# ---- imem_load_ctrl ----
imem_load_ctrl, drive-strength map:
Drawn at 3 px/µm.
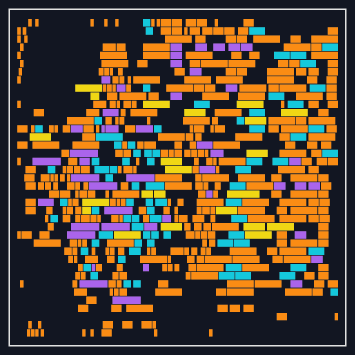
imem_load_ctrl, placed cells, one color a class:
Drawn at 4 px/µm.
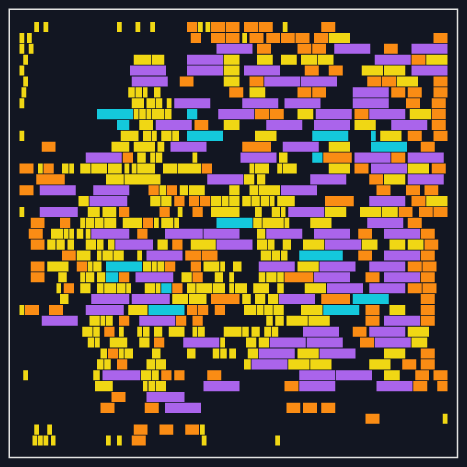
File: src/rtl/imem_load_ctrl.sv
//------------------------------------------------------------------------------
// Module  : imem_load_ctrl
// Brief   : Fetch-stage sequencer for normal execution vs. instruction-memory load.
// Revision: 1.0 - initial release
//------------------------------------------------------------------------------
`default_nettype none

module imem_load_ctrl #(
  parameter int          ADDR_W        = 16,
  parameter int          DEPTH_WORDS   = 1024,
  parameter logic [31:0] BOOT_ADDR     = 32'h0000_0000,
  parameter int          DRAIN_CYCLES  = 2,
  parameter bit          START_IN_LOAD = 1'b0
) (
  input  logic              clk,
  input  logic              rst,
  input  logic              hazard_stall,
  input  logic              load_req,
  input  logic              load_valid,
  input  logic [31:0]       load_data,
  input  logic              load_last,
  output logic              load_ready,
  output logic              imem_write_en,
  output logic [ADDR_W-1:0] imem_write_addr,
  output logic [31:0]       imem_write_data,
  output logic              core_pc_en,
  output logic              core_flush,
  output logic              redirect_en,
  output logic [31:0]       redirect_addr,
  output logic              load_busy,
  output logic              load_done,
  output logic              load_error,
  output logic [ADDR_W-2:0] word_count
);

  localparam int                CNT_W      = ADDR_W - 1;
  localparam logic [CNT_W-1:0]  DEPTH_C    = CNT_W'(DEPTH_WORDS);
  localparam logic [3:0]        DRAIN_LAST = 4'(DRAIN_CYCLES - 1);
  localparam logic [ADDR_W-1:0] BOOT_C     = BOOT_ADDR[ADDR_W-1:0];

  typedef enum logic [1:0] {
    S_RUN     = 2'd0,
    S_DRAIN   = 2'd1,
    S_LOAD    = 2'd2,
    S_RELEASE = 2'd3
  } state_t;

  state_t            state_q, state_d;
  logic              req_q;
  logic [3:0]        drain_cnt_q, drain_cnt_d;
  logic [ADDR_W-1:0] addr_q, addr_d;
  logic [CNT_W-1:0]  count_q, count_d;
  logic              err_q, err_d;
  logic              wr_en_q, wr_en_d;
  logic [ADDR_W-1:0] wr_addr_q, wr_addr_d;
  logic [31:0]       wr_data_q, wr_data_d;
  logic              done_q;
  logic              start;

  // Only a rising edge of load_req starts a load, so a request left high does not retrigger
  assign start = load_req & ~req_q;

  always_comb begin
    state_d     = state_q;
    drain_cnt_d = drain_cnt_q;
    addr_d      = addr_q;
    count_d     = count_q;
    err_d       = err_q;
    wr_en_d     = 1'b0;
    wr_addr_d   = wr_addr_q;
    wr_data_d   = wr_data_q;
    load_ready  = 1'b0;
    core_pc_en  = 1'b0;
    core_flush  = 1'b0;
    redirect_en = 1'b0;
    load_busy   = 1'b1;

    case (state_q)
      S_RUN: begin
        load_busy  = 1'b0;
        core_pc_en = ~hazard_stall;
        if (start) begin
          state_d     = S_DRAIN;
          drain_cnt_d = 4'd0;
          addr_d      = BOOT_C;
          count_d     = '0;
          err_d       = 1'b0;
        end
      end
      S_DRAIN: begin
        core_flush = 1'b1;
        if (drain_cnt_q == DRAIN_LAST) begin
          state_d = S_LOAD;
        end else begin
          drain_cnt_d = drain_cnt_q + 4'd1;
        end
      end
      S_LOAD: begin
        core_flush = 1'b1;
        load_ready = 1'b1;
        if (load_valid) begin
          // A full memory drops the word but still honours load_last
          if (count_q == DEPTH_C) begin
            err_d = 1'b1;
          end else begin
            wr_en_d   = 1'b1;
            wr_addr_d = addr_q;
            wr_data_d = load_data;
            addr_d    = addr_q + ADDR_W'(4);
            count_d   = count_q + CNT_W'(1);
          end
          if (load_last) begin
            state_d = S_RELEASE;
          end
        end
      end
      S_RELEASE: begin
        core_pc_en  = 1'b1;
        core_flush  = 1'b1;
        redirect_en = 1'b1;
        state_d     = S_RUN;
      end
      default: begin
        state_d = S_RUN;
      end
    endcase
  end

  always_ff @(posedge clk or negedge rst) begin
    if (!rst) begin
      if (START_IN_LOAD) begin
        state_q <= S_DRAIN;
      end else begin
        state_q <= S_RUN;
      end
      req_q       <= 1'b0;
      drain_cnt_q <= 4'd0;
      addr_q      <= BOOT_C;
      count_q     <= '0;
      err_q       <= 1'b0;
      wr_en_q     <= 1'b0;
      wr_addr_q   <= '0;
      wr_data_q   <= '0;
      done_q      <= 1'b0;
    end else begin
      state_q     <= state_d;
      req_q       <= load_req;
      drain_cnt_q <= drain_cnt_d;
      addr_q      <= addr_d;
      count_q     <= count_d;
      err_q       <= err_d;
      wr_en_q     <= wr_en_d;
      wr_addr_q   <= wr_addr_d;
      wr_data_q   <= wr_data_d;
      done_q      <= (state_q == S_RELEASE);
    end
  end

  assign imem_write_en   = wr_en_q;
  assign imem_write_addr = wr_addr_q;
  assign imem_write_data = wr_data_q;
  assign redirect_addr   = redirect_en ? BOOT_ADDR : 32'h0;
  assign load_done       = done_q;
  assign load_error      = err_q;
  assign word_count      = count_q;

endmodule

`default_nettype wire
File: config.mk
export PLATFORM = sky130hd
export DESIGN_NAME = imem_load_ctrl
export DESIGN_NICKNAME = d
export VERILOG_FILES = /design/src/rtl/imem_load_ctrl.sv
export SDC_FILE = /design/constraint.sdc
export NUM_CORES = 1
export LEC_CHECK = 0
export CORE_MARGIN = 2
export CORE_UTILIZATION = 38
export CTS_CLUSTER_SIZE = 40
export DETAILED_ROUTE_END_ITERATION = 10
export PLACE_DENSITY = 0.7
export SYNTH_ARGS = -nofsm -noshare
export SYNTH_HDL_FRONTEND = slang
export SYNTH_SLANG_ARGS = --single-unit
File: constraint.sdc
create_clock -name clk -period 2.2 [get_ports clk]
set_input_delay 0.22 -clock clk [delete_from_list [all_inputs] [get_ports clk]]
set_output_delay 0.22 -clock clk [all_outputs]
set_load 0.05 [all_outputs]
==> results_slide.txt <==
Physical Implementation Snapshot

Global routing
  – Pin count of the biggest net entering global routing: 54

Logic synthesis
  – Synth Warn #: 0
  – Distinct lib cells used: 50
  – Complex Gates by Area: 0.1056
  – Area fraction in mux cells: 0.1538
  – Async SR Flop Fraction: 1.000
  – Top cell type's share of synthesized area: 0.4825

Place
  – Post-Place Setup Slack: -0.1188 ns
  – Post-detail-place hpwl: 7.921 mm
  – Routability Congestion: between 0.8 and 0.9

Status
  – Status: finished, violations left
  – Failing checks: setup timing

Pwr
  – Static Leak: 2.655 nW
  – Comb pwr: 5.40 mW
  – Reg power frac: 0.265
  – Comb pwr share: 0.574
  – Peak supply drop: 1.021 mV

STA
  – Final Hold Fails: 0
  – Peak Freq: about 430 MHz
  – Final setup viols: ~50
  – Final setup margin: -0.1311 ns

Routing
  – Max Used Layer: met4
  – DR vias: 3521

Floorplan
  – Chip area: 12480 µm²

Critical path
  – Flop2flop setup slack: -0.13 ns

Final layout
  – Storage cell area: between 2000 and 2500 µm²
## Picture notes: 'drive-strength map' of imem_load_ctrl
- purple: drive 2 (cells 45; share 8.5%)
- yellow: drive 6 and up (cells 22; share 4.2%)
- cyan: drive 3 to 4 (cells 77; share 15%)
- orange: drive 1 or less (cells 385; share 73%)
area grow syn2layout: 41.10%
Final Cell Area: 6220 µm²
Buffers excl. clock: 148

## Picture notes: 'placed cells, one color a class' of imem_load_ctrl
- cyan: clock drivers and dummy loads (cells 16)
- orange: other buffers and delay cells (cells 148)
- purple: flops (cells 85)
- yellow: all other logic (cells 280)
Core Rows: 39
Core ar.: 11370 µm²
utilization after layout: 0.5470
Seq/total area: 0.3442


# ---- fifo_rd_stream ----
fifo_rd_stream, placed cells, one color a class:
Drawn at 6 px/µm.
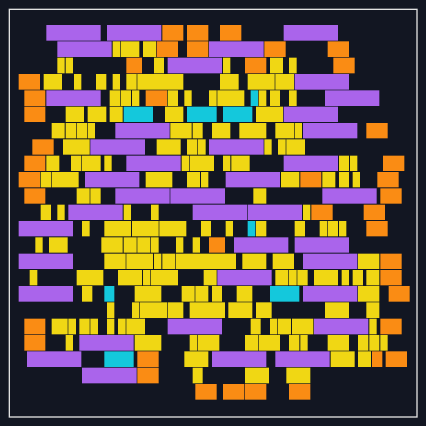
fifo_rd_stream, sequential cells grouped by signal name:
Drawn at 6 px/µm. Other sequential cells in the stronger gray, the rest of the logic in the fainter gray.
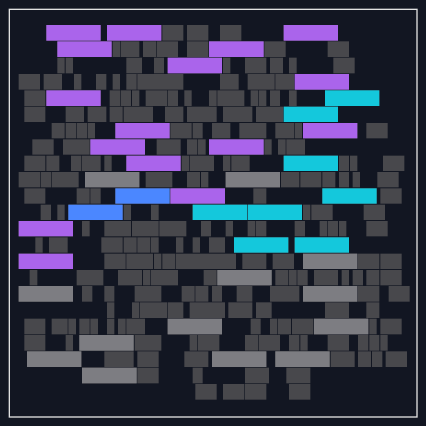
`src/rtl/fifo_pkg.sv`:
```
// Shared definitions for the FIFO read-side streaming logic.
//   rd_state_e    : controller states (stream data out / flush queued data)
//   BUF_DEPTH     : depth of the output buffer between FIFO and stream
//   room_for_read : headroom test used to decide whether a new read may issue
package fifo_pkg;

  // ST_STREAM is the STREAM state, ST_FLUSH is the FLUSH state.
  typedef enum logic [0:0] {
    ST_STREAM = 1'b0,
    ST_FLUSH  = 1'b1
  } rd_state_e;

  localparam int unsigned BUF_DEPTH = 2;

  // True when (occ + in_flight - beat) < BUF_DEPTH, rewritten without
  // subtraction so no underflow can occur.
  function automatic logic room_for_read(input logic [1:0] occ,
                                         input logic       in_flight,
                                         input logic       beat);
    logic [2:0] committed;
    logic [2:0] limit;
    committed = {1'b0, occ} + {2'b00, in_flight};
    limit     = 3'(BUF_DEPTH) + {2'b00, beat};
    return (committed < limit);
  endfunction

endpackage

```
`src/rtl/fifo_skid_buf.sv`:
```
// Two-entry in-order buffer holding words returned from the FIFO.
// Ports:
//   clk, rst_n  : clock, asynchronous active-low reset
//   clr         : drop all entries (takes priority over push)
//   push        : write push_data behind the current entries
//   push_data   : word to write
//   pop         : remove the head entry (ignored when empty)
//   head_data   : oldest entry, registered
//   valid       : buffer non-empty, registered
//   occupancy   : number of entries held (0..2)
module fifo_skid_buf #(
  parameter int DATA_WIDTH = 8
) (
  input  logic                  clk,
  input  logic                  rst_n,
  input  logic                  clr,
  input  logic                  push,
  input  logic [DATA_WIDTH-1:0] push_data,
  input  logic                  pop,
  output logic [DATA_WIDTH-1:0] head_data,
  output logic                  valid,
  output logic [1:0]            occupancy
);

  logic [DATA_WIDTH-1:0] head_r;
  logic [DATA_WIDTH-1:0] tail_r;
  logic [1:0]            occ_r;
  logic                  valid_r;

  logic [DATA_WIDTH-1:0] head_nxt_s;
  logic [DATA_WIDTH-1:0] tail_nxt_s;
  logic [1:0]            occ_nxt_s;
  logic                  pop_s;

  assign pop_s     = pop && (occ_r != 2'd0);
  assign head_data = head_r;
  assign valid     = valid_r;
  assign occupancy = occ_r;

  // Next-state of the entries and occupancy for push / pop / clear.
  always_comb begin
    head_nxt_s = head_r;
    tail_nxt_s = tail_r;
    occ_nxt_s  = occ_r;
    if (clr) begin
      occ_nxt_s = 2'd0;
    end else begin
      case ({push, pop_s})
        2'b10: begin
          case (occ_r)
            2'd0: begin
              head_nxt_s = push_data;
              occ_nxt_s  = 2'd1;
            end
            2'd1: begin
              tail_nxt_s = push_data;
              occ_nxt_s  = 2'd2;
            end
            // Push into a full buffer cannot happen under the read
            // headroom rule; the word is dropped rather than corrupting order.
            default: begin
              occ_nxt_s = occ_r;
            end
          endcase
        end
        2'b01: begin
          if (occ_r == 2'd2) begin
            head_nxt_s = tail_r;
          end else begin
            head_nxt_s = head_r;
          end
          occ_nxt_s = occ_r - 2'd1;
        end
        2'b11: begin
          // Occupancy is unchanged; the new word lands behind the survivor.
          if (occ_r == 2'd1) begin
            head_nxt_s = push_data;
          end else begin
            head_nxt_s = tail_r;
            tail_nxt_s = push_data;
          end
        end
        default: begin
          occ_nxt_s = occ_r;
        end
      endcase
    end
  end

  // Entry and occupancy registers.
  always_ff @(posedge clk or negedge rst_n) begin
    if (!rst_n) begin
      head_r  <= {DATA_WIDTH{1'b0}};
      tail_r  <= {DATA_WIDTH{1'b0}};
      occ_r   <= 2'd0;
      valid_r <= 1'b0;
    end else begin
      head_r  <= head_nxt_s;
      tail_r  <= tail_nxt_s;
      occ_r   <= occ_nxt_s;
      valid_r <= (occ_nxt_s != 2'd0);
    end
  end

endmodule

```
`src/rtl/fifo_rd_stream.sv`:
```
// Converts a FIFO read port (read enable, data one cycle later) into a
// valid/ready stream, with a flush that discards all queued data.
// Ports:
//   CLK, RST_N  : clock, asynchronous active-low reset
//   EMPTY       : FIFO empty flag
//   REN         : FIFO read enable
//   R_DATA      : FIFO read data, valid the cycle after REN
//   M_VALID     : stream valid (registered)
//   M_READY     : stream sink ready
//   M_DATA      : stream data (registered)
//   FLUSH       : single-cycle flush request
//   FLUSH_DONE  : single-cycle pulse when the flush has finished
//   BEAT_CNT    : delivered-beat counter, wraps
module fifo_rd_stream #(
  parameter int DATA_WIDTH = 8,
  parameter int CNT_WIDTH  = 16
) (
  input  logic                  CLK,
  input  logic                  RST_N,
  input  logic                  EMPTY,
  output logic                  REN,
  input  logic [DATA_WIDTH-1:0] R_DATA,
  output logic                  M_VALID,
  input  logic                  M_READY,
  output logic [DATA_WIDTH-1:0] M_DATA,
  input  logic                  FLUSH,
  output logic                  FLUSH_DONE,
  output logic [CNT_WIDTH-1:0]  BEAT_CNT
);
  import fifo_pkg::*;

  rd_state_e             state_r;
  rd_state_e             state_nxt_s;
  logic                  run_r;
  logic                  in_flight_r;
  logic                  flush_done_r;
  logic [CNT_WIDTH-1:0]  beat_cnt_r;

  logic                  ren_s;
  logic                  push_s;
  logic                  beat_s;
  logic                  flush_start_s;
  logic                  flush_exit_s;
  logic [1:0]            occ_s;
  logic                  valid_s;
  logic [DATA_WIDTH-1:0] head_s;

  assign beat_s = valid_s && M_READY;

  // REN has to follow EMPTY within the same cycle, so it is the one output
  // that cannot come straight from a flop; run_r keeps it low through reset
  // and the first cycle after release.
  assign REN        = ren_s;
  assign M_VALID    = valid_s;
  assign M_DATA     = head_s;
  assign FLUSH_DONE = flush_done_r;
  assign BEAT_CNT   = beat_cnt_r;

  // Next state, read enable and buffer push decisions.
  always_comb begin
    state_nxt_s   = state_r;
    ren_s         = 1'b0;
    push_s        = 1'b0;
    flush_start_s = 1'b0;
    flush_exit_s  = 1'b0;
    case (state_r)
      ST_STREAM: begin
        ren_s = run_r && !EMPTY && room_for_read(occ_s, in_flight_r, beat_s);
        if (FLUSH) begin
          // The word landing at this edge and any read issued now are
          // dropped: no push here, and FLUSH never pushes.
          state_nxt_s   = ST_FLUSH;
          flush_start_s = 1'b1;
        end else begin
          push_s = in_flight_r;
        end
      end
      ST_FLUSH: begin
        ren_s = run_r && !EMPTY;
        if (EMPTY && !in_flight_r) begin
          state_nxt_s  = ST_STREAM;
          flush_exit_s = 1'b1;
        end else begin
          state_nxt_s = ST_FLUSH;
        end
      end
      default: begin
        state_nxt_s = ST_STREAM;
      end
    endcase
  end

  // Controller state, read tracking, flush pulse and beat counter.
  always_ff @(posedge CLK or negedge RST_N) begin
    if (!RST_N) begin
      state_r      <= ST_STREAM;
      run_r        <= 1'b0;
      in_flight_r  <= 1'b0;
      flush_done_r <= 1'b0;
      beat_cnt_r   <= {CNT_WIDTH{1'b0}};
    end else begin
      state_r      <= state_nxt_s;
      run_r        <= 1'b1;
      in_flight_r  <= ren_s;
      flush_done_r <= flush_exit_s;
      if (flush_start_s) begin
        beat_cnt_r <= {CNT_WIDTH{1'b0}};
      end else if (beat_s) begin
        beat_cnt_r <= beat_cnt_r + {{(CNT_WIDTH-1){1'b0}}, 1'b1};
      end else begin
        beat_cnt_r <= beat_cnt_r;
      end
    end
  end

  fifo_skid_buf #(
    .DATA_WIDTH(DATA_WIDTH)
  ) u_buf (
    .clk       (CLK),
    .rst_n     (RST_N),
    .clr       (flush_start_s),
    .push      (push_s),
    .push_data (R_DATA),
    .pop       (beat_s),
    .head_data (head_s),
    .valid     (valid_s),
    .occupancy (occ_s)
  );

endmodule
```
`config.mk`:
```
export PLATFORM = sky130hd
export DESIGN_NAME = fifo_rd_stream
export DESIGN_NICKNAME = d
export VERILOG_FILES = /design/src/rtl/fifo_pkg.sv /design/src/rtl/fifo_skid_buf.sv /design/src/rtl/fifo_rd_stream.sv
export SDC_FILE = /design/constraint.sdc
export NUM_CORES = 1
export LEC_CHECK = 0
export CAP_MARGIN = 10
export CORE_UTILIZATION = 50
export CTS_CLUSTER_SIZE = 24
export DETAILED_ROUTE_END_ITERATION = 10
export PLACE_DENSITY_LB_ADDON = 0.25
export SKIP_CTS_REPAIR_TIMING = 1
export SKIP_LAST_GASP = 1
export SYNTH_ARGS = -nofsm -noshare
export SYNTH_HDL_FRONTEND = slang
export SYNTH_SLANG_ARGS = --single-unit
```
`constraint.sdc`:
```
create_clock -name CLK -period 3.4 [get_ports CLK]
set_input_delay 0.68 -clock CLK [delete_from_list [all_inputs] [get_ports CLK]]
set_output_delay 0.68 -clock CLK [all_outputs]
set_load 0.005 [all_outputs]
```
==> results_slide.txt <==
Physical Implementation Snapshot

Status
  – Status: finished, final reports clean

Logic synthesis
  – Distinct lib cells used: around 40
  – Area fraction in mux cells: 0.06141
  – EDFF count, synth: 0
  – Synthesized area per cell: 10.33 µm²
  – Post-synth top flop: dfrtp_1
  – Fa+ha+maj area frac: 0.06373
  – Post-synth seq share: 0.4519
  – Syn Inst Count: approximately 210

CTS
  – CTS root buf: clkbuf_8
  – CTS tree: yes
  – Clock slew at reported path FFs: 0.07 ns

Floorplan
  – Initial Util: 0.5285

STA
  – Slew Viols, Final: 0
  – Final Skew: roughly 0.0056 ns
  – Hold WS: 0.4921 ns

Final layout
  – Gate Area: 1091 µm²
  – Mi-comb count: ~150
  – Fill count: approximately 340
  – Storage cell area: ~980 µm²

Global routing
  – Pin count of the biggest net entering global routing: 40

Routing
  – Routed met1 length: 1.870 mm
  – Wirelength per Cell: 13.68 µm
  – Total Wirelength: 4.118 mm
  – Drc violations: 0

Worst hold path
  – Hold worst-path end: FLUSH_DONE$_DFF_PN0_

Critical path
  – Stages on worst setup path: 6
  – RR Startpoint: u_buf.occupancy[0]$_DFF_PN0_
  – CP endpoint kind: output port
About 'placed cells, one color a class' of fifo_rd_stream:
- purple: flops (cells 39)
- cyan: clock drivers and dummy loads (cells 8)
- yellow: all other logic (cells 163)
- orange: other buffers and delay cells (cells 41)
Final Cell Area: 2653 µm²
Seq/total area: 0.3679
utilization after layout: 0.6491
Core ar.: 4086 µm²
Core Rows: 23

About 'sequential cells grouped by signal name' of fifo_rd_stream:
- purple: `BEAT_CNT` (sequential cells 16)
- cyan: `u_buf.head_data` (sequential cells 8; where right middle)
- blue: `u_buf.occupancy` (sequential cells 2)


# ---- execute_stage_flat ----
execute_stage_flat, M3 wires:
Drawn at 1.5 px/µm. Cells faint in the background.
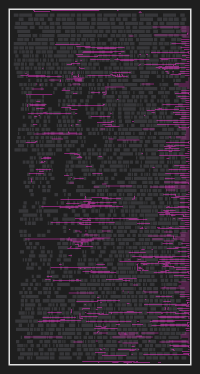
execute_stage_flat, sequential cells grouped by signal name:
Drawn at 2 px/µm. Other sequential cells in the stronger gray, the rest of the logic in the fainter gray.
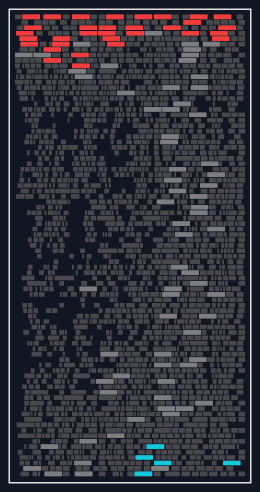
**src/rtl/execute_stage_if.sv**
```systemverilog
// ID/EX operand/control bundle, WB forwarding inputs and EX/MEM results of the execute stage.
// The pipeline side drives the master modport; execute_stage is the slave.
interface execute_stage_if #(
  parameter int DAT_WIDTH  = 32,
  parameter int ADDR_WIDTH = 32
);
  // ID/EX register contents
  logic                  RegWrite_E;
  logic                  ALUSrc_E;
  logic                  MemWrite_E;
  logic                  MemRead_E;
  logic                  Branch_E;
  logic                  MemtoReg_E;
  logic [3:0]            control_o_E;
  logic [DAT_WIDTH-1:0]  ImmExt_E;
  logic [DAT_WIDTH-1:0]  rdata1_E;
  logic [DAT_WIDTH-1:0]  rdata2_E;
  logic [4:0]            rs1_E;
  logic [4:0]            rs2_E;
  logic [4:0]            rd_E;
  logic [ADDR_WIDTH-1:0] PC_E;
  logic [ADDR_WIDTH-1:0] PC_4E;

  // writeback-stage forwarding source
  logic                  RegWrite_W;
  logic [4:0]            rd_W;
  logic [DAT_WIDTH-1:0]  Result_W;

  // branch resolution (combinational)
  logic                  PCSrc_E;
  logic [ADDR_WIDTH-1:0] PC_Target_E;

  // EX/MEM register contents
  logic                  RegWrite_M;
  logic                  MemWrite_M;
  logic                  MemRead_M;
  logic                  MemtoReg_M;
  logic [DAT_WIDTH-1:0]  ALUResult_M;
  logic [DAT_WIDTH-1:0]  WriteData_M;
  logic [4:0]            rd_M;
  logic [ADDR_WIDTH-1:0] PC_4M;

  modport master (
    output RegWrite_E, ALUSrc_E, MemWrite_E, MemRead_E, Branch_E, MemtoReg_E,
    output control_o_E, ImmExt_E, rdata1_E, rdata2_E, rs1_E, rs2_E, rd_E, PC_E, PC_4E,
    output RegWrite_W, rd_W, Result_W,
    input  PCSrc_E, PC_Target_E,
    input  RegWrite_M, MemWrite_M, MemRead_M, MemtoReg_M,
    input  ALUResult_M, WriteData_M, rd_M, PC_4M
  );

  modport slave (
    input  RegWrite_E, ALUSrc_E, MemWrite_E, MemRead_E, Branch_E, MemtoReg_E,
    input  control_o_E, ImmExt_E, rdata1_E, rdata2_E, rs1_E, rs2_E, rd_E, PC_E, PC_4E,
    input  RegWrite_W, rd_W, Result_W,
    output PCSrc_E, PC_Target_E,
    output RegWrite_M, MemWrite_M, MemRead_M, MemtoReg_M,
    output ALUResult_M, WriteData_M, rd_M, PC_4M
  );
endinterface

```
**src/rtl/execute_stage.sv**
```systemverilog
// Execute stage: MEM/WB operand forwarding, ALU, branch resolution and the EX/MEM pipeline register.
// The EX/MEM register captures on every edge; stalls and squashes are handled upstream.
module execute_stage #(
  parameter int DAT_WIDTH  = 32,
  parameter int ADDR_WIDTH = 32
) (
  input logic            clk,
  input logic            rst_n,
  execute_stage_if.slave bus
);

  typedef enum logic [3:0] {
    ALU_AND = 4'b0000,
    ALU_OR  = 4'b0001,
    ALU_ADD = 4'b0010,
    ALU_SUB = 4'b0110,
    ALU_SLT = 4'b0111
  } alu_op_e;

  logic                  r_regwrite_m;
  logic                  r_memwrite_m;
  logic                  r_memread_m;
  logic                  r_memtoreg_m;
  logic [DAT_WIDTH-1:0]  r_alu_result_m;
  logic [DAT_WIDTH-1:0]  r_write_data_m;
  logic [4:0]            r_rd_m;
  logic [ADDR_WIDTH-1:0] r_pc_4m;

  logic                  w_fwd_a_mem;
  logic                  w_fwd_a_wb;
  logic                  w_fwd_b_mem;
  logic                  w_fwd_b_wb;
  logic [DAT_WIDTH-1:0]  w_src_a;
  logic [DAT_WIDTH-1:0]  w_fwd_b;
  logic [DAT_WIDTH-1:0]  w_src_b;
  logic [DAT_WIDTH-1:0]  w_alu_result;
  logic                  w_zero;
  logic [ADDR_WIDTH-1:0] w_imm_addr;

  // x0 is hard-wired to zero, so a pending write to it must never be forwarded.
  assign w_fwd_a_mem = r_regwrite_m   && (r_rd_m   != 5'd0) && (r_rd_m   == bus.rs1_E);
  assign w_fwd_a_wb  = bus.RegWrite_W && (bus.rd_W != 5'd0) && (bus.rd_W == bus.rs1_E);
  assign w_fwd_b_mem = r_regwrite_m   && (r_rd_m   != 5'd0) && (r_rd_m   == bus.rs2_E);
  assign w_fwd_b_wb  = bus.RegWrite_W && (bus.rd_W != 5'd0) && (bus.rd_W == bus.rs2_E);

  // MEM holds the younger result, so it is checked before WB.
  assign w_src_a = w_fwd_a_mem ? r_alu_result_m :
                   w_fwd_a_wb  ? bus.Result_W   : bus.rdata1_E;
  assign w_fwd_b = w_fwd_b_mem ? r_alu_result_m :
                   w_fwd_b_wb  ? bus.Result_W   : bus.rdata2_E;
  assign w_src_b = bus.ALUSrc_E ? bus.ImmExt_E : w_fwd_b;

  always_comb begin
    // NOTE: every always_comb output gets a default first so no path leaves it unassigned (no latch).
    w_alu_result = '0;
    case (bus.control_o_E)
      ALU_AND: w_alu_result = w_src_a & w_src_b;
      ALU_OR:  w_alu_result = w_src_a | w_src_b;
      ALU_ADD: w_alu_result = w_src_a + w_src_b;
      ALU_SUB: w_alu_result = w_src_a - w_src_b;
      ALU_SLT: w_alu_result = {{(DAT_WIDTH-1){1'b0}}, ($signed(w_src_a) < $signed(w_src_b))};
      default: w_alu_result = '0;
    endcase
  end

  assign w_zero      = (w_alu_result == '0);
  assign bus.PCSrc_E = bus.Branch_E & w_zero;

  // Fit the immediate to the PC width: truncate when wider, sign-extend when narrower.
  generate
    if (DAT_WIDTH >= ADDR_WIDTH) begin : g_imm_trunc
      assign w_imm_addr = bus.ImmExt_E[ADDR_WIDTH-1:0];
    end else begin : g_imm_sext
      assign w_imm_addr = {{(ADDR_WIDTH-DAT_WIDTH){bus.ImmExt_E[DAT_WIDTH-1]}}, bus.ImmExt_E};
    end
  endgenerate

  assign bus.PC_Target_E = bus.PC_E + w_imm_addr;

  // NOTE: sequential state uses non-blocking assignments so every register samples pre-edge values.
  // NOTE: rst_n sits in the sensitivity list, clearing the register immediately without waiting for clk.
  always_ff @(posedge clk or negedge rst_n) begin
    if (!rst_n) begin
      r_regwrite_m   <= 1'b0;
      r_memwrite_m   <= 1'b0;
      r_memread_m    <= 1'b0;
      r_memtoreg_m   <= 1'b0;
      r_alu_result_m <= '0;
      r_write_data_m <= '0;
      r_rd_m         <= 5'd0;
      r_pc_4m        <= '0;
    end else begin
      r_regwrite_m   <= bus.RegWrite_E;
      r_memwrite_m   <= bus.MemWrite_E;
      r_memread_m    <= bus.MemRead_E;
      r_memtoreg_m   <= bus.MemtoReg_E;
      r_alu_result_m <= w_alu_result;
      r_write_data_m <= w_fwd_b;
      r_rd_m         <= bus.rd_E;
      r_pc_4m        <= bus.PC_4E;
    end
  end

  assign bus.RegWrite_M  = r_regwrite_m;
  assign bus.MemWrite_M  = r_memwrite_m;
  assign bus.MemRead_M   = r_memread_m;
  assign bus.MemtoReg_M  = r_memtoreg_m;
  assign bus.ALUResult_M = r_alu_result_m;
  assign bus.WriteData_M = r_write_data_m;
  assign bus.rd_M        = r_rd_m;
  assign bus.PC_4M       = r_pc_4m;

endmodule

```
**src/flat_wrapper.sv**
```systemverilog
// flat-port wrapper written by rule: the top's interface ports become plain ports
module execute_stage_flat 
#(
  parameter int DAT_WIDTH  = 32,
  parameter int ADDR_WIDTH = 32
)
  (clk, rst_n, bus_RegWrite_E, bus_ALUSrc_E, bus_MemWrite_E, bus_MemRead_E, bus_Branch_E, bus_MemtoReg_E, bus_control_o_E, bus_ImmExt_E, bus_rdata1_E, bus_rdata2_E, bus_rs1_E, bus_rs2_E, bus_rd_E, bus_PC_E, bus_PC_4E, bus_RegWrite_W, bus_rd_W, bus_Result_W, bus_PCSrc_E, bus_PC_Target_E, bus_RegWrite_M, bus_MemWrite_M, bus_MemRead_M, bus_MemtoReg_M, bus_ALUResult_M, bus_WriteData_M, bus_rd_M, bus_PC_4M);
  execute_stage_if #(.DAT_WIDTH(DAT_WIDTH), .ADDR_WIDTH(ADDR_WIDTH)) bus_i ();
  input logic clk;
  input logic rst_n;
  input wire logic [$bits(bus_i.RegWrite_E)-1:0] bus_RegWrite_E;
  input wire logic [$bits(bus_i.ALUSrc_E)-1:0] bus_ALUSrc_E;
  input wire logic [$bits(bus_i.MemWrite_E)-1:0] bus_MemWrite_E;
  input wire logic [$bits(bus_i.MemRead_E)-1:0] bus_MemRead_E;
  input wire logic [$bits(bus_i.Branch_E)-1:0] bus_Branch_E;
  input wire logic [$bits(bus_i.MemtoReg_E)-1:0] bus_MemtoReg_E;
  input wire logic [$bits(bus_i.control_o_E)-1:0] bus_control_o_E;
  input wire logic [$bits(bus_i.ImmExt_E)-1:0] bus_ImmExt_E;
  input wire logic [$bits(bus_i.rdata1_E)-1:0] bus_rdata1_E;
  input wire logic [$bits(bus_i.rdata2_E)-1:0] bus_rdata2_E;
  input wire logic [$bits(bus_i.rs1_E)-1:0] bus_rs1_E;
  input wire logic [$bits(bus_i.rs2_E)-1:0] bus_rs2_E;
  input wire logic [$bits(bus_i.rd_E)-1:0] bus_rd_E;
  input wire logic [$bits(bus_i.PC_E)-1:0] bus_PC_E;
  input wire logic [$bits(bus_i.PC_4E)-1:0] bus_PC_4E;
  input wire logic [$bits(bus_i.RegWrite_W)-1:0] bus_RegWrite_W;
  input wire logic [$bits(bus_i.rd_W)-1:0] bus_rd_W;
  input wire logic [$bits(bus_i.Result_W)-1:0] bus_Result_W;
  output wire logic [$bits(bus_i.PCSrc_E)-1:0] bus_PCSrc_E;
  output wire logic [$bits(bus_i.PC_Target_E)-1:0] bus_PC_Target_E;
  output wire logic [$bits(bus_i.RegWrite_M)-1:0] bus_RegWrite_M;
  output wire logic [$bits(bus_i.MemWrite_M)-1:0] bus_MemWrite_M;
  output wire logic [$bits(bus_i.MemRead_M)-1:0] bus_MemRead_M;
  output wire logic [$bits(bus_i.MemtoReg_M)-1:0] bus_MemtoReg_M;
  output wire logic [$bits(bus_i.ALUResult_M)-1:0] bus_ALUResult_M;
  output wire logic [$bits(bus_i.WriteData_M)-1:0] bus_WriteData_M;
  output wire logic [$bits(bus_i.rd_M)-1:0] bus_rd_M;
  output wire logic [$bits(bus_i.PC_4M)-1:0] bus_PC_4M;
  assign bus_i.RegWrite_E = bus_RegWrite_E;
  assign bus_i.ALUSrc_E = bus_ALUSrc_E;
  assign bus_i.MemWrite_E = bus_MemWrite_E;
  assign bus_i.MemRead_E = bus_MemRead_E;
  assign bus_i.Branch_E = bus_Branch_E;
  assign bus_i.MemtoReg_E = bus_MemtoReg_E;
  assign bus_i.control_o_E = bus_control_o_E;
  assign bus_i.ImmExt_E = bus_ImmExt_E;
  assign bus_i.rdata1_E = bus_rdata1_E;
  assign bus_i.rdata2_E = bus_rdata2_E;
  assign bus_i.rs1_E = bus_rs1_E;
  assign bus_i.rs2_E = bus_rs2_E;
  assign bus_i.rd_E = bus_rd_E;
  assign bus_i.PC_E = bus_PC_E;
  assign bus_i.PC_4E = bus_PC_4E;
  assign bus_i.RegWrite_W = bus_RegWrite_W;
  assign bus_i.rd_W = bus_rd_W;
  assign bus_i.Result_W = bus_Result_W;
  assign bus_PCSrc_E = bus_i.PCSrc_E;
  assign bus_PC_Target_E = bus_i.PC_Target_E;
  assign bus_RegWrite_M = bus_i.RegWrite_M;
  assign bus_MemWrite_M = bus_i.MemWrite_M;
  assign bus_MemRead_M = bus_i.MemRead_M;
  assign bus_MemtoReg_M = bus_i.MemtoReg_M;
  assign bus_ALUResult_M = bus_i.ALUResult_M;
  assign bus_WriteData_M = bus_i.WriteData_M;
  assign bus_rd_M = bus_i.rd_M;
  assign bus_PC_4M = bus_i.PC_4M;
  execute_stage #(.DAT_WIDTH(DAT_WIDTH), .ADDR_WIDTH(ADDR_WIDTH)) u_core (.clk(clk), .rst_n(rst_n), .bus(bus_i));
endmodule
```
**config.mk**
```make
export PLATFORM = sky130hd
export DESIGN_NAME = execute_stage_flat
export DESIGN_NICKNAME = d
export VERILOG_FILES = /design/src/rtl/execute_stage_if.sv /design/src/rtl/execute_stage.sv /design/src/flat_wrapper.sv
export SDC_FILE = /design/constraint.sdc
export NUM_CORES = 1
export LEC_CHECK = 0
export CORE_AREA = 2 2 118 234
export DETAILED_ROUTE_END_ITERATION = 6
export DIE_AREA = 0 0 120 236
export PLACE_DENSITY_LB_ADDON = 0.08
export RECOVER_POWER = 25
export SKIP_CTS_REPAIR_TIMING = 1
export SLEW_MARGIN = 20
export SYNTH_ARGS = -nofsm -noshare
export SYNTH_HDL_FRONTEND = slang
export SYNTH_SLANG_ARGS = --single-unit
```
**constraint.sdc**
```tcl
create_clock -name clk -period 8.15 [get_ports clk]
set_clock_uncertainty 0.1 [all_clocks]
set_input_delay 1.63 -clock clk [delete_from_list [all_inputs] [get_ports clk]]
set_output_delay 1.63 -clock clk [all_outputs]
set_load 0.005 [all_outputs]
```
==> results_slide.txt <==
Physical Implementation Snapshot

Status
  – Status: finished, violations left
  – Failing checks: capacitance limit, slew limit, setup timing

STA
  – Final setup viols: 1
  – Final setup margin: -0.4045 ns
  – Period minus WS final: around 8.6 ns
  – Slew Viols, Final: 47

Place
  – PortBufs: 362
  – Placed Cells: 2427

Final layout
  – Finished Layout Cells: 2492
  – Nets: 2504
  – Top cells excl fill/tap: 416 x buf_4, 303 x clkdlybuf4s50_1, 137 x inv_1
  – Registers: between 100 and 150

Routing
  – WL met2: 26.60 mm
  – WL met3: 3.656 mm
  – 1st-iter DRT viols: approximately 1100
  – Pre-antenna DRT Iters: 6
  – DR vias: between 10000 and 15000

Critical path
  – Critical path class: primary input to output port
  – Worst setup startpoint: bus_rd_W[3]

Floorplan
  – Core ar.: between 20000 and 30000 µm²
  – Chip area: 28320 µm²

Logic synthesis
  – Area fraction in mux cells: 0.1136

Run
  – Max-cap violations: 1

Global routing
  – GR Util met3: 0.05174

CTS
  – CTS max path bufs: 2
## Picture notes: 'M3 wires' of execute_stage_flat
- longest straight run: 54.3 µm
- share of all routed wire: 6.7%
- nets with wire on the layer: 383
- wire length on this layer: 3660 µm

## Picture notes: 'sequential cells grouped by signal name' of execute_stage_flat
- red: `u_core.bus.PC_4M` (sequential cells 32; where a horizontal strip, top)
- cyan: `u_core.bus.rd_M` (sequential cells 5; where bottom middle)
- not colored: 68
utilization after layout: 0.7334
seq pwr: 0.590 mW


# ---- mem_port_arbiter ----
mem_port_arbiter, M3 wires:
Drawn at 4 px/µm. Cells faint in the background.
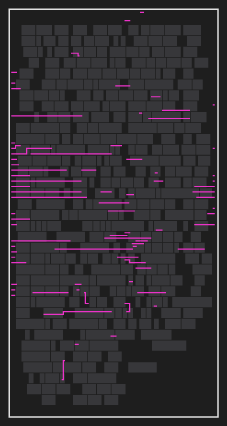
mem_port_arbiter, drive-strength map:
Drawn at 4 px/µm.
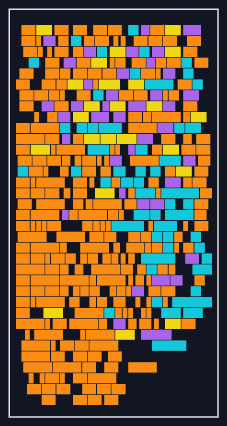
mem_port_arbiter, placement view:
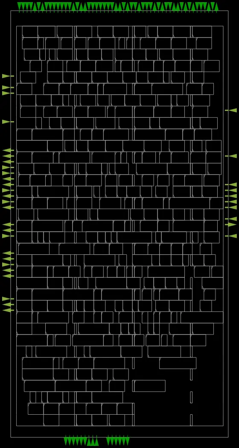
## src/rtl/mem_port_arbiter.sv

```systemverilog
// Round-robin arbiter sharing one single-port memory between instruction
// fetch (port 0), the stack datapath (port 1) and the loader/debug port
// (port 2). A requester may take a bounded lock to run an atomic
// pop-modify-push sequence. Read data is registered per port.
module mem_port_arbiter #(
    parameter int ADDR_W   = 5,
    parameter int DATA_W   = 8,
    parameter int LOCK_MAX = 4
) (
    input  logic              clk,
    input  logic              rst,
    input  logic [2:0]        req,
    input  logic [2:0]        we,
    input  logic [2:0]        lock,
    input  logic [ADDR_W-1:0] addr0,
    input  logic [ADDR_W-1:0] addr1,
    input  logic [ADDR_W-1:0] addr2,
    input  logic [DATA_W-1:0] wdata0,
    input  logic [DATA_W-1:0] wdata1,
    input  logic [DATA_W-1:0] wdata2,
    output logic [2:0]        gnt,
    output logic [2:0]        rvalid,
    output logic [DATA_W-1:0] rdata0,
    output logic [DATA_W-1:0] rdata1,
    output logic [DATA_W-1:0] rdata2,
    output logic [ADDR_W-1:0] mem_address,
    output logic [DATA_W-1:0] mem_writedata,
    output logic              mem_writemem,
    output logic              mem_readmem,
    input  logic [DATA_W-1:0] mem_readmem_out
);

    localparam logic [3:0] LOCK_MAX_C = 4'(LOCK_MAX);

    typedef enum logic {
        ST_ARB    = 1'b0,
        ST_LOCKED = 1'b1
    } state_t;

    state_t            r_state;
    state_t            w_state_nx;
    logic [1:0]        r_rr_ptr;
    logic [1:0]        w_rr_ptr_nx;
    logic [1:0]        r_owner;
    logic [1:0]        w_owner_nx;
    logic [3:0]        r_lock_cnt;
    logic [3:0]        w_lock_cnt_nx;
    logic [3:0]        w_lock_cnt_inc;
    logic [2:0]        r_rvalid;
    logic [DATA_W-1:0] r_rdata0;
    logic [DATA_W-1:0] r_rdata1;
    logic [DATA_W-1:0] r_rdata2;

    logic [1:0]        w_cand1;
    logic [1:0]        w_cand2;
    logic [1:0]        w_win;
    logic              w_win_vld;
    logic              w_grant;
    logic [2:0]        w_gnt;
    logic [ADDR_W-1:0] w_sel_addr;
    logic [DATA_W-1:0] w_sel_wdata;

    // Successor of a port index in the ring 0 -> 1 -> 2 -> 0.
    function automatic logic [1:0] next_port(input logic [1:0] p);
        return (p == 2'd2) ? 2'd0 : p + 2'd1;
    endfunction

    assign w_cand1        = next_port(r_rr_ptr);
    assign w_cand2        = next_port(w_cand1);
    assign w_lock_cnt_inc = r_lock_cnt + 4'd1;

    // Pick the winner: rotating priority in ARB, only the owner in LOCKED.
    always_comb begin
        w_win     = 2'd0;
        w_win_vld = 1'b0;
        if (r_state == ST_ARB) begin
            if (req[w_cand1]) begin
                w_win     = w_cand1;
                w_win_vld = 1'b1;
            end else if (req[w_cand2]) begin
                w_win     = w_cand2;
                w_win_vld = 1'b1;
            end else if (req[r_rr_ptr]) begin
                w_win     = r_rr_ptr;
                w_win_vld = 1'b1;
            end
        end else if (req[r_owner]) begin
            w_win     = r_owner;
            w_win_vld = 1'b1;
        end
    end

    // No grant is issued while reset is being applied.
    assign w_grant = w_win_vld & ~rst;
    assign w_gnt   = w_grant ? (3'b001 << w_win) : 3'b000;
    assign gnt     = w_gnt;

    // Route the winner's address and write data toward the memory.
    always_comb begin
        w_sel_addr  = addr2;
        w_sel_wdata = wdata2;
        case (w_win)
            2'd0: begin
                w_sel_addr  = addr0;
                w_sel_wdata = wdata0;
            end
            2'd1: begin
                w_sel_addr  = addr1;
                w_sel_wdata = wdata1;
            end
            default: begin
                w_sel_addr  = addr2;
                w_sel_wdata = wdata2;
            end
        endcase
    end

    // Memory is driven only in a grant cycle; otherwise everything is zero.
    assign mem_address   = w_grant ? w_sel_addr : '0;
    assign mem_writedata = w_grant ? w_sel_wdata : '0;
    assign mem_writemem  = w_grant & we[w_win];
    assign mem_readmem   = w_grant & ~we[w_win];

    // Next-state logic for arbitration pointer, lock ownership and lock count.
    always_comb begin
        w_state_nx    = r_state;
        w_rr_ptr_nx   = r_rr_ptr;
        w_owner_nx    = r_owner;
        w_lock_cnt_nx = r_lock_cnt;
        case (r_state)
            ST_ARB: begin
                if (w_grant) begin
                    w_rr_ptr_nx = w_win;
                    if (lock[w_win]) begin
                        w_state_nx    = ST_LOCKED;
                        w_owner_nx    = w_win;
                        w_lock_cnt_nx = 4'd1;
                    end
                end
            end
            ST_LOCKED: begin
                if (w_grant) begin
                    w_lock_cnt_nx = w_lock_cnt_inc;
                end
                // Release on lock drop or when this grant exhausts the budget;
                // the old owner then has lowest priority.
                if (!lock[r_owner] || (w_grant && (w_lock_cnt_inc == LOCK_MAX_C))) begin
                    w_state_nx    = ST_ARB;
                    w_rr_ptr_nx   = r_owner;
                    w_lock_cnt_nx = 4'd0;
                end
            end
            default: begin
                w_state_nx = ST_ARB;
            end
        endcase
    end

    // Arbitration state register; reset abandons any lock in progress.
    always_ff @(posedge clk) begin
        if (rst) begin
            r_state    <= ST_ARB;
            r_rr_ptr   <= 2'd2;
            r_owner    <= 2'd0;
            r_lock_cnt <= 4'd0;
        end else begin
            r_state    <= w_state_nx;
            r_rr_ptr   <= w_rr_ptr_nx;
            r_owner    <= w_owner_nx;
            r_lock_cnt <= w_lock_cnt_nx;
        end
    end

    // Capture read data for the granted reader and pulse its rvalid.
    always_ff @(posedge clk) begin
        if (rst) begin
            r_rvalid <= 3'b000;
            r_rdata0 <= '0;
            r_rdata1 <= '0;
            r_rdata2 <= '0;
        end else begin
            r_rvalid <= w_gnt & ~we;
            if (w_gnt[0] && !we[0]) r_rdata0 <= mem_readmem_out;
            if (w_gnt[1] && !we[1]) r_rdata1 <= mem_readmem_out;
            if (w_gnt[2] && !we[2]) r_rdata2 <= mem_readmem_out;
        end
    end

    assign rvalid = r_rvalid;
    assign rdata0 = r_rdata0;
    assign rdata1 = r_rdata1;
    assign rdata2 = r_rdata2;

endmodule

```

## config.mk

```make
export PLATFORM = sky130hd
export DESIGN_NAME = mem_port_arbiter
export DESIGN_NICKNAME = d
export VERILOG_FILES = /design/src/rtl/mem_port_arbiter.sv
export SDC_FILE = /design/constraint.sdc
export NUM_CORES = 1
export LEC_CHECK = 0
export CORE_ASPECT_RATIO = 2
export CORE_UTILIZATION = 41
export CTS_BUF_LIST = sky130_fd_sc_hd__clkbuf_2 sky130_fd_sc_hd__clkbuf_4 sky130_fd_sc_hd__clkbuf_8
export CTS_CLUSTER_SIZE = 16
export DETAILED_ROUTE_END_ITERATION = 16
export GPL_TIMING_DRIVEN = 0
export PLACE_DENSITY = 0.9
export SYNTH_ARGS = -nofsm -noshare
export SYNTH_HDL_FRONTEND = slang
export SYNTH_SLANG_ARGS = --single-unit
```

## constraint.sdc

```tcl
create_clock -name clk -period 1.96 [get_ports clk]
set_input_delay 0.196 -clock clk [delete_from_list [all_inputs] [get_ports clk]]
set_output_delay 0.196 -clock clk [all_outputs]
set_load 0.02 [all_outputs]
```

==> results_slide.txt <==
Physical Implementation Snapshot

Critical path
  – Buf/Inv on CP: 2
  – Critical path arrival: ~2.1 ns
  – CP endpoint kind: output port

Logic synthesis
  – EDFF count, synth: 0
  – Dominant cell type by area after synthesis: dfxtp_1
  – Largest logic family: AND-OR/OR-AND gates
  – Biggest area cells: dfxtp_1 35%, mux2i_1 9.8%, a21oi_1 5.9%
  – Distinct lib cells used: roughly 54

STA
  – Final setup viols: 19
  – Final setup margin: -0.3625 ns
  – Setup TNS Final: -3.174 ns

Final layout
  – Nets: 431
  – Storage cell area: 729.5 µm²
  – Top cell category: combinational gates
  – Signal inverters: 6
  – Clock buf/inv share: 0.02543
  – Final non-clock buffer share: 0.3622
  – Utilization after layout: 0.7770

Status
  – Status: finished, violations left
  – Failing checks: setup timing

Pwr
  – Clock share of power: 0.198
  – Peak supply drop: between 0.7 and 0.8 mV
  – Static Leak: between 1 and 1.5 nW
  – Reg power frac: 0.298

CTS
  – Worst skew pair latency: 0.29 ns
  – Htree depth: 2
  – Sink Count: 36

Routing
  – Routed met1 length: between 2 and 3 mm
  – Vias per Instance: roughly 5.8

Global routing
  – Vias in the first global route: 2336
  – GRT met1 Usage: 0.2789

Run
  – Tool warnings: 29
Notes on 'M3 wires' of mem_port_arbiter above:
- wire length on this layer: 357 µm
- longest straight run: 20.0 µm
- nets with wire on the layer: 64
- main direction: horizontal
DR vias: 2481
Total Wirelength: 8.041 mm
GR Util met3: 0.05556

Notes on 'drive-strength map' of mem_port_arbiter above:
- orange: drive 1 or less (cells 258; share 69%)
- yellow: drive 6 and up (cells 23; share 6.2%)
- cyan: drive 3 to 4 (cells 53; share 14%)
- purple: drive 2 (cells 39; share 10%)

Notes on 'placement view' of mem_port_arbiter above:
n_taps: 55
registers: 36


# ---- dglk_record ----
dglk_record, drive-strength map:
Drawn at 2 px/µm.
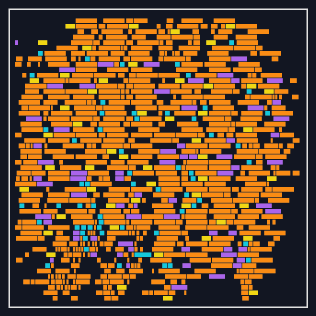
dglk_record, sequential cells grouped by signal name:
Drawn at 2 px/µm. Other sequential cells in the stronger gray, the rest of the logic in the fainter gray.
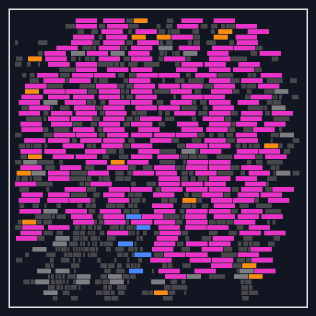
## src/rtl/dglk_record_pkg.sv

```systemverilog
// rtl/dglk_record_pkg.sv - shared widths, ctrl flag layout and ALU bus decode for dglk_record
//
// Purpose: bus, sample and address widths of the RTMQ peripheral slice used by
//          the digital-lock record block, the ctrl flag bus layout, and the
//          register-write hit test used for the pop strobe.
// ALU output bus layout (W_ALU bits, MSB first): {we, addr[W_ADR], data[W_DAT]}
// Ports: none (package).
package dglk_record_pkg;

   localparam int W_ADR = 8;                    // RTMQ register address width
   localparam int W_DAT = 32;                   // RTMQ register data width
   localparam int W_ALU = 1 + W_ADR + W_DAT;    // ALU output bus width
   localparam int W_PBK = 16;                   // sample width
   localparam int W_APB = 4;                    // sample store address width

   // ctrl flag bus as seen by the record block: {r_ena, rd_rst, wr_rst}
   typedef struct packed {
      logic r_ena;
      logic rd_rst;
      logic wr_rst;
   } ctrl_t;

   function automatic logic alu_hit(input logic we, input logic [W_ADR-1:0] adr,
                                    input logic [W_ADR-1:0] base);
      return we && (adr == base);
   endfunction

endpackage

```

## src/rtl/dglk_record_bram.sv

```systemverilog
// rtl/dglk_record_bram.sv - simple dual-port sample store with registered read port
//
// Purpose: block RAM for captured samples. One write port, one read port whose
//          output register only updates on a read enable, so the last read word
//          is held between reads.
// Ports:
//   clk    in   system clock
//   rst    in   synchronous active-high reset (clears the read register only)
//   we     in   write enable
//   waddr  in   write address [AW]
//   wdata  in   write data [DW]
//   re     in   read enable
//   raddr  in   read address [AW]
//   rdata  out  registered read data [DW], valid the cycle after re
module dglk_record_bram #(
   parameter int DW = 16,
   parameter int AW = 4
) (
   input  logic          clk,
   input  logic          rst,
   input  logic          we,
   input  logic [AW-1:0] waddr,
   input  logic [DW-1:0] wdata,
   input  logic          re,
   input  logic [AW-1:0] raddr,
   output logic [DW-1:0] rdata
);

   logic [DW-1:0] mem [0:(1<<AW)-1];

   always_ff @(posedge clk) begin
      if (we) begin
         mem[waddr] <= wdata;
      end
   end

   always_ff @(posedge clk) begin
      if (rst) begin
         rdata <= '0;
      end else if (re) begin
         rdata <= mem[raddr];
      end
   end

endmodule

```

## src/rtl/dglk_record.sv

```systemverilog
// rtl/dglk_record.sv - digital-lock capture block: record a sample stream, pop it back via RTMQ
//
// Purpose: while enabled, writes one registered sample per cycle into the sample
//          store until it holds 2^W_APB samples; an RTMQ register write to ADDR
//          pops the next stored sample onto rd_dat two cycles later.
// Option:  DGLK_REC_DECIM_EN adds a register at ADDR+1 holding decimation D; in
//          record mode only every (D+1)th accepted cycle writes.
// Ports:
//   clk      in   system clock
//   rst      in   synchronous active-high reset
//   alu_out  in   RTMQ ALU output bus [W_ALU]
//   ctrl     in   {r_ena, rd_rst, wr_rst}
//   rec_in   in   sample stream [W_PBK]
//   rd_dat   out  last popped sample [W_PBK]
//   rd_vld   out  one-cycle pulse, rd_dat updated
//   full     out  store full, recording stopped
//   count    out  samples written since last wr_rst [W_APB+1]
module dglk_record
   import dglk_record_pkg::*;
#(
   parameter logic [W_ADR-1:0] ADDR = '0
) (
   input  logic             clk,
   input  logic             rst,
   input  logic [W_ALU-1:0] alu_out,
   input  logic [2:0]       ctrl,
   input  logic [W_PBK-1:0] rec_in,
   output logic [W_PBK-1:0] rd_dat,
   output logic             rd_vld,
   output logic             full,
   output logic [W_APB:0]   count
);

   localparam logic [1:0] S_IDLE = 2'd0;
   localparam logic [1:0] S_REC  = 2'd1;
   localparam logic [1:0] S_FULL = 2'd2;

   localparam int           DEPTH = 1 << W_APB;
   localparam logic [W_APB:0] LAST = (W_APB+1)'(DEPTH - 1);

   // ALU bus fields
   logic             alu_we;
   logic [W_ADR-1:0] alu_adr;
   logic [W_DAT-1:0] alu_dat;
   logic             unused_alu_dat;

   assign alu_we         = alu_out[W_ALU-1];
   assign alu_adr        = alu_out[W_ALU-2 -: W_ADR];
   assign alu_dat        = alu_out[W_DAT-1:0];
   assign unused_alu_dat = ^alu_dat;

   // Input stage: ctrl, sample and pop strobe all registered once on entry
   ctrl_t            ctrl_q;
   logic [W_PBK-1:0] rec_q;
   logic             pop_q;

   always_ff @(posedge clk) begin
      if (rst) begin
         ctrl_q <= '0;
         rec_q  <= '0;
         pop_q  <= 1'b0;
      end else begin
         ctrl_q <= ctrl_t'(ctrl);
         rec_q  <= rec_in;
         pop_q  <= alu_hit(alu_we, alu_adr, ADDR);
      end
   end

   logic [1:0]     state;
   logic [W_APB:0] r_ptr;
   logic           accept;
   logic           wr;
   logic           pop_ok;

   // A cycle is accepted whenever r_ena is seen outside FULL, including the
   // IDLE cycle that enters REC, so N enabled cycles record N samples.
   assign accept = ctrl_q.r_ena && (state != S_FULL) && !ctrl_q.wr_rst;

`ifdef DGLK_REC_DECIM_EN
   localparam logic [W_ADR-1:0] ADDR_D = ADDR + 1'b1;

   logic [W_APB-1:0] decim;
   logic [W_APB-1:0] dcnt;

   always_ff @(posedge clk) begin
      if (rst) begin
         decim <= '0;
      end else if (alu_hit(alu_we, alu_adr, ADDR_D)) begin
         decim <= alu_dat[W_APB-1:0];
      end
   end

   // Cleared whenever recording is off, so each IDLE->REC entry writes first.
   always_ff @(posedge clk) begin
      if (rst || ctrl_q.wr_rst || !ctrl_q.r_ena) begin
         dcnt <= '0;
      end else if (accept) begin
         dcnt <= (dcnt == decim) ? '0 : dcnt + 1'b1;
      end
   end

   assign wr = accept && (dcnt == '0);
`else
   assign wr = accept;
`endif

   // Capture FSM and write count; wr_rst overrides any same-cycle write.
   always_ff @(posedge clk) begin
      if (rst || ctrl_q.wr_rst) begin
         state <= S_IDLE;
         count <= '0;
      end else begin
         if (wr) begin
            count <= count + 1'b1;
         end
         case (state)
            S_IDLE, S_REC: begin
               if (wr && (count == LAST)) begin
                  state <= S_FULL;
               end else if (ctrl_q.r_ena) begin
                  state <= S_REC;
               end else begin
                  state <= S_IDLE;
               end
            end
            S_FULL:  state <= S_FULL;
            default: state <= S_IDLE;
         endcase
      end
   end

   assign full = (state == S_FULL);

   // Pop path: empty test against the live count; rd_rst drops a same-cycle pop.
   assign pop_ok = pop_q && !ctrl_q.rd_rst && (r_ptr < count);

   always_ff @(posedge clk) begin
      if (rst || ctrl_q.rd_rst) begin
         r_ptr <= '0;
      end else if (pop_ok) begin
         r_ptr <= r_ptr + 1'b1;
      end
   end

   always_ff @(posedge clk) begin
      if (rst) begin
         rd_vld <= 1'b0;
      end else begin
         rd_vld <= pop_ok;
      end
   end

   dglk_record_bram #(
      .DW (W_PBK),
      .AW (W_APB)
   ) u_bram (
      .clk   (clk),
      .rst   (rst),
      .we    (wr),
      .waddr (count[W_APB-1:0]),
      .wdata (rec_q),
      .re    (pop_ok),
      .raddr (r_ptr[W_APB-1:0]),
      .rdata (rd_dat)
   );

endmodule

```

## config.mk

```make
export PLATFORM = sky130hd
export DESIGN_NAME = dglk_record
export DESIGN_NICKNAME = d
export VERILOG_FILES = /design/src/rtl/dglk_record_pkg.sv /design/src/rtl/dglk_record_bram.sv /design/src/rtl/dglk_record.sv
export SDC_FILE = /design/constraint.sdc
export NUM_CORES = 1
export LEC_CHECK = 0
export CELL_PAD_IN_SITES_DETAIL_PLACEMENT = 0
export CELL_PAD_IN_SITES_GLOBAL_PLACEMENT = 1
export CORE_MARGIN = 2
export CORE_UTILIZATION = 56
export CTS_BUF_LIST = sky130_fd_sc_hd__clkbuf_4 sky130_fd_sc_hd__clkbuf_8
export DETAILED_ROUTE_END_ITERATION = 10
export HOLD_SLACK_MARGIN = 0.03
export PLACE_DENSITY = 0.85
export REMOVE_ABC_BUFFERS = 1
export SLEW_MARGIN = 20
export SYNTH_ARGS = -nofsm -noshare
export SYNTH_HDL_FRONTEND = slang
export SYNTH_SLANG_ARGS = --single-unit
export TNS_END_PERCENT = 10
```

## constraint.sdc

```tcl
create_clock -name clk -period 3.8 [get_ports clk]
set_input_delay 0.57 -clock clk [delete_from_list [all_inputs] [get_ports clk]]
set_output_delay 0.57 -clock clk [all_outputs]
set_load 0.05 [all_outputs]
```

==> results_slide.txt <==
Physical Implementation Snapshot

Status
  – Status: finished, final reports clean

STA
  – Hold WS: 0.4544 ns
  – Final setup margin: 0.8891 ns
  – Period minus WS final: 2.911 ns

Final layout
  – Signal inverters: 8
  – Final Cell Area: 13470 µm²
  – Area grow syn2layout: 15.65%
  – Layout cells sized above 1: 0.2288
  – Fill count: 1404
  – Mi-comb count: 301
  – Final non-clock buffer share: 0.05277

Routing
  – DR vias: 6142
  – Drc violations: 0
  – Max Used Layer: met4

Critical path
  – R2R Path End: u_bram.rdata[14]$_SDFFE_PP0P_
  – Critical path startpoint category: flop
  – CP endpoint kind: flop
  – Stages on worst setup path: 7

Pwr
  – Peak supply drop: 0.3502 mV
  – Power density cells: 480.3 nW/µm²
  – Clock share of power: 0.417
  – Comb pwr: 0.0839 mW
  – Top pwr grp: registers
  – Clk power: 2.70 mW

Logic synthesis
  – Fa+ha+maj area frac: 0.01074
  – Syn Inst Count: 650
  – Yosys chip area: 11640 µm²

Global routing
  – Gr ovfl total: 0

Place
  – Routability Congestion: ~0.75
  – Post-detail-place hpwl: 13.68 mm
  – Placed Cells: 962
  – Area post-placement: around 13000 µm²

Floorplan
  – N_taps: 270
  – Core ar.: 20300 µm²
  – Chip area: 21960 µm²

Worst hold path
  – Hold depth: 1
## Picture notes: 'drive-strength map' of dglk_record
- yellow: drive 6 and up (cells 51; share 6.6%)
- orange: drive 1 or less (cells 600; share 77%)
- cyan: drive 3 to 4 (cells 59; share 7.6%)
- purple: drive 2 (cells 68; share 8.7%)

## Picture notes: 'sequential cells grouped by signal name' of dglk_record
- blue: `r_ptr` (sequential cells 5; where bottom middle)
- magenta: `u_bram.mem` (sequential cells 256)
- orange: `rec_q` (sequential cells 16; where spread over the die)
seq pwr: 3.68 mW
Storage cell area: 8675 µm²
utilization after layout: 0.6635


# ---- fwd_hazard_unit ----
fwd_hazard_unit, sequential cells grouped by signal name:
Drawn at 6 px/µm. Other sequential cells in the stronger gray, the rest of the logic in the fainter gray.
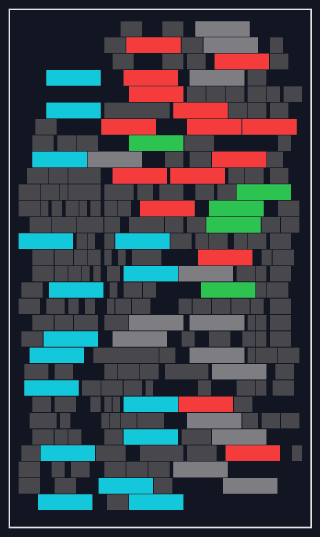
fwd_hazard_unit, placed cells, one color a class:
Drawn at 8 px/µm.
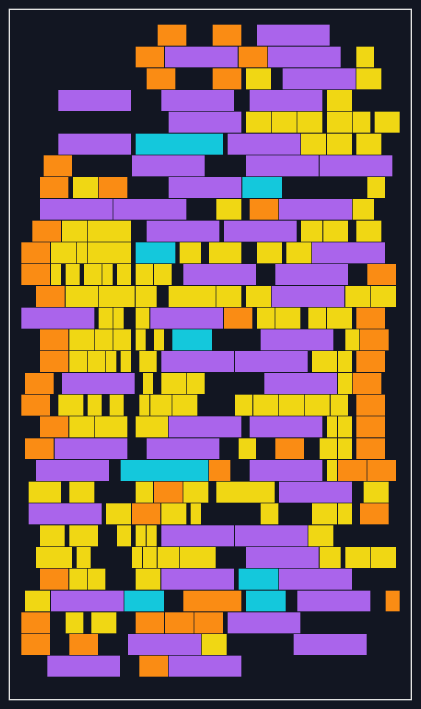
## src/rtl/mips_pkg.sv

```systemverilog
// Shared definitions for the MIPS pipeline forwarding/hazard logic:
// forward-select encodings, slot indexing and the EX slot control bundle.
package mips_pkg;

    localparam int REG_ADDR_W = 5;

    // Slot index into the per-stage pipes: 0 = EX, 1 = MEM, 2 = WB.
    localparam int STAGES   = 2;
    localparam int SLOT_EX  = 0;
    localparam int SLOT_MEM = 1;
    localparam int SLOT_WB  = 2;

    localparam logic [1:0] FWD_RF  = 2'b00;
    localparam logic [1:0] FWD_WB  = 2'b01;
    localparam logic [1:0] FWD_MEM = 2'b10;

    typedef struct packed {
        logic use_rs;
        logic use_rt;
        logic we;
        logic load;
    } slot_ctl_t;

endpackage

```

## src/rtl/reg_match.sv

```systemverilog
// One source-register versus one slot-destination compare; register 0
// never counts as a producer.
module reg_match
    import mips_pkg::*;
#(
    parameter int ADDR_W = REG_ADDR_W
) (
    input  logic              src_use,
    input  logic [ADDR_W-1:0] src,
    input  logic [ADDR_W-1:0] rd,
    input  logic              wr,
    output logic              match
);

    assign match = src_use & wr & (rd != '0) & (src == rd);

endmodule

```

## src/rtl/fwd_hazard_unit.sv

```systemverilog
// Forwarding selects for EX and load-use / RAW stall for ID, driven from a
// private shadow of the EX, MEM and WB destination info.
module fwd_hazard_unit
    import mips_pkg::*;
#(
    parameter int ADDR_W = REG_ADDR_W,
    parameter bit FWD_EN = 1'b1,
    parameter int CNT_W  = 16
) (
    input  logic              clk,
    input  logic              reset_n,
    input  logic              id_valid,
    input  logic [ADDR_W-1:0] id_rs,
    input  logic [ADDR_W-1:0] id_rt,
    input  logic              id_use_rs,
    input  logic              id_use_rt,
    input  logic [ADDR_W-1:0] id_rd,
    input  logic              id_we,
    input  logic              id_load,
    input  logic              flush,
    output logic              stall,
    output logic [1:0]        fwd_a,
    output logic [1:0]        fwd_b,
    output logic              ex_valid,
    output logic [CNT_W-1:0]  stall_cnt
);

    logic [STAGES:0]             vld_pipe;
    logic [STAGES:0][ADDR_W-1:0] rd_pipe;
    logic [STAGES:SLOT_MEM]      we_pipe;
    slot_ctl_t                   ex_ctl;
    logic [ADDR_W-1:0]           ex_rs, ex_rt;
    logic [STAGES:0]             slot_wr;
    logic                        ex_load;

    logic [1:0][ADDR_W-1:0] id_src, ex_src;
    logic [1:0]             id_use, ex_use;
    logic [1:0][1:0]        id_hit;   // [src][EX, MEM]
    logic [1:0][1:0]        ex_hit;   // [src][MEM, WB]
    logic [1:0][1:0]        sel;

    assign slot_wr[SLOT_EX]  = vld_pipe[SLOT_EX]  & ex_ctl.we;
    assign slot_wr[SLOT_MEM] = vld_pipe[SLOT_MEM] & we_pipe[SLOT_MEM];
    assign slot_wr[SLOT_WB]  = vld_pipe[SLOT_WB]  & we_pipe[SLOT_WB];

    assign id_src = {id_rt, id_rs};
    assign id_use = {id_use_rt, id_use_rs};
    assign ex_src = {ex_rt, ex_rs};
    assign ex_use = {ex_ctl.use_rt, ex_ctl.use_rs};

    // ID sources look at EX/MEM for stalls; EX sources look at MEM/WB for forwarding.
    for (genvar s = 0; s < 2; s++) begin : g_src
        for (genvar k = 0; k < 2; k++) begin : g_slot
            reg_match #(.ADDR_W(ADDR_W)) u_id (
                .src_use (id_use[s]),
                .src     (id_src[s]),
                .rd      (rd_pipe[k]),
                .wr      (slot_wr[k]),
                .match   (id_hit[s][k])
            );
            reg_match #(.ADDR_W(ADDR_W)) u_ex (
                .src_use (ex_use[s]),
                .src     (ex_src[s]),
                .rd      (rd_pipe[k+1]),
                .wr      (slot_wr[k+1]),
                .match   (ex_hit[s][k])
            );
        end
    end

    always_comb begin
        stall = 1'b0;
        if (id_valid) begin
            if (FWD_EN)
                stall = (id_hit[0][0] | id_hit[1][0]) & ex_ctl.load;
            else
                stall = |id_hit;
        end
    end

    always_comb begin
        for (int s = 0; s < 2; s++) begin
            sel[s] = FWD_RF;
            if (FWD_EN && vld_pipe[SLOT_EX]) begin
                if (ex_hit[s][0])
                    sel[s] = FWD_MEM;
                else if (ex_hit[s][1])
                    sel[s] = FWD_WB;
            end
        end
    end

    assign fwd_a    = sel[0];
    assign fwd_b    = sel[1];
    assign ex_valid = vld_pipe[SLOT_EX];
    assign ex_load  = id_valid & ~stall & ~flush;

    always_ff @(posedge clk or negedge reset_n) begin
        if (!reset_n) begin
            vld_pipe  <= '0;
            rd_pipe   <= '0;
            we_pipe   <= '0;
            ex_ctl    <= '0;
            ex_rs     <= '0;
            ex_rt     <= '0;
            stall_cnt <= '0;
        end else begin
            vld_pipe <= {vld_pipe[STAGES-1:0], ex_load};
            rd_pipe  <= {rd_pipe[STAGES-1:0], id_rd};
            we_pipe  <= {we_pipe[SLOT_MEM], ex_ctl.we};
            // EX payload is don't-care on a bubble, so it loads unconditionally.
            ex_ctl   <= '{use_rs: id_use_rs, use_rt: id_use_rt, we: id_we, load: id_load};
            ex_rs    <= id_rs;
            ex_rt    <= id_rt;
            if (stall && stall_cnt != '1)
                stall_cnt <= stall_cnt + CNT_W'(1);
        end
    end

endmodule

```

## config.mk

```make
export PLATFORM = sky130hd
export DESIGN_NAME = fwd_hazard_unit
export DESIGN_NICKNAME = d
export VERILOG_FILES = /design/src/rtl/mips_pkg.sv /design/src/rtl/reg_match.sv /design/src/rtl/fwd_hazard_unit.sv
export SDC_FILE = /design/constraint.sdc
export NUM_CORES = 1
export LEC_CHECK = 0
export CAP_MARGIN = 20
export CORE_ASPECT_RATIO = 1.75
export CORE_UTILIZATION = 54
export DETAILED_ROUTE_END_ITERATION = 16
export PLACE_DENSITY = 0.84
export SYNTH_ARGS = -nofsm -noshare
export SYNTH_HDL_FRONTEND = slang
export SYNTH_SLANG_ARGS = --single-unit
```

## constraint.sdc

```tcl
create_clock -name clk -period 4.8 [get_ports clk]
set_input_delay 0.96 -clock clk [delete_from_list [all_inputs] [get_ports clk]]
set_output_delay 0.96 -clock clk [all_outputs]
set_load 0.05 [all_outputs]
```

==> results_slide.txt <==
Physical Implementation Snapshot

Status
  – Status: finished, final reports clean

Routing
  – Antenna-violating nets left: 0
  – Vias per Instance: a little under 6

Place
  – Placed Cells: 265

Final layout
  – Area grow syn2layout: 30.03%
  – Top reg by flops: stall_cnt

Critical path
  – R2R Path End: stall_cnt[8]$_DFFE_PN0P_
  – Maximum fanout along the worst path: 2
  – Most common cell on crit path: clkdlybuf4s50_1
  – WP data required: 3.84 ns

Logic synthesis
  – Post-synth top flop: dfrtp_1
  – Most instantiated cells after synthesis: 50 x dfrtp_1, 30 x xnor2_1, 13 x xor2_1
  – Xor/xnor share: 0.1725
  – Flops after synth: around 50
  – Synth top cell by count: dfrtp_1
  – Post-Synth Simple-Gate Area: 0.1862

Floorplan
  – Initial Util: 0.5647

Pwr
  – Power density cells: 310.5 nW/µm²

CTS
  – Clock slew at reported path FFs: around 0.08 ns

STA
  – Worst Tran Pin Value: 0.5264 ns
  – Hold WS: between 0.3 and 0.4 ns
About 'sequential cells grouped by signal name' of fwd_hazard_unit:
- green: `ex_rt` (sequential cells 5; where right middle)
- red: `rd_pipe` (sequential cells 15)
- cyan: `stall_cnt` (sequential cells 16)
- not colored: 14
Storage cell area: 1251 µm²
utilization after layout: 0.7343
Seq/total area: 0.4407
seq pwr: 0.453 mW

About 'placed cells, one color a class' of fwd_hazard_unit:
- yellow: all other logic (cells 122)
- orange: other buffers and delay cells (cells 46)
- cyan: clock drivers and dummy loads (cells 8)
- purple: flops (cells 50)


# ---- dmem_arbiter ----
===== src/rtl/dmem_arbiter.sv =====
// Two-port round-robin arbiter and access sequencer for the single-ported data memory.
// One request is latched at a time, driven to memory in ACCESS, and answered in DONE.
module dmem_arbiter #(
   parameter int DATA_WIDTH = 32,
   parameter int ADDR_WIDTH = 32,
   parameter int TIMEOUT    = 15
) (
   input  logic                  clk,
   input  logic                  rst_n,

   input  logic                  p0_req,
   input  logic                  p0_we,
   input  logic [2:0]            p0_ctrl,
   input  logic [ADDR_WIDTH-1:0] p0_addr,
   input  logic [DATA_WIDTH-1:0] p0_wd,
   output logic                  p0_gnt,
   output logic                  p0_done,
   output logic                  p0_err,
   output logic [DATA_WIDTH-1:0] p0_rd,

   input  logic                  p1_req,
   input  logic                  p1_we,
   input  logic [2:0]            p1_ctrl,
   input  logic [ADDR_WIDTH-1:0] p1_addr,
   input  logic [DATA_WIDTH-1:0] p1_wd,
   output logic                  p1_gnt,
   output logic                  p1_done,
   output logic                  p1_err,
   output logic [DATA_WIDTH-1:0] p1_rd,

   output logic [ADDR_WIDTH-1:0] mem_addr,
   output logic                  mem_we,
   output logic                  mem_read,
   output logic [2:0]            mem_ctrl,
   output logic [DATA_WIDTH-1:0] mem_wd,
   input  logic [DATA_WIDTH-1:0] mem_rd,
   input  logic                  mem_ready,
   output logic                  busy
);

   localparam int CNT_W = $clog2(TIMEOUT + 1);

   typedef enum logic [1:0] {S_IDLE, S_ACCESS, S_DONE} state_t;

   state_t                state;
   logic                  last_gnt;   // also identifies the owner of the access in flight
   logic                  we_q;
   logic [2:0]            ctrl_q;
   logic [ADDR_WIDTH-1:0] addr_q;
   logic [DATA_WIDTH-1:0] wd_q;
   logic [CNT_W-1:0]      cnt;

   logic                  grant_any;
   logic                  grant_port;
   logic                  timed_out;
   logic                  finish;
   logic                  fin_err;
   logic [DATA_WIDTH-1:0] fin_rd;

   // On a tie the port that did not win last time is chosen.
   assign grant_any  = p0_req | p1_req;
   assign grant_port = (p0_req & p1_req) ? ~last_gnt : p1_req;
   assign timed_out  = (cnt == CNT_W'(TIMEOUT));
   assign finish     = mem_ready | timed_out;
   assign fin_err    = ~mem_ready;
   assign fin_rd     = (mem_ready && !we_q) ? mem_rd : '0;
   assign busy       = (state != S_IDLE);

   // Memory port is decoded from the registered state, so reset silences it at once.
   always_comb begin
      // NOTE: every output gets a default before the if, so no latch is inferred.
      mem_addr = '0;
      mem_we   = 1'b0;
      mem_read = 1'b0;
      mem_ctrl = '0;
      mem_wd   = '0;
      if (state == S_ACCESS) begin
         mem_addr = addr_q;
         mem_we   = we_q;
         mem_read = ~we_q;
         mem_ctrl = ctrl_q;
         mem_wd   = wd_q;
      end
   end

   always_ff @(posedge clk or negedge rst_n) begin
      if (!rst_n) begin
         state    <= S_IDLE;
         last_gnt <= 1'b1;
         we_q     <= 1'b0;
         ctrl_q   <= '0;
         addr_q   <= '0;
         wd_q     <= '0;
         cnt      <= '0;
         p0_gnt   <= 1'b0;
         p1_gnt   <= 1'b0;
         p0_done  <= 1'b0;
         p1_done  <= 1'b0;
         p0_err   <= 1'b0;
         p1_err   <= 1'b0;
         p0_rd    <= '0;
         p1_rd    <= '0;
      end else begin
         // NOTE: sequential state uses non-blocking assignments only; the pulse
         // clears below are overridden by later assignments in the same edge.
         p0_gnt  <= 1'b0;
         p1_gnt  <= 1'b0;
         p0_done <= 1'b0;
         p1_done <= 1'b0;
         case (state)
            S_IDLE: begin
               if (grant_any) begin
                  last_gnt <= grant_port;
                  we_q     <= grant_port ? p1_we   : p0_we;
                  ctrl_q   <= grant_port ? p1_ctrl : p0_ctrl;
                  addr_q   <= grant_port ? p1_addr : p0_addr;
                  wd_q     <= grant_port ? p1_wd   : p0_wd;
                  cnt      <= '0;
                  p0_gnt   <= ~grant_port;
                  p1_gnt   <= grant_port;
                  state    <= S_ACCESS;
               end
            end
            S_ACCESS: begin
               if (finish) begin
                  if (last_gnt) begin
                     p1_done <= 1'b1;
                     p1_err  <= fin_err;
                     p1_rd   <= fin_rd;
                  end else begin
                     p0_done <= 1'b1;
                     p0_err  <= fin_err;
                     p0_rd   <= fin_rd;
                  end
                  state <= S_DONE;
               end else begin
                  cnt <= cnt + 1'b1;
               end
            end
            S_DONE:  state <= S_IDLE;
            default: state <= S_IDLE;
         endcase
      end
   end

endmodule


===== config.mk =====
export PLATFORM = sky130hd
export DESIGN_NAME = dmem_arbiter
export DESIGN_NICKNAME = d
export VERILOG_FILES = /design/src/rtl/dmem_arbiter.sv
export SDC_FILE = /design/constraint.sdc
export NUM_CORES = 1
export LEC_CHECK = 0
export CORE_AREA = 2 2 126 128
export CTS_CLUSTER_SIZE = 28
export DETAILED_ROUTE_END_ITERATION = 12
export DIE_AREA = 0 0 128 130
export PLACE_DENSITY = 0.95
export SLEW_MARGIN = 20
export SYNTH_ARGS = -nofsm -noshare
export SYNTH_HDL_FRONTEND = slang
export SYNTH_SLANG_ARGS = --single-unit

===== constraint.sdc =====
create_clock -name clk -period 2.97 [get_ports clk]
set_clock_uncertainty 0.2 [all_clocks]
set_input_delay 0.297 -clock clk [delete_from_list [all_inputs] [get_ports clk]]
set_output_delay 0.297 -clock clk [all_outputs]
set_load 0.03 [all_outputs]

dmem_arbiter, drive-strength map:
Drawn at 3 px/µm.
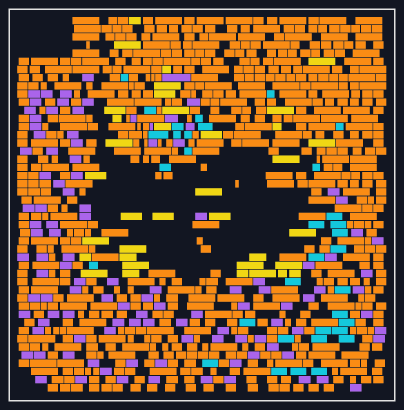
- cyan: drive 3 to 4 (cells 34; share 4.2%)
- purple: drive 2 (cells 112; share 14%)
- orange: drive 1 or less (cells 631; share 78%)
- yellow: drive 6 and up (cells 36; share 4.4%)

==> results_slide.txt <==
Physical Implementation Snapshot

Global routing
  – GRT met1 Usage: 0.2685
  – Gr ovfl total: 0
  – Vias in the first global route: 5551
  – Antenna violations before repair: 0
  – GRT Overall Usage: 0.2316

Logic synthesis
  – Xor/xnor share: 0.001290
  – Most instantiated cells after synthesis: 144 x dfrtp_1, 104 x mux2_2, 69 x and2_1
  – Post-Synthesis Net Count: around 670
  – Biggest area cells: dfrtp_1 53%, mux2_2 17%, a22o_1 8.3%

Critical path
  – Worst path slowest cell: clkdlybuf4s50_1
  – Stages on worst setup path: 4
  – R2R Path End: addr_q[9]$_DFFE_PN0P_
  – Flop2flop setup slack: 0.78 ns
  – WP data required: 2.47 ns

Final layout
  – Most frequent logic cell in the layout: clkdlybuf4s50_1
  – Logic share of the area: 0.2706
  – Top cell category: sequential cells
  – Fill count: 1087
  – Layout cells sized above 1: 0.2239
  – Finished Layout Cells: 1005
  – Nets: 974
  – Signal inverters: 5
  – Buffers excl. clock: 325

STA
  – Final setup margin: about 0.13 ns
  – Period minus WS final: 2.840 ns
  – Worst Tran Pin Value: 0.4996 ns
  – Relative slew slack: 0.6662

Pwr
  – Power density cells: approximately 1100 nW/µm²
  – Peak supply drop: roughly 0.54 mV
  – Comb pwr share: 0.541
  – Seq pwr: 3.51 mW
  – Clock share of power: 0.171

CTS
  – Sink Count: 145
  – Post-CTS setup buffer count: 0
  – Post-CTS sizing: 0

Run
  – Tool warnings: 26

Place
  – Placed Cells: 972
  – Routability Congestion: 0.7911

Routing
  – Vias per Instance: 5.249

Status
  – Status: finished, final reports clean

# ---- id_ex_stage ----
===== src/rtl/mips_pkg.sv =====
// mips_pkg: shared opcode, funct and ALU select constants plus immediate sign extension
package mips_pkg;
    localparam logic [5:0] OP_RTYPE = 6'h00;
    localparam logic [5:0] OP_ADDI  = 6'h08;
    localparam logic [5:0] OP_LW    = 6'h23;
    localparam logic [5:0] OP_SW    = 6'h2B;
    localparam logic [5:0] OP_BEQ   = 6'h04;
    localparam logic [5:0] FN_ADD = 6'h20;
    localparam logic [5:0] FN_SUB = 6'h22;
    localparam logic [5:0] FN_AND = 6'h24;
    localparam logic [5:0] FN_OR  = 6'h25;
    localparam logic [5:0] FN_NOR = 6'h27;
    localparam logic [5:0] FN_SLT = 6'h2A;
    localparam logic [2:0] ALU_AND = 3'b000;
    localparam logic [2:0] ALU_OR  = 3'b001;
    localparam logic [2:0] ALU_ADD = 3'b010;
    localparam logic [2:0] ALU_NOR = 3'b100;
    localparam logic [2:0] ALU_SUB = 3'b110;
    localparam logic [2:0] ALU_SLT = 3'b111;
    localparam logic [2:0] RESET_SEL = ALU_AND;
    function automatic logic [31:0] sext(input logic [15:0] imm);
        return {{16{imm[15]}}, imm};
    endfunction
endpackage


===== src/rtl/id_ex_stage_regfile.sv =====
// regfile: 32x32 register file, two async read ports with write bypass, one sync write port.
// Ports: clk, rst (async, active-high); ra1/ra2 -> rd1/rd2 reads; we/wa/wd write port.
module regfile (
    input  logic        clk,
    input  logic        rst,
    input  logic [4:0]  ra1,
    input  logic [4:0]  ra2,
    output logic [31:0] rd1,
    output logic [31:0] rd2,
    input  logic        we,
    input  logic [4:0]  wa,
    input  logic [31:0] wd
);
    logic [31:0] mem [32];

    always_ff @(posedge clk or posedge rst) begin
        if (rst) begin
            for (int i = 0; i < 32; i++) mem[i] <= '0;
        end else if (we && wa != 5'd0) begin
            mem[wa] <= wd;
        end
    end

    always_comb begin
        rd1 = ra1 == 5'd0 ? 32'd0 : (we && wa == ra1) ? wd : mem[ra1];
        rd2 = ra2 == 5'd0 ? 32'd0 : (we && wa == ra2) ? wd : mem[ra2];
    end
endmodule


===== src/rtl/id_ex_stage.sv =====
// id_ex_stage: decode, register read and ID/EX pipeline register feeding the ALU.
// Ports: clk, rst (async, active-high); instr/instr_valid in ID; stall/flush pipeline control;
// wb_en/wb_addr/wb_data write-back; operand1/operand2/sel/ex_valid/ex_dest/ex_reg_write/illegal to EX.
module id_ex_stage
    import mips_pkg::*;
(
    input  logic        clk,
    input  logic        rst,
    input  logic [31:0] instr,
    input  logic        instr_valid,
    input  logic        stall,
    input  logic        flush,
    input  logic        wb_en,
    input  logic [4:0]  wb_addr,
    input  logic [31:0] wb_data,
    output logic [31:0] operand1,
    output logic [31:0] operand2,
    output logic [2:0]  sel,
    output logic        ex_valid,
    output logic [4:0]  ex_dest,
    output logic        ex_reg_write,
    output logic        illegal
);
    logic [5:0]  opcode, funct;
    logic [4:0]  rs, rt, rd;
    logic [31:0] rs_val, rt_val;
    logic        legal, use_imm, reg_write;
    logic [2:0]  d_sel;
    logic [4:0]  dest;
    logic        take;

    assign opcode = instr[31:26];
    assign rs     = instr[25:21];
    assign rt     = instr[20:16];
    assign rd     = instr[15:11];
    assign funct  = instr[5:0];

    regfile u_rf (
        .clk(clk), .rst(rst),
        .ra1(rs), .ra2(rt), .rd1(rs_val), .rd2(rt_val),
        .we(wb_en), .wa(wb_addr), .wd(wb_data)
    );

    always_comb begin
        legal     = 1'b1;
        use_imm   = 1'b1;
        reg_write = 1'b0;
        d_sel     = ALU_ADD;
        dest      = rt;
        case (opcode)
            OP_RTYPE: begin
                use_imm   = 1'b0;
                reg_write = 1'b1;
                dest      = rd;
                case (funct)
                    FN_ADD:  d_sel = ALU_ADD;
                    FN_SUB:  d_sel = ALU_SUB;
                    FN_AND:  d_sel = ALU_AND;
                    FN_OR:   d_sel = ALU_OR;
                    FN_NOR:  d_sel = ALU_NOR;
                    FN_SLT:  d_sel = ALU_SLT;
                    default: legal = 1'b0;
                endcase
            end
            OP_ADDI, OP_LW: reg_write = 1'b1;
            OP_SW:   dest = 5'd0;
            OP_BEQ: begin
                use_imm = 1'b0;
                d_sel   = ALU_SUB;
                dest    = 5'd0;
            end
            default: legal = 1'b0;
        endcase
    end

    // Only a valid, legal instruction becomes a real EX entry; everything else loads a bubble.
    assign take = instr_valid && legal;

    always_ff @(posedge clk or posedge rst) begin
        if (rst) begin
            operand1     <= '0;
            operand2     <= '0;
            sel          <= RESET_SEL;
            ex_valid     <= 1'b0;
            ex_dest      <= '0;
            ex_reg_write <= 1'b0;
            illegal      <= 1'b0;
        end else if (flush) begin
            operand1     <= '0;
            operand2     <= '0;
            sel          <= RESET_SEL;
            ex_valid     <= 1'b0;
            ex_dest      <= '0;
            ex_reg_write <= 1'b0;
            illegal      <= 1'b0;
        end else if (stall) begin
            illegal      <= 1'b0;
        end else begin
            operand1     <= take ? rs_val : '0;
            operand2     <= !take ? '0 : use_imm ? sext(instr[15:0]) : rt_val;
            sel          <= take ? d_sel : RESET_SEL;
            ex_valid     <= take;
            ex_dest      <= take ? dest : '0;
            ex_reg_write <= take && reg_write;
            illegal      <= instr_valid && !legal;
        end
    end
endmodule


===== config.mk =====
export PLATFORM = sky130hd
export DESIGN_NAME = id_ex_stage
export DESIGN_NICKNAME = d
export VERILOG_FILES = /design/src/rtl/mips_pkg.sv /design/src/rtl/id_ex_stage_regfile.sv /design/src/rtl/id_ex_stage.sv
export SDC_FILE = /design/constraint.sdc
export NUM_CORES = 2
export LEC_CHECK = 0
export ABC_AREA = 1
export CORE_MARGIN = 3
export CORE_UTILIZATION = 45
export DETAILED_ROUTE_END_ITERATION = 12
export PLACE_DENSITY = 0.67
export SYNTH_ARGS = -nofsm -noshare
export SYNTH_HDL_FRONTEND = slang
export SYNTH_SLANG_ARGS = --single-unit
export TNS_END_PERCENT = 100

===== constraint.sdc =====
create_clock -name clk -period 71.5 [get_ports clk]
set_input_delay 14.3 -clock clk [delete_from_list [all_inputs] [get_ports clk]]
set_output_delay 14.3 -clock clk [all_outputs]
set_load 0.03 [all_outputs]

id_ex_stage, placement view:
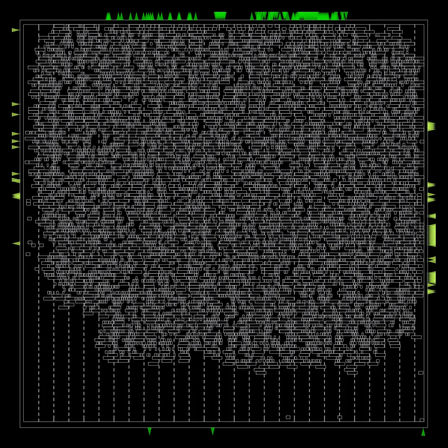
registers: 1099
Core Rows: 134
utilization after layout: 0.5004

==> results_slide.txt <==
Physical Implementation Snapshot

STA
  – Peak Freq: 56.21 MHz
  – Hold WS: approximately 0.38 ns
  – Period minus WS final: 17.79 ns

CTS
  – Post-CTS setup buffer count: 0
  – Clock slew at reported path FFs: around 0.06 ns

Critical path
  – R2R Path End: operand2[8]$_DFFE_PP0P_
  – Critical Path End: operand2[5]$_DFFE_PP0P_

Status
  – Status: finished, final reports clean

Pwr
  – Reg power frac: 0.441
  – Total Power: 1.810 mW

Routing
  – Wirelength per Cell: between 20 and 25 µm

Final layout
  – Buffers excl. clock: 247
  – Registers with the most flip-flops: u_rf.mem (1024), operand1 (32), operand2 (32)
  – Clock buffer count: approximately 160
  – Max reg flops: just over 1000

Worst hold path
  – Hold worst-path end: u_rf.mem[1023]$_DFFE_PP0P_
  – Hold Crit Start: u_rf.mem[1023]$_DFFE_PP0P_

Place
  – PortBufs: between 100 and 150
  – Routability Congestion: 0.8875

Logic synthesis
  – Fa+ha+maj area frac: 0
  – Synth Warn #: 0

Global routing
  – Vias in the first global route: approximately 56000

Floorplan
  – Die Wd: 374.1 µm
id_ex_stage, M3 wires:
Drawn at 1 px/µm. Cells faint in the background.
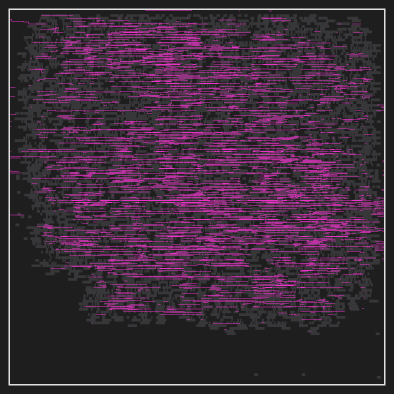
- main direction: horizontal
- longest straight run: 123 µm
- share of all routed wire: 13%
- wire length on this layer: 31.6 mm
Total Wirelength: 241.3 mm
DR vias: 61410
GR Util met3: 0.08297


# ---- pipe_elastic_stage ----
pipe_elastic_stage, placement view:
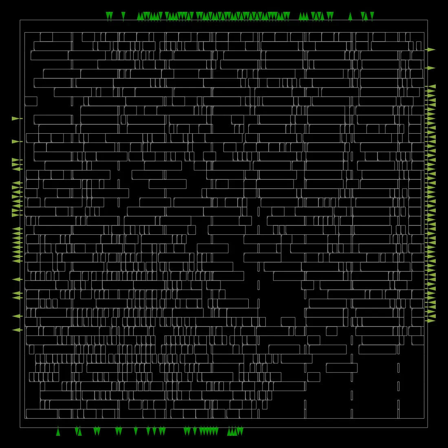
pipe_elastic_stage, placed cells, one color a class:
Drawn at 4 px/µm.
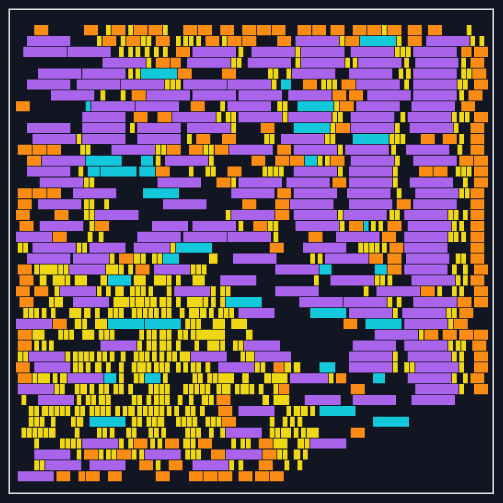
### config.mk
export PLATFORM = sky130hd
export DESIGN_NAME = pipe_elastic_stage
export DESIGN_NICKNAME = d
export VERILOG_FILES = /design/src/rtl/pipe_elastic_stage.sv
export SDC_FILE = /design/constraint.sdc
export NUM_CORES = 1
export LEC_CHECK = 0
export ABC_AREA = 1
export CORE_UTILIZATION = 50
export CTS_BUF_LIST = sky130_fd_sc_hd__clkbuf_16
export CTS_CLUSTER_DIAMETER = 50
export CTS_CLUSTER_SIZE = 16
export DETAILED_ROUTE_END_ITERATION = 10
export GPL_ROUTABILITY_DRIVEN = 0
export MAX_ROUTING_LAYER = met4
export PLACE_DENSITY = 0.82
export SKIP_CTS_REPAIR_TIMING = 1
export SYNTH_ARGS = -nofsm -noshare
export SYNTH_HDL_FRONTEND = slang
export SYNTH_SLANG_ARGS = --single-unit
export TNS_END_PERCENT = 10
### constraint.sdc
create_clock -name clk -period 4.5 [get_ports clk]
set_input_delay 1.125 -clock clk [delete_from_list [all_inputs] [get_ports clk]]
set_output_delay 1.125 -clock clk [all_outputs]
set_load 0.01 [all_outputs]
### src/rtl/pipe_elastic_stage.sv
// Elastic pipeline stage: circular buffer of DEPTH entries with valid/ready on both sides,
// synchronous flush and a backpressure cycle counter. Optional pass-through: PIPE_ELASTIC_BYPASS_EN.
module pipe_elastic_stage #(
  parameter int WIDTH = 64,
  parameter int DEPTH = 2,
  parameter int CW    = $clog2(DEPTH + 1)
) (
  input  logic             clk,
  input  logic             rst_n,
  input  logic             flush_i,
  input  logic             in_valid_i,
  output logic             in_ready_o,
  input  logic [WIDTH-1:0] in_data_i,
  output logic             out_valid_o,
  input  logic             out_ready_i,
  output logic [WIDTH-1:0] out_data_o,
  output logic [CW-1:0]    count_o,
  output logic [31:0]      bp_cycles_o
);

  localparam int            PW       = (DEPTH > 1) ? $clog2(DEPTH) : 1;
  localparam logic [PW-1:0] LAST_PTR = PW'(DEPTH - 1);
  localparam logic [CW-1:0] FULL_CNT = CW'(DEPTH);

  logic [WIDTH-1:0] mem [DEPTH];
  logic [PW-1:0]    wr_ptr;
  logic [PW-1:0]    rd_ptr;
  logic [CW-1:0]    count;
  logic [31:0]      bp_cycles;
  logic             empty;
  logic             push;
  logic             pop;
  logic             bypass;
  logic             store;
  logic             take;

  function automatic logic [PW-1:0] next_ptr(input logic [PW-1:0] p);
    return (p == LAST_PTR) ? '0 : p + PW'(1);
  endfunction

  assign empty      = (count == '0);
  assign in_ready_o = (count != FULL_CNT);
  assign push       = in_valid_i && in_ready_o && !flush_i;
  assign pop        = out_valid_o && out_ready_i && !flush_i;

`ifdef PIPE_ELASTIC_BYPASS_EN
  // An empty stage forwards the incoming entry straight through; it is only stored if not taken.
  assign bypass      = empty && in_valid_i && out_ready_i && !flush_i;
  assign out_valid_o = !empty || in_valid_i;
  assign out_data_o  = empty ? in_data_i : mem[rd_ptr];
`else
  assign bypass      = 1'b0;
  assign out_valid_o = !empty;
  assign out_data_o  = mem[rd_ptr];
`endif

  assign store = push && !bypass;
  assign take  = pop && !bypass;

  assign count_o     = count;
  assign bp_cycles_o = bp_cycles;

  // Payload storage is deliberately left out of reset.
  always_ff @(posedge clk) begin
    if (store) mem[wr_ptr] <= in_data_i;
  end

  always_ff @(posedge clk or negedge rst_n) begin
    if (!rst_n) begin
      count  <= '0;
      wr_ptr <= '0;
      rd_ptr <= '0;
    end else if (flush_i) begin
      count  <= '0;
      wr_ptr <= '0;
      rd_ptr <= '0;
    end else begin
      if (store) wr_ptr <= next_ptr(wr_ptr);
      if (take)  rd_ptr <= next_ptr(rd_ptr);
      if (store && !take)      count <= count + CW'(1);
      else if (take && !store) count <= count - CW'(1);
    end
  end

  // Flush neither clears nor advances the stall counter; it saturates instead of wrapping.
  always_ff @(posedge clk or negedge rst_n) begin
    if (!rst_n) begin
      bp_cycles <= '0;
    end else if (out_valid_o && !out_ready_i && !flush_i && (bp_cycles != '1)) begin
      bp_cycles <= bp_cycles + 32'd1;
    end
  end

endmodule

==> results_slide.txt <==
Physical Implementation Snapshot

Status
  – Status: finished, final reports clean

Pwr
  – Comb pwr share: 0.261
  – Power density cells: approximately 460 nW/µm²
  – Top pwr grp: registers
  – Seq pwr: roughly 1.9 mW

Routing
  – DR vias: 5309
  – Max Used Layer: met4
  – WL met3: just under 900 µm
  – Drc violations: 0
  – Routed met1 length: 6.599 mm
  – Pre-antenna DRT Iters: 5

Logic synthesis
  – Biggest area cells: edfxtp_1 55%, nand2_1 21%, dfrtp_1 13%
  – Post-synth top flop: edfxtp_1

Critical path
  – R2r worst-path depth: 7
  – RR Startpoint: count_o[0]$_DFFE_PN0P_
  – Flop2flop setup slack: approximately 2.3 ns
  – Stages on worst setup path: 5
  – Critical path arrival: 2.39 ns
  – Buf/Inv on CP: 3
  – Maximum fanout along the worst path: ~46
  – Worst path slowest cell: inv_2
  – Critical path startpoint category: flop
  – Critical path class: flop to output port

Global routing
  – Vias in the first global route: 4801
  – GRT Max-Usage Layer: met2

STA
  – Worst Tran Pin Value: 0.8501 ns
  – Hold WS: 0.5646 ns

Final layout
  – Logic share of the area: 0.2208
  – Layout cells sized above 1: 0.05667
  – Clock buffer count: 17

Place
  – Placed Cells: approximately 1000

CTS
  – CTS buffer count: 17
  – CTS root buf: clkbuf_16
## Picture notes: 'placement view' of pipe_elastic_stage
registers: 164
Core Rows: 42
Core ar.: 13510 µm²

## Picture notes: 'placed cells, one color a class' of pipe_elastic_stage
- yellow: all other logic (cells 531)
- cyan: clock drivers and dummy loads (cells 32)
- orange: other buffers and delay cells (cells 173)
- purple: flops (cells 164)


# ---- tone_gen ----
## src/rtl/tone_gen_pkg.sv

```systemverilog
// tone_gen_pkg: shared state encoding and sizing constants for the tone generator.
package tone_gen_pkg;

    localparam int NOTE_W_DEF   = 27;
    localparam int MIN_HALF_DEF = 2;

    typedef enum logic {
        SILENT = 1'b0,
        TONE   = 1'b1
    } state_t;

endpackage

```

## src/rtl/tone_gen_half_period_counter.sv

```systemverilog
// half_period_counter: free-running counter that wraps at limit-1 and flags the terminal count.
module half_period_counter #(
    parameter int W = 27
) (
    input  logic         clk,
    input  logic         reset,
    input  logic         clear,
    input  logic [W-1:0] limit,
    output logic         tc
);

    logic [W-1:0] cnt;

    assign tc = cnt == limit - W'(1);

    always_ff @(posedge clk) begin
        cnt <= (reset || clear || tc) ? '0 : cnt + W'(1);
    end

endmodule

```

## src/rtl/tone_gen.sv

```systemverilog
// tone_gen: square-wave tone player; note changes and mutes only take effect at a falling toggle.
module tone_gen
    import tone_gen_pkg::*;
#(
    parameter int NOTE_W   = NOTE_W_DEF,
    parameter int MIN_HALF = MIN_HALF_DEF
) (
    input  logic              clk,
    input  logic              reset,
    input  logic [NOTE_W-1:0] note,
    input  logic              enable,
    output logic              audio_out,
    output logic              playing,
    output logic              note_load
);

    state_t            state;
    logic [NOTE_W-1:0] act_note;
    logic [NOTE_W-1:0] req;
    logic              tc;

    assign req     = (note == '0) ? '0 : (note < NOTE_W'(MIN_HALF)) ? NOTE_W'(MIN_HALF) : note;
    assign playing = state == TONE;

    half_period_counter #(.W(NOTE_W)) u_counter (
        .clk   (clk),
        .reset (reset),
        .clear (state == SILENT),
        .limit (act_note),
        .tc    (tc)
    );

    always_ff @(posedge clk) begin
        if (reset) begin
            state     <= SILENT;
            act_note  <= '0;
            audio_out <= 1'b0;
            note_load <= 1'b0;
        end else begin
            note_load <= 1'b0;
            if (state == SILENT) begin
                if (enable && req != '0) begin
                    state     <= TONE;
                    act_note  <= req;
                    note_load <= 1'b1;
                end
            end else if (tc) begin
                audio_out <= ~audio_out;
                // mute outranks a pending note change at the falling toggle
                if (audio_out) begin
                    if (!enable || req == '0) begin
                        state <= SILENT;
                    end else if (req != act_note) begin
                        act_note  <= req;
                        note_load <= 1'b1;
                    end
                end
            end
        end
    end

endmodule

```

## config.mk

```make
export PLATFORM = sky130hd
export DESIGN_NAME = tone_gen
export DESIGN_NICKNAME = d
export VERILOG_FILES = /design/src/rtl/tone_gen_pkg.sv /design/src/rtl/tone_gen_half_period_counter.sv /design/src/rtl/tone_gen.sv
export SDC_FILE = /design/constraint.sdc
export NUM_CORES = 1
export LEC_CHECK = 0
export ABC_AREA = 0
export ABC_CLOCK_PERIOD_IN_PS = 8800
export CORE_ASPECT_RATIO = 1.1
export CORE_MARGIN = 2
export CORE_UTILIZATION = 30
export CTS_CLUSTER_SIZE = 25
export DETAILED_ROUTE_END_ITERATION = 6
export PLACE_DENSITY = 0.42
export SYNTH_ARGS = -nofsm -noshare
export SYNTH_HDL_FRONTEND = slang
export SYNTH_SLANG_ARGS = --single-unit
```

## constraint.sdc

```tcl
create_clock -name clk -period 8.8 [get_ports clk]
set_input_delay 1.76 -clock clk [delete_from_list [all_inputs] [get_ports clk]]
set_output_delay 1.76 -clock clk [all_outputs]
set_load 0.05 [all_outputs]
```

==> results_slide.txt <==
Physical Implementation Snapshot

Final layout
  – Gate Area: around 3000 µm²
  – Top cell category: combinational gates
  – Fill count: roughly 1500
  – Seq/total area: 0.2262

CTS
  – CTS max path bufs: 2
  – CTS root buf: clkbuf_16
  – Worst skew pair latency: 0.33 ns
  – # hold bufs at CTS: 0

Status
  – Status: finished, final reports clean

Routing
  – Vias per Instance: between 5 and 6
  – Total Wirelength: roughly 14 mm

Pwr
  – NetSw: between 0.2 and 0.3 mW
  – Comb pwr: 0.171 mW
  – Int Power: 0.5712 mW

STA
  – Worst Tran Pin Value: ~1.2 ns
  – Peak Freq: 195.3 MHz
  – Setup TNS Final: 0 ns

Logic synthesis
  – Xor/xnor share: 0.1605
  – Synth Warn #: 0
  – Distinct lib cells used: 59
  – Async SR Flop Fraction: 0
  – Complex Gates by Area: 0.1806
  – Syn Inst Count: 564

Place
  – Area post-placement: 4755 µm²

Worst hold path
  – Hold depth: 1
  – Hold worst-path end: u_counter.cnt[0]$_SDFF_PP0_

Critical path
  – Worst path slowest cell: nor4_4
tone_gen, placed cells, one color a class:
Drawn at 4 px/µm.
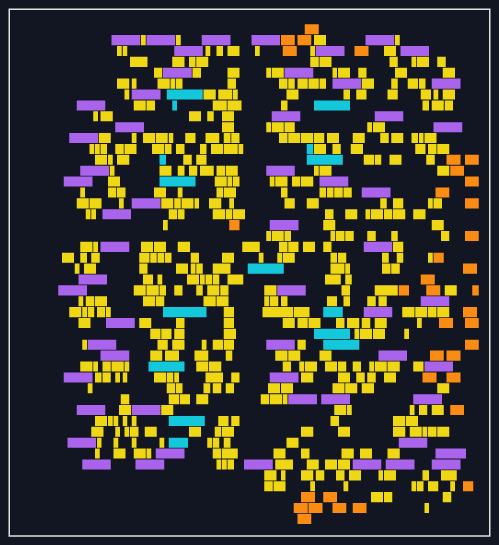
- orange: other buffers and delay cells (cells 36)
- yellow: all other logic (cells 444)
- purple: flops (cells 57)
- cyan: clock drivers and dummy loads (cells 15)


# ---- module_captura_numero_flat ----
--- config.mk ---
export PLATFORM = sky130hd
export DESIGN_NAME = module_captura_numero_flat
export DESIGN_NICKNAME = d
export VERILOG_FILES = /design/src/rtl/module_captura_numero_if.sv /design/src/rtl/module_captura_numero.sv /design/src/flat_wrapper.sv
export SDC_FILE = /design/constraint.sdc
export NUM_CORES = 1
export LEC_CHECK = 0
export CORE_MARGIN = 3
export CORE_UTILIZATION = 55
export DETAILED_ROUTE_END_ITERATION = 6
export MAX_ROUTING_LAYER = met4
export PLACE_DENSITY_LB_ADDON = 0.05
export SYNTH_ARGS = -nofsm -noshare
export SYNTH_HDL_FRONTEND = slang
export SYNTH_SLANG_ARGS = --single-unit
--- constraint.sdc ---
create_clock -name clk -period 5.8 [get_ports clk]
set_input_delay 0.87 -clock clk [delete_from_list [all_inputs] [get_ports clk]]
set_output_delay 0.87 -clock clk [all_outputs]
set_load 0.005 [all_outputs]
--- src/rtl/module_captura_numero_if.sv ---
// Keypad-event, operand and handshake bundle between the keypad front end,
// the operand capture block and the multiplier datapath.
interface module_captura_numero_if #(
  parameter int NUM_DIGITS = 3,
  parameter int OUT_W      = 10
);
  localparam int CW = $clog2(NUM_DIGITS + 1);

  logic                    dato_listo_i;
  logic [1:0]              dato_codc_i;
  logic [1:0]              dato_codf_i;
  logic                    ack_i;
  logic [OUT_W-1:0]        numero_o;
  logic [4*NUM_DIGITS-1:0] bcd_o;
  logic [CW-1:0]           num_digitos_o;
  logic                    valido_o;
  logic                    error_o;
  logic [3:0]              tecla_o;

  // Producer side: keypad scanner plus the operand consumer.
  modport master (
    output dato_listo_i, dato_codc_i, dato_codf_i, ack_i,
    input  numero_o, bcd_o, num_digitos_o, valido_o, error_o, tecla_o
  );

  // Capture block side.
  modport slave (
    input  dato_listo_i, dato_codc_i, dato_codf_i, ack_i,
    output numero_o, bcd_o, num_digitos_o, valido_o, error_o, tecla_o
  );
endinterface

--- src/rtl/module_captura_numero.sv ---
// Multi-digit decimal operand capture from a 4x4 keypad. Keeps the entry in
// BCD, exposes its binary value combinationally, and holds the finished
// operand under a valid/ack handshake.
module module_captura_numero #(
  parameter int NUM_DIGITS = 3,
  parameter int OUT_W      = 10
) (
  input  logic                         clk,
  input  logic                         rst,
  module_captura_numero_if.slave       bus
);
  localparam int BW = 4 * NUM_DIGITS;
  localparam int CW = $clog2(NUM_DIGITS + 1);

  localparam logic [3:0] POS_CLEAR = 4'd3;
  localparam logic [3:0] POS_ENTER = 4'd11;
  localparam logic [3:0] POS_BKSP  = 4'd12;
  localparam logic [3:0] NO_KEY    = 4'd15;

  typedef enum logic [1:0] {IDLE, CAPTURA, LISTO} state_t;

  state_t         state_q, state_d;
  logic [BW-1:0]  bcd_q, bcd_d;
  logic [CW-1:0]  cnt_q, cnt_d;
  logic           error_q, error_d;
  logic [3:0]     tecla_q, tecla_d;

  logic [3:0]     pos;
  logic           es_digito;
  logic [3:0]     digito;

  assign pos = {bus.dato_codc_i, bus.dato_codf_i};

  // Keypad position to digit; 15 marks any non-digit position.
  always_comb begin
    es_digito = 1'b1;
    digito    = NO_KEY;
    case (pos)
      4'd0:    digito = 4'd1;
      4'd1:    digito = 4'd4;
      4'd2:    digito = 4'd7;
      4'd4:    digito = 4'd2;
      4'd5:    digito = 4'd5;
      4'd6:    digito = 4'd8;
      4'd8:    digito = 4'd3;
      4'd9:    digito = 4'd6;
      4'd10:   digito = 4'd9;
      4'd7:    digito = 4'd0;
      default: es_digito = 1'b0;
    endcase
  end

  // Edit the entry; a same-cycle ack in LISTO takes priority over any key.
  always_comb begin
    state_d = state_q;
    bcd_d   = bcd_q;
    cnt_d   = cnt_q;
    error_d = 1'b0;
    tecla_d = tecla_q;
    if (bus.dato_listo_i) tecla_d = digito;
    if (state_q == LISTO && bus.ack_i) begin
      state_d = IDLE;
      bcd_d   = '0;
      cnt_d   = '0;
    end else if (bus.dato_listo_i) begin
      if (pos == POS_CLEAR) begin
        state_d = IDLE;
        bcd_d   = '0;
        cnt_d   = '0;
      end else if (es_digito) begin
        if (state_q != LISTO && cnt_q < CW'(NUM_DIGITS)) begin
          bcd_d   = (bcd_q << 4) | BW'(digito);
          cnt_d   = cnt_q + 1'b1;
          state_d = CAPTURA;
        end else begin
          error_d = 1'b1;
        end
      end else if (pos == POS_BKSP) begin
        if (state_q == CAPTURA) begin
          bcd_d = bcd_q >> 4;
          cnt_d = cnt_q - 1'b1;
          if (cnt_q == CW'(1)) state_d = IDLE;
        end else begin
          error_d = 1'b1;
        end
      end else if (pos == POS_ENTER) begin
        if (state_q == CAPTURA) state_d = LISTO;
        else                    error_d = 1'b1;
      end else begin
        error_d = 1'b1;
      end
    end
  end

  // State and entry registers.
  always_ff @(posedge clk or negedge rst) begin
    if (!rst) begin
      state_q <= IDLE;
      bcd_q   <= '0;
      cnt_q   <= '0;
      error_q <= 1'b0;
      tecla_q <= NO_KEY;
    end else begin
      state_q <= state_d;
      bcd_q   <= bcd_d;
      cnt_q   <= cnt_d;
      error_q <= error_d;
      tecla_q <= tecla_d;
    end
  end

  // BCD to binary by Horner's rule, most significant digit first.
  logic [OUT_W-1:0] acc;
  always_comb begin
    acc = '0;
    for (int i = NUM_DIGITS - 1; i >= 0; i--)
      acc = (acc << 3) + (acc << 1) + OUT_W'(bcd_q[4*i +: 4]);
  end

  assign bus.numero_o      = acc;
  assign bus.bcd_o         = bcd_q;
  assign bus.num_digitos_o = cnt_q;
  assign bus.valido_o      = (state_q == LISTO);
  assign bus.error_o       = error_q;
  assign bus.tecla_o       = tecla_q;
endmodule

--- src/flat_wrapper.sv ---
// flat-port wrapper written by rule: the top's interface ports become plain ports
module module_captura_numero_flat 
#(
  parameter int NUM_DIGITS = 3,
  parameter int OUT_W      = 10
)
  (clk, rst, bus_dato_listo_i, bus_dato_codc_i, bus_dato_codf_i, bus_ack_i, bus_numero_o, bus_bcd_o, bus_num_digitos_o, bus_valido_o, bus_error_o, bus_tecla_o);
  module_captura_numero_if #(.NUM_DIGITS(NUM_DIGITS), .OUT_W(OUT_W)) bus_i ();
  input  logic clk;
  input  logic rst;
  input wire logic [$bits(bus_i.dato_listo_i)-1:0] bus_dato_listo_i;
  input wire logic [$bits(bus_i.dato_codc_i)-1:0] bus_dato_codc_i;
  input wire logic [$bits(bus_i.dato_codf_i)-1:0] bus_dato_codf_i;
  input wire logic [$bits(bus_i.ack_i)-1:0] bus_ack_i;
  output wire logic [$bits(bus_i.numero_o)-1:0] bus_numero_o;
  output wire logic [$bits(bus_i.bcd_o)-1:0] bus_bcd_o;
  output wire logic [$bits(bus_i.num_digitos_o)-1:0] bus_num_digitos_o;
  output wire logic [$bits(bus_i.valido_o)-1:0] bus_valido_o;
  output wire logic [$bits(bus_i.error_o)-1:0] bus_error_o;
  output wire logic [$bits(bus_i.tecla_o)-1:0] bus_tecla_o;
  assign bus_i.dato_listo_i = bus_dato_listo_i;
  assign bus_i.dato_codc_i = bus_dato_codc_i;
  assign bus_i.dato_codf_i = bus_dato_codf_i;
  assign bus_i.ack_i = bus_ack_i;
  assign bus_numero_o = bus_i.numero_o;
  assign bus_bcd_o = bus_i.bcd_o;
  assign bus_num_digitos_o = bus_i.num_digitos_o;
  assign bus_valido_o = bus_i.valido_o;
  assign bus_error_o = bus_i.error_o;
  assign bus_tecla_o = bus_i.tecla_o;
  module_captura_numero #(.NUM_DIGITS(NUM_DIGITS), .OUT_W(OUT_W)) u_core (.clk(clk), .rst(rst), .bus(bus_i));
endmodule
module_captura_numero_flat, sequential cells grouped by signal name:
Drawn at 6 px/µm. Other sequential cells in the stronger gray, the rest of the logic in the fainter gray.
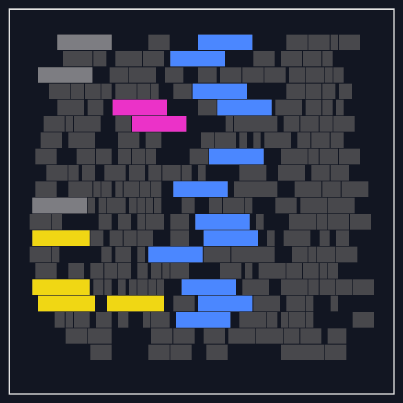
- blue: `u_core.bus.bcd_o` (sequential cells 12)
- yellow: `u_core.bus.tecla_o` (sequential cells 4; where bottom left)
- magenta: `u_core.bus.num_digitos_o` (sequential cells 2)
- not colored: 3

==> results_slide.txt <==
Physical Implementation Snapshot

CTS
  – Worst skew pair latency: roughly 0.30 ns
  – Htree depth: 1

Logic synthesis
  – Largest logic family: AND-OR/OR-AND gates
  – Async SR Flop Fraction: 1.000
  – Yosys chip area: 1842 µm²
  – Flops after synth: 21
  – Synthesized area per cell: roughly 9.3 µm²
  – Cells in synth_stat.txt: 197
  – Post-synth seq share: 0.2880
  – Most instantiated cells after synthesis: 21 x ha_1, 17 x dfrtp_1, 16 x inv_1

Worst hold path
  – Min-delay worst type: flop to flop
  – Hold worst-path end: u_core.bus.tecla_o[0]$_DFFE_PN1P_

Final layout
  – Buffers excl. clock: 37
  – Max reg flops: 12
  – Nets: 265
  – Layout cells sized above 1: 0.06494
  – Signal inverters: 17
  – Area grow syn2layout: 22.49%
  – Clock buf/inv share: 0.01220
  – Most frequent logic cell in the layout: clkdlybuf4s50_1
  – Final non-clock buffer share: 0.1642
  – Top cells excl fill/tap: 37 x clkdlybuf4s50_1, 21 x ha_1, 17 x dfrtp_1
  – Fill count: ~230

STA
  – Hold WS: 0.4664 ns
  – Final worst path period share: 0.9100

Status
  – Status: finished, final reports clean

Run
  – Max-cap violations: 0
  – Tool warnings: 27

Global routing
  – GRT met1 Usage: 0.2686
  – Pin count of the biggest net entering global routing: 22

Routing
  – Drc violations: 0
  – WL met2: 2.358 mm
  – Routed met1 length: 1.862 mm

Critical path
  – Delay-heaviest family, CP: adder cells
  – Maximum fanout along the worst path: 9
  – WP data required: ~5 ns
  – Crit-path cells: ha_1 > fa_1 > o21a_1 > a31o_1 > a31oi_1 > xnor2_1 > ha_1 > ha_1 > or4_1 > o22ai_1 > xor2_1 > xnor2_1 > clkdlybuf4s50_1

Floorplan
  – Die Y: 63.87 µm
  – Core ar.: 3128 µm²
  – Die Wd: 63.87 µm
  – Chip area: 4079 µm²

Pwr
  – Total Power: approximately 1.4 mW
  – Top pwr grp: combinational cells

Place
  – Post-Place Setup Slack: 0.8746 ns
module_captura_numero_flat, placement view:
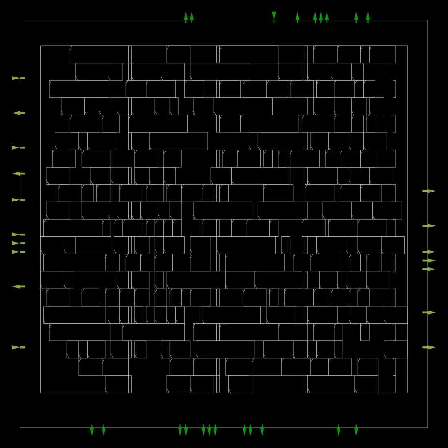
n_taps: 44
Finished Layout Cells: 275


# ---- dr_latch_bank_ctrl ----
dr_latch_bank_ctrl, placement view:
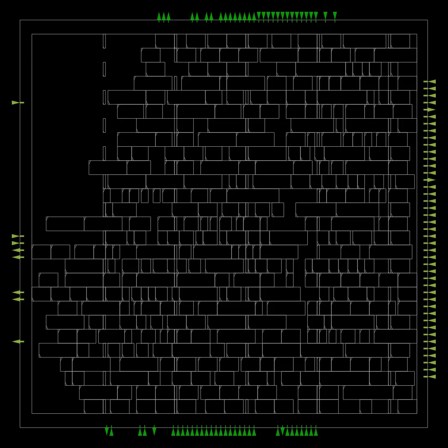
dr_latch_bank_ctrl, M3 wires:
Drawn at 4 px/µm. Cells faint in the background.
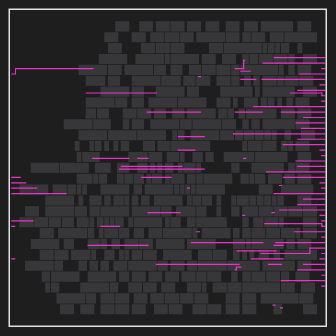
dr_latch_bank_ctrl, drive-strength map:
Drawn at 4 px/µm.
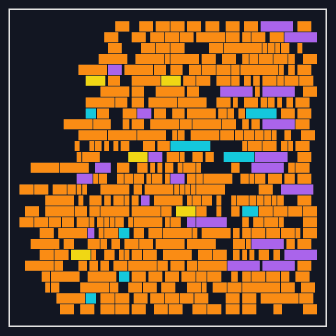
File: config.mk
export PLATFORM = sky130hd
export DESIGN_NAME = dr_latch_bank_ctrl
export DESIGN_NICKNAME = d
export VERILOG_FILES = /design/src/rtl/dr_latch_bank_ctrl.sv
export SDC_FILE = /design/constraint.sdc
export NUM_CORES = 1
export LEC_CHECK = 0
export CORE_MARGIN = 2
export CORE_UTILIZATION = 48
export CTS_BUF_LIST = sky130_fd_sc_hd__clkbuf_8
export DETAILED_ROUTE_END_ITERATION = 10
export PLACE_DENSITY = 0.95
export REMOVE_ABC_BUFFERS = 1
export SYNTH_ARGS = -nofsm -noshare
export SYNTH_HDL_FRONTEND = slang
export SYNTH_SLANG_ARGS = --single-unit
export TNS_END_PERCENT = 5
File: constraint.sdc
create_clock -name clk -period 3.8 [get_ports clk]
set_input_delay 0.95 -clock clk [delete_from_list [all_inputs] [get_ports clk]]
set_output_delay 0.95 -clock clk [all_outputs]
set_load 0.01 [all_outputs]
File: src/rtl/dr_latch_bank_ctrl.sv
// Synchronous write controller for a shared bank of dual-rail latch words.
// Two requesters are arbitrated round-robin. Each write is sequenced as a
// return-to-zero transfer: null spacer, codeword, close the latch, then drop
// the rails back to null. Completion is taken from the latch read-back rails.
module dr_latch_bank_ctrl #(
   parameter int DW      = 8,
   parameter int DEPTH   = 4,
   parameter int SETTLE  = 1,
   parameter int TIMEOUT = 15,
   localparam int AW     = (DEPTH > 1) ? $clog2(DEPTH) : 1
) (
   input  logic                  clk,
   input  logic                  rst,
   input  logic [1:0]            req_i,
   input  logic [2*AW-1:0]       addr_i,
   input  logic [2*DW-1:0]       data_i,
   output logic [1:0]            ack_o,
   output logic                  err_o,
   output logic                  busy_o,
   output logic [DEPTH-1:0]      lat_o,
   output logic                  cell_rst_o,
   output logic [2*DW-1:0]       rail_o,
   input  logic [2*DEPTH*DW-1:0] rail_i
);

   localparam int                CW             = $clog2(TIMEOUT + 1);
   localparam logic [CW-1:0]     SETTLE_M1      = CW'(SETTLE - 1);
   localparam logic [CW-1:0]     TIMEOUT_M1     = CW'(TIMEOUT - 1);
   localparam logic [AW:0]       DEPTH_W        = (AW + 1)'(DEPTH);
   localparam logic [DEPTH-1:0]  LAT_ALL_OPAQUE = {DEPTH{1'b1}};
   localparam logic [2*DW-1:0]   RAIL_NULL      = {(2*DW){1'b0}};
   localparam logic [CW-1:0]     CNT_ZERO       = {CW{1'b0}};

   typedef enum logic [2:0] {
      ST_IDLE  = 3'd0,
      ST_NULL  = 3'd1,
      ST_DATA  = 3'd2,
      ST_HOLD  = 3'd3,
      ST_RTZ   = 3'd4,
      ST_ABORT = 3'd5
   } state_t;

   // Single-rail to dual-rail: 0 -> 01, 1 -> 10. Never produces 11, so an
   // illegal read-back rail pair can never compare equal to a codeword.
   function automatic logic [2*DW-1:0] dr_encode(input logic [DW-1:0] d);
      logic [2*DW-1:0] r;
      r = RAIL_NULL;
      for (int b = 0; b < DW; b++) begin
         r[2*b +: 2] = d[b] ? 2'b10 : 2'b01;
      end
      return r;
   endfunction

   // A word is at the spacer when every rail is low.
   function automatic logic dr_is_null(input logic [2*DW-1:0] r);
      return (r == RAIL_NULL);
   endfunction

   // Addresses at or beyond DEPTH name no latch word.
   function automatic logic addr_in_range(input logic [AW-1:0] a);
      return ({1'b0, a} < DEPTH_W);
   endfunction

   // Latch-enable pattern with only the addressed word transparent (0).
   function automatic logic [DEPTH-1:0] lat_open(input logic [AW-1:0] a);
      logic [DEPTH-1:0] l;
      l = LAT_ALL_OPAQUE;
      for (int w = 0; w < DEPTH; w++) begin
         l[w] = !(addr_in_range(a) && (a == AW'(w)));
      end
      return l;
   endfunction

   state_t            state_r;
   logic [CW-1:0]     cnt_r;
   logic              rr_r;
   logic [1:0]        mask_r;
   logic              win_r;
   logic [AW-1:0]     addr_r;
   logic [DW-1:0]     data_r;
   logic [1:0]        ack_r;
   logic              err_r;
   logic              busy_r;
   logic [DEPTH-1:0]  lat_r;
   logic [2*DW-1:0]   rail_r;
   logic              rst_d_r;
   logic              cell_rst_r;

   logic [2*DW-1:0]   word_s;
   logic [1:0]        req_eff_s;
   logic              grant_s;
   logic              win_s;
   logic [AW-1:0]     win_addr_s;
   logic [DW-1:0]     win_data_s;
   logic              settled_s;
   logic              timeout_s;
   logic              addr_ok_s;
   logic              null_ok_s;
   logic              match_s;

   // Read back the addressed word, mask the just-acked requester, pick a winner
   always_comb begin
      word_s = RAIL_NULL;
      for (int w = 0; w < DEPTH; w++) begin
         word_s = (addr_r == AW'(w)) ? rail_i[w*2*DW +: 2*DW] : word_s;
      end

      req_eff_s = req_i & ~mask_r;
      grant_s   = |req_eff_s;
      if (req_eff_s == 2'b11) begin
         win_s = rr_r;
      end else if (req_eff_s[1]) begin
         win_s = 1'b1;
      end else begin
         win_s = 1'b0;
      end
      win_addr_s = win_s ? addr_i[2*AW-1:AW] : addr_i[AW-1:0];
      win_data_s = win_s ? data_i[2*DW-1:DW] : data_i[DW-1:0];

      settled_s = (cnt_r > SETTLE_M1) || (cnt_r == SETTLE_M1);
      timeout_s = (cnt_r == TIMEOUT_M1);
      addr_ok_s = addr_in_range(addr_r);
      null_ok_s = addr_ok_s && dr_is_null(word_s);
      match_s   = addr_ok_s && (word_s == dr_encode(data_r));
   end

   // Write sequencer: state, arbitration and all registered outputs
   always_ff @(posedge clk) begin
      if (rst) begin
         state_r <= ST_IDLE;
         cnt_r   <= CNT_ZERO;
         rr_r    <= 1'b0;
         mask_r  <= 2'b00;
         win_r   <= 1'b0;
         addr_r  <= {AW{1'b0}};
         data_r  <= {DW{1'b0}};
         ack_r   <= 2'b00;
         err_r   <= 1'b0;
         busy_r  <= 1'b0;
         lat_r   <= LAT_ALL_OPAQUE;
         rail_r  <= RAIL_NULL;
      end else begin
         // Pulses default low; the mask follows the ack by exactly one cycle.
         ack_r  <= 2'b00;
         err_r  <= 1'b0;
         mask_r <= ack_r;
         case (state_r)
            ST_IDLE: begin
               if (grant_s) begin
                  state_r <= ST_NULL;
                  win_r   <= win_s;
                  addr_r  <= win_addr_s;
                  data_r  <= win_data_s;
                  cnt_r   <= CNT_ZERO;
                  busy_r  <= 1'b1;
                  lat_r   <= lat_open(win_addr_s);
                  rail_r  <= RAIL_NULL;
                  if (req_eff_s == 2'b11) begin
                     rr_r <= ~win_s;
                  end
               end else begin
                  state_r <= ST_IDLE;
                  cnt_r   <= CNT_ZERO;
                  busy_r  <= 1'b0;
                  lat_r   <= LAT_ALL_OPAQUE;
                  rail_r  <= RAIL_NULL;
               end
            end
            ST_NULL: begin
               if (null_ok_s && settled_s) begin
                  state_r <= ST_DATA;
                  cnt_r   <= CNT_ZERO;
                  rail_r  <= dr_encode(data_r);
               end else if (timeout_s) begin
                  state_r <= ST_ABORT;
                  cnt_r   <= CNT_ZERO;
                  lat_r   <= LAT_ALL_OPAQUE;
                  rail_r  <= RAIL_NULL;
                  ack_r   <= win_r ? 2'b10 : 2'b01;
                  err_r   <= 1'b1;
               end else begin
                  cnt_r <= cnt_r + CW'(1);
               end
            end
            ST_DATA: begin
               if (match_s && settled_s) begin
                  // Close the addressed latch while the codeword is still driven.
                  state_r <= ST_HOLD;
                  cnt_r   <= CNT_ZERO;
                  lat_r   <= LAT_ALL_OPAQUE;
               end else if (timeout_s) begin
                  state_r <= ST_ABORT;
                  cnt_r   <= CNT_ZERO;
                  lat_r   <= LAT_ALL_OPAQUE;
                  rail_r  <= RAIL_NULL;
                  ack_r   <= win_r ? 2'b10 : 2'b01;
                  err_r   <= 1'b1;
               end else begin
                  cnt_r <= cnt_r + CW'(1);
               end
            end
            ST_HOLD: begin
               state_r <= ST_RTZ;
               cnt_r   <= CNT_ZERO;
               lat_r   <= LAT_ALL_OPAQUE;
               rail_r  <= RAIL_NULL;
               ack_r   <= win_r ? 2'b10 : 2'b01;
            end
            ST_RTZ: begin
               state_r <= ST_IDLE;
               cnt_r   <= CNT_ZERO;
               busy_r  <= 1'b0;
               lat_r   <= LAT_ALL_OPAQUE;
               rail_r  <= RAIL_NULL;
            end
            ST_ABORT: begin
               state_r <= ST_IDLE;
               cnt_r   <= CNT_ZERO;
               busy_r  <= 1'b0;
               lat_r   <= LAT_ALL_OPAQUE;
               rail_r  <= RAIL_NULL;
            end
            default: begin
               state_r <= ST_IDLE;
               cnt_r   <= CNT_ZERO;
               busy_r  <= 1'b0;
               lat_r   <= LAT_ALL_OPAQUE;
               rail_r  <= RAIL_NULL;
            end
         endcase
      end
   end

   // Cell reset stretch: asserted during rst and for the first cycle after the
   // controller leaves reset, so the cells clear before any codeword arrives.
   always_ff @(posedge clk) begin
      rst_d_r    <= rst;
      cell_rst_r <= rst | rst_d_r;
   end

   assign ack_o      = ack_r;
   assign err_o      = err_r;
   assign busy_o     = busy_r;
   assign lat_o      = lat_r;
   assign rail_o     = rail_r;
   assign cell_rst_o = cell_rst_r;

endmodule

==> results_slide.txt <==
Physical Implementation Snapshot

STA
  – Slew Viols, Final: 0
  – Hold WS: around 0.43 ns

Routing
  – WL met3: between 500 and 600 µm
  – Wirelength per Cell: 17.72 µm

Final layout
  – N_diodes: 0

CTS
  – Htree depth: 2
  – Post-CTS setup buffer count: 0
  – CTS tree: yes

Critical path
  – R2r worst-path depth: 7
  – Delay-heaviest family, CP: AND-OR/OR-AND gates
  – Slowest stage delay, CP: ~0.54 ns
  – Maximum fanout along the worst path: 10

Logic synthesis
  – Biggest area cells: dfxtp_1 35%, mux4_2 10%, nor2_1 5.6%
  – Mapped Area: 2693 µm²

Status
  – Status: finished, final reports clean
Notes on 'placement view' of dr_latch_bank_ctrl above:
Finished Layout Cells: 457
Core ar.: 5473 µm²
Seq/total area: 0.2397
utilization after layout: 0.7181

Notes on 'M3 wires' of dr_latch_bank_ctrl above:
- nets with wire on the layer: 70
- share of all routed wire: 7.1%
- wire length on this layer: 575 µm
- longest straight run: 22.8 µm

Notes on 'drive-strength map' of dr_latch_bank_ctrl above:
- orange: drive 1 or less (cells 350; share 91%)
- yellow: drive 6 and up (cells 5; share 1.3%)
- purple: drive 2 (cells 22; share 5.7%)
- cyan: drive 3 to 4 (cells 8; share 2.1%)
Final Cell Area: 3930 µm²
area grow syn2layout: 45.96%



==> notes/layouts.md <==
Pictures saved along the way, in no particular order.

Sequential cells grouped by signal name.
panel A
Drawn at 4 px/µm. Other sequential cells in the stronger gray, the rest of the logic in the fainter gray.
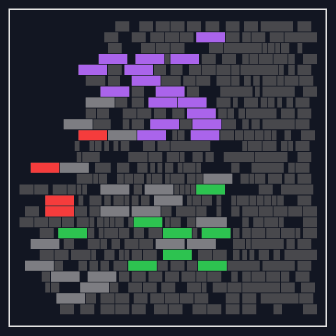
panel B
Drawn at 3 px/µm. Other sequential cells in the stronger gray, the rest of the logic in the fainter gray.
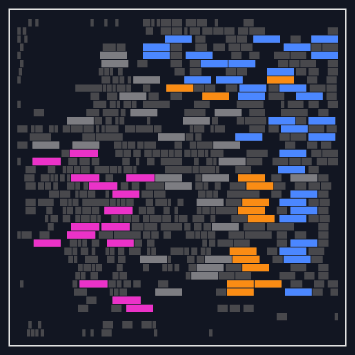
panel C
Drawn at 1 px/µm. Other sequential cells in the stronger gray, the rest of the logic in the fainter gray.
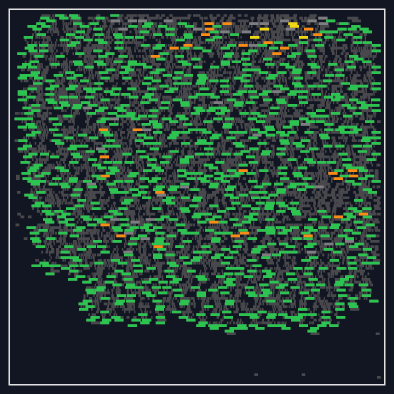
panel D
Drawn at 3 px/µm. Other sequential cells in the stronger gray, the rest of the logic in the fainter gray.
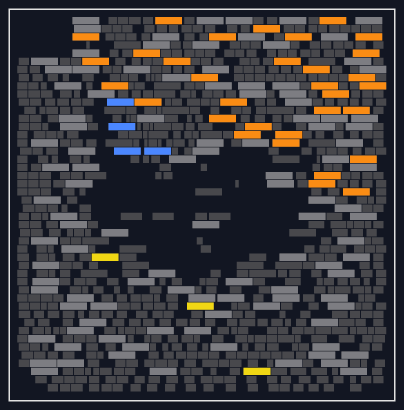
panel E
Drawn at 4 px/µm. Other sequential cells in the stronger gray, the rest of the logic in the fainter gray.
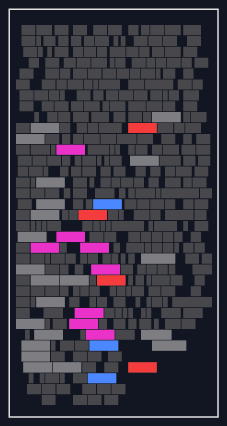
panel F
Drawn at 3 px/µm. Other sequential cells in the stronger gray, the rest of the logic in the fainter gray.
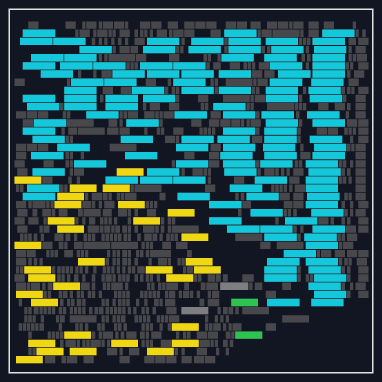
Of these, most sequential cells: panel C
Of these, smallest die: panel E
- panel A = dr_latch_bank_ctrl
- panel F = pipe_elastic_stage
- panel E = mem_port_arbiter
- panel B = imem_load_ctrl
- panel D = dmem_arbiter
- panel C = id_ex_stage

Key to panel B:
- blue: `imem_write_data` (sequential cells 32)
- magenta: `word_count` (sequential cells 15)
- orange: `imem_write_addr` (sequential cells 14)
- not colored: 24


==> gallery <==
Placement view.
(a)
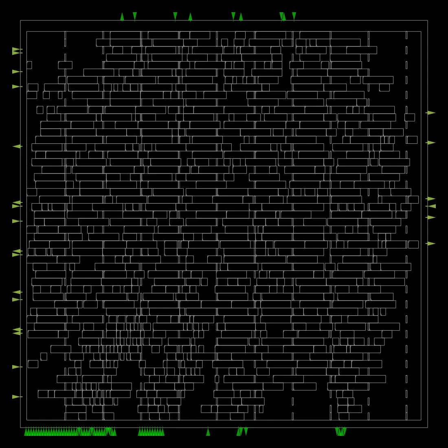
(b)
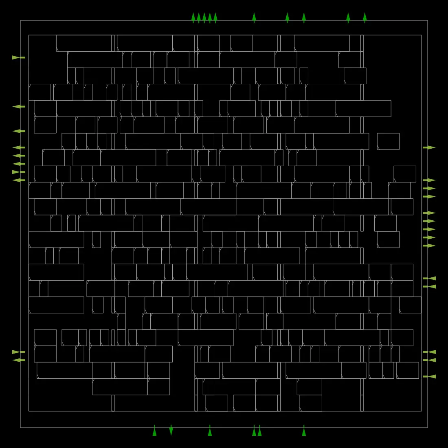
(c)
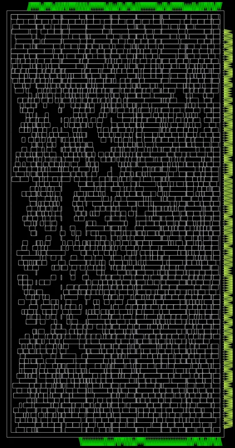
(d)
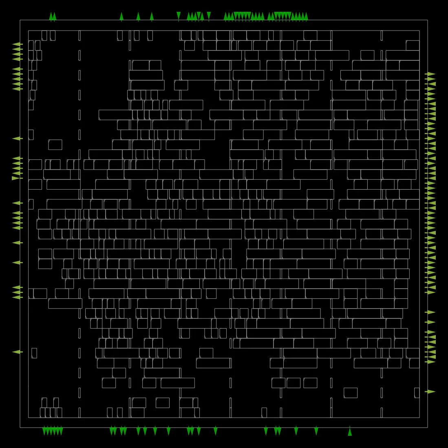
(e)
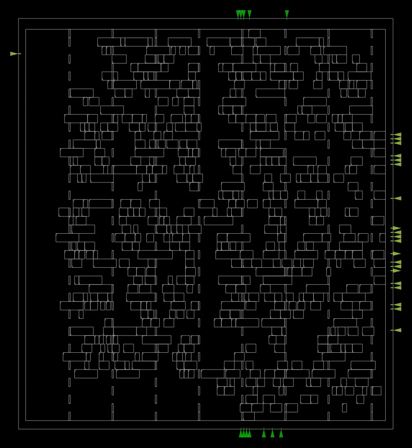
(f)
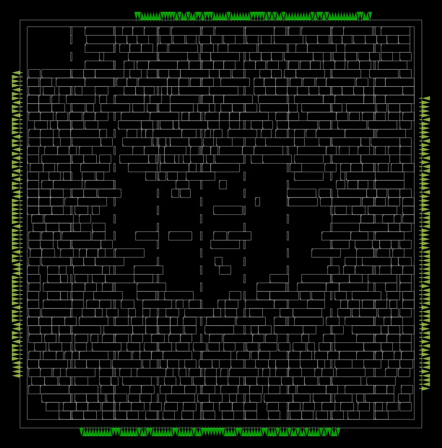
Of these, most sequential cells: (a)
Of these, most cells: (c)
For execute_stage_flat, see (c).
For imem_load_ctrl, see (d).
For dglk_record, see (a).
For dmem_arbiter, see (f).
For tone_gen, see (e).
For fifo_rd_stream, see (b).

Power is estimated from default activity; no workload was simulated.
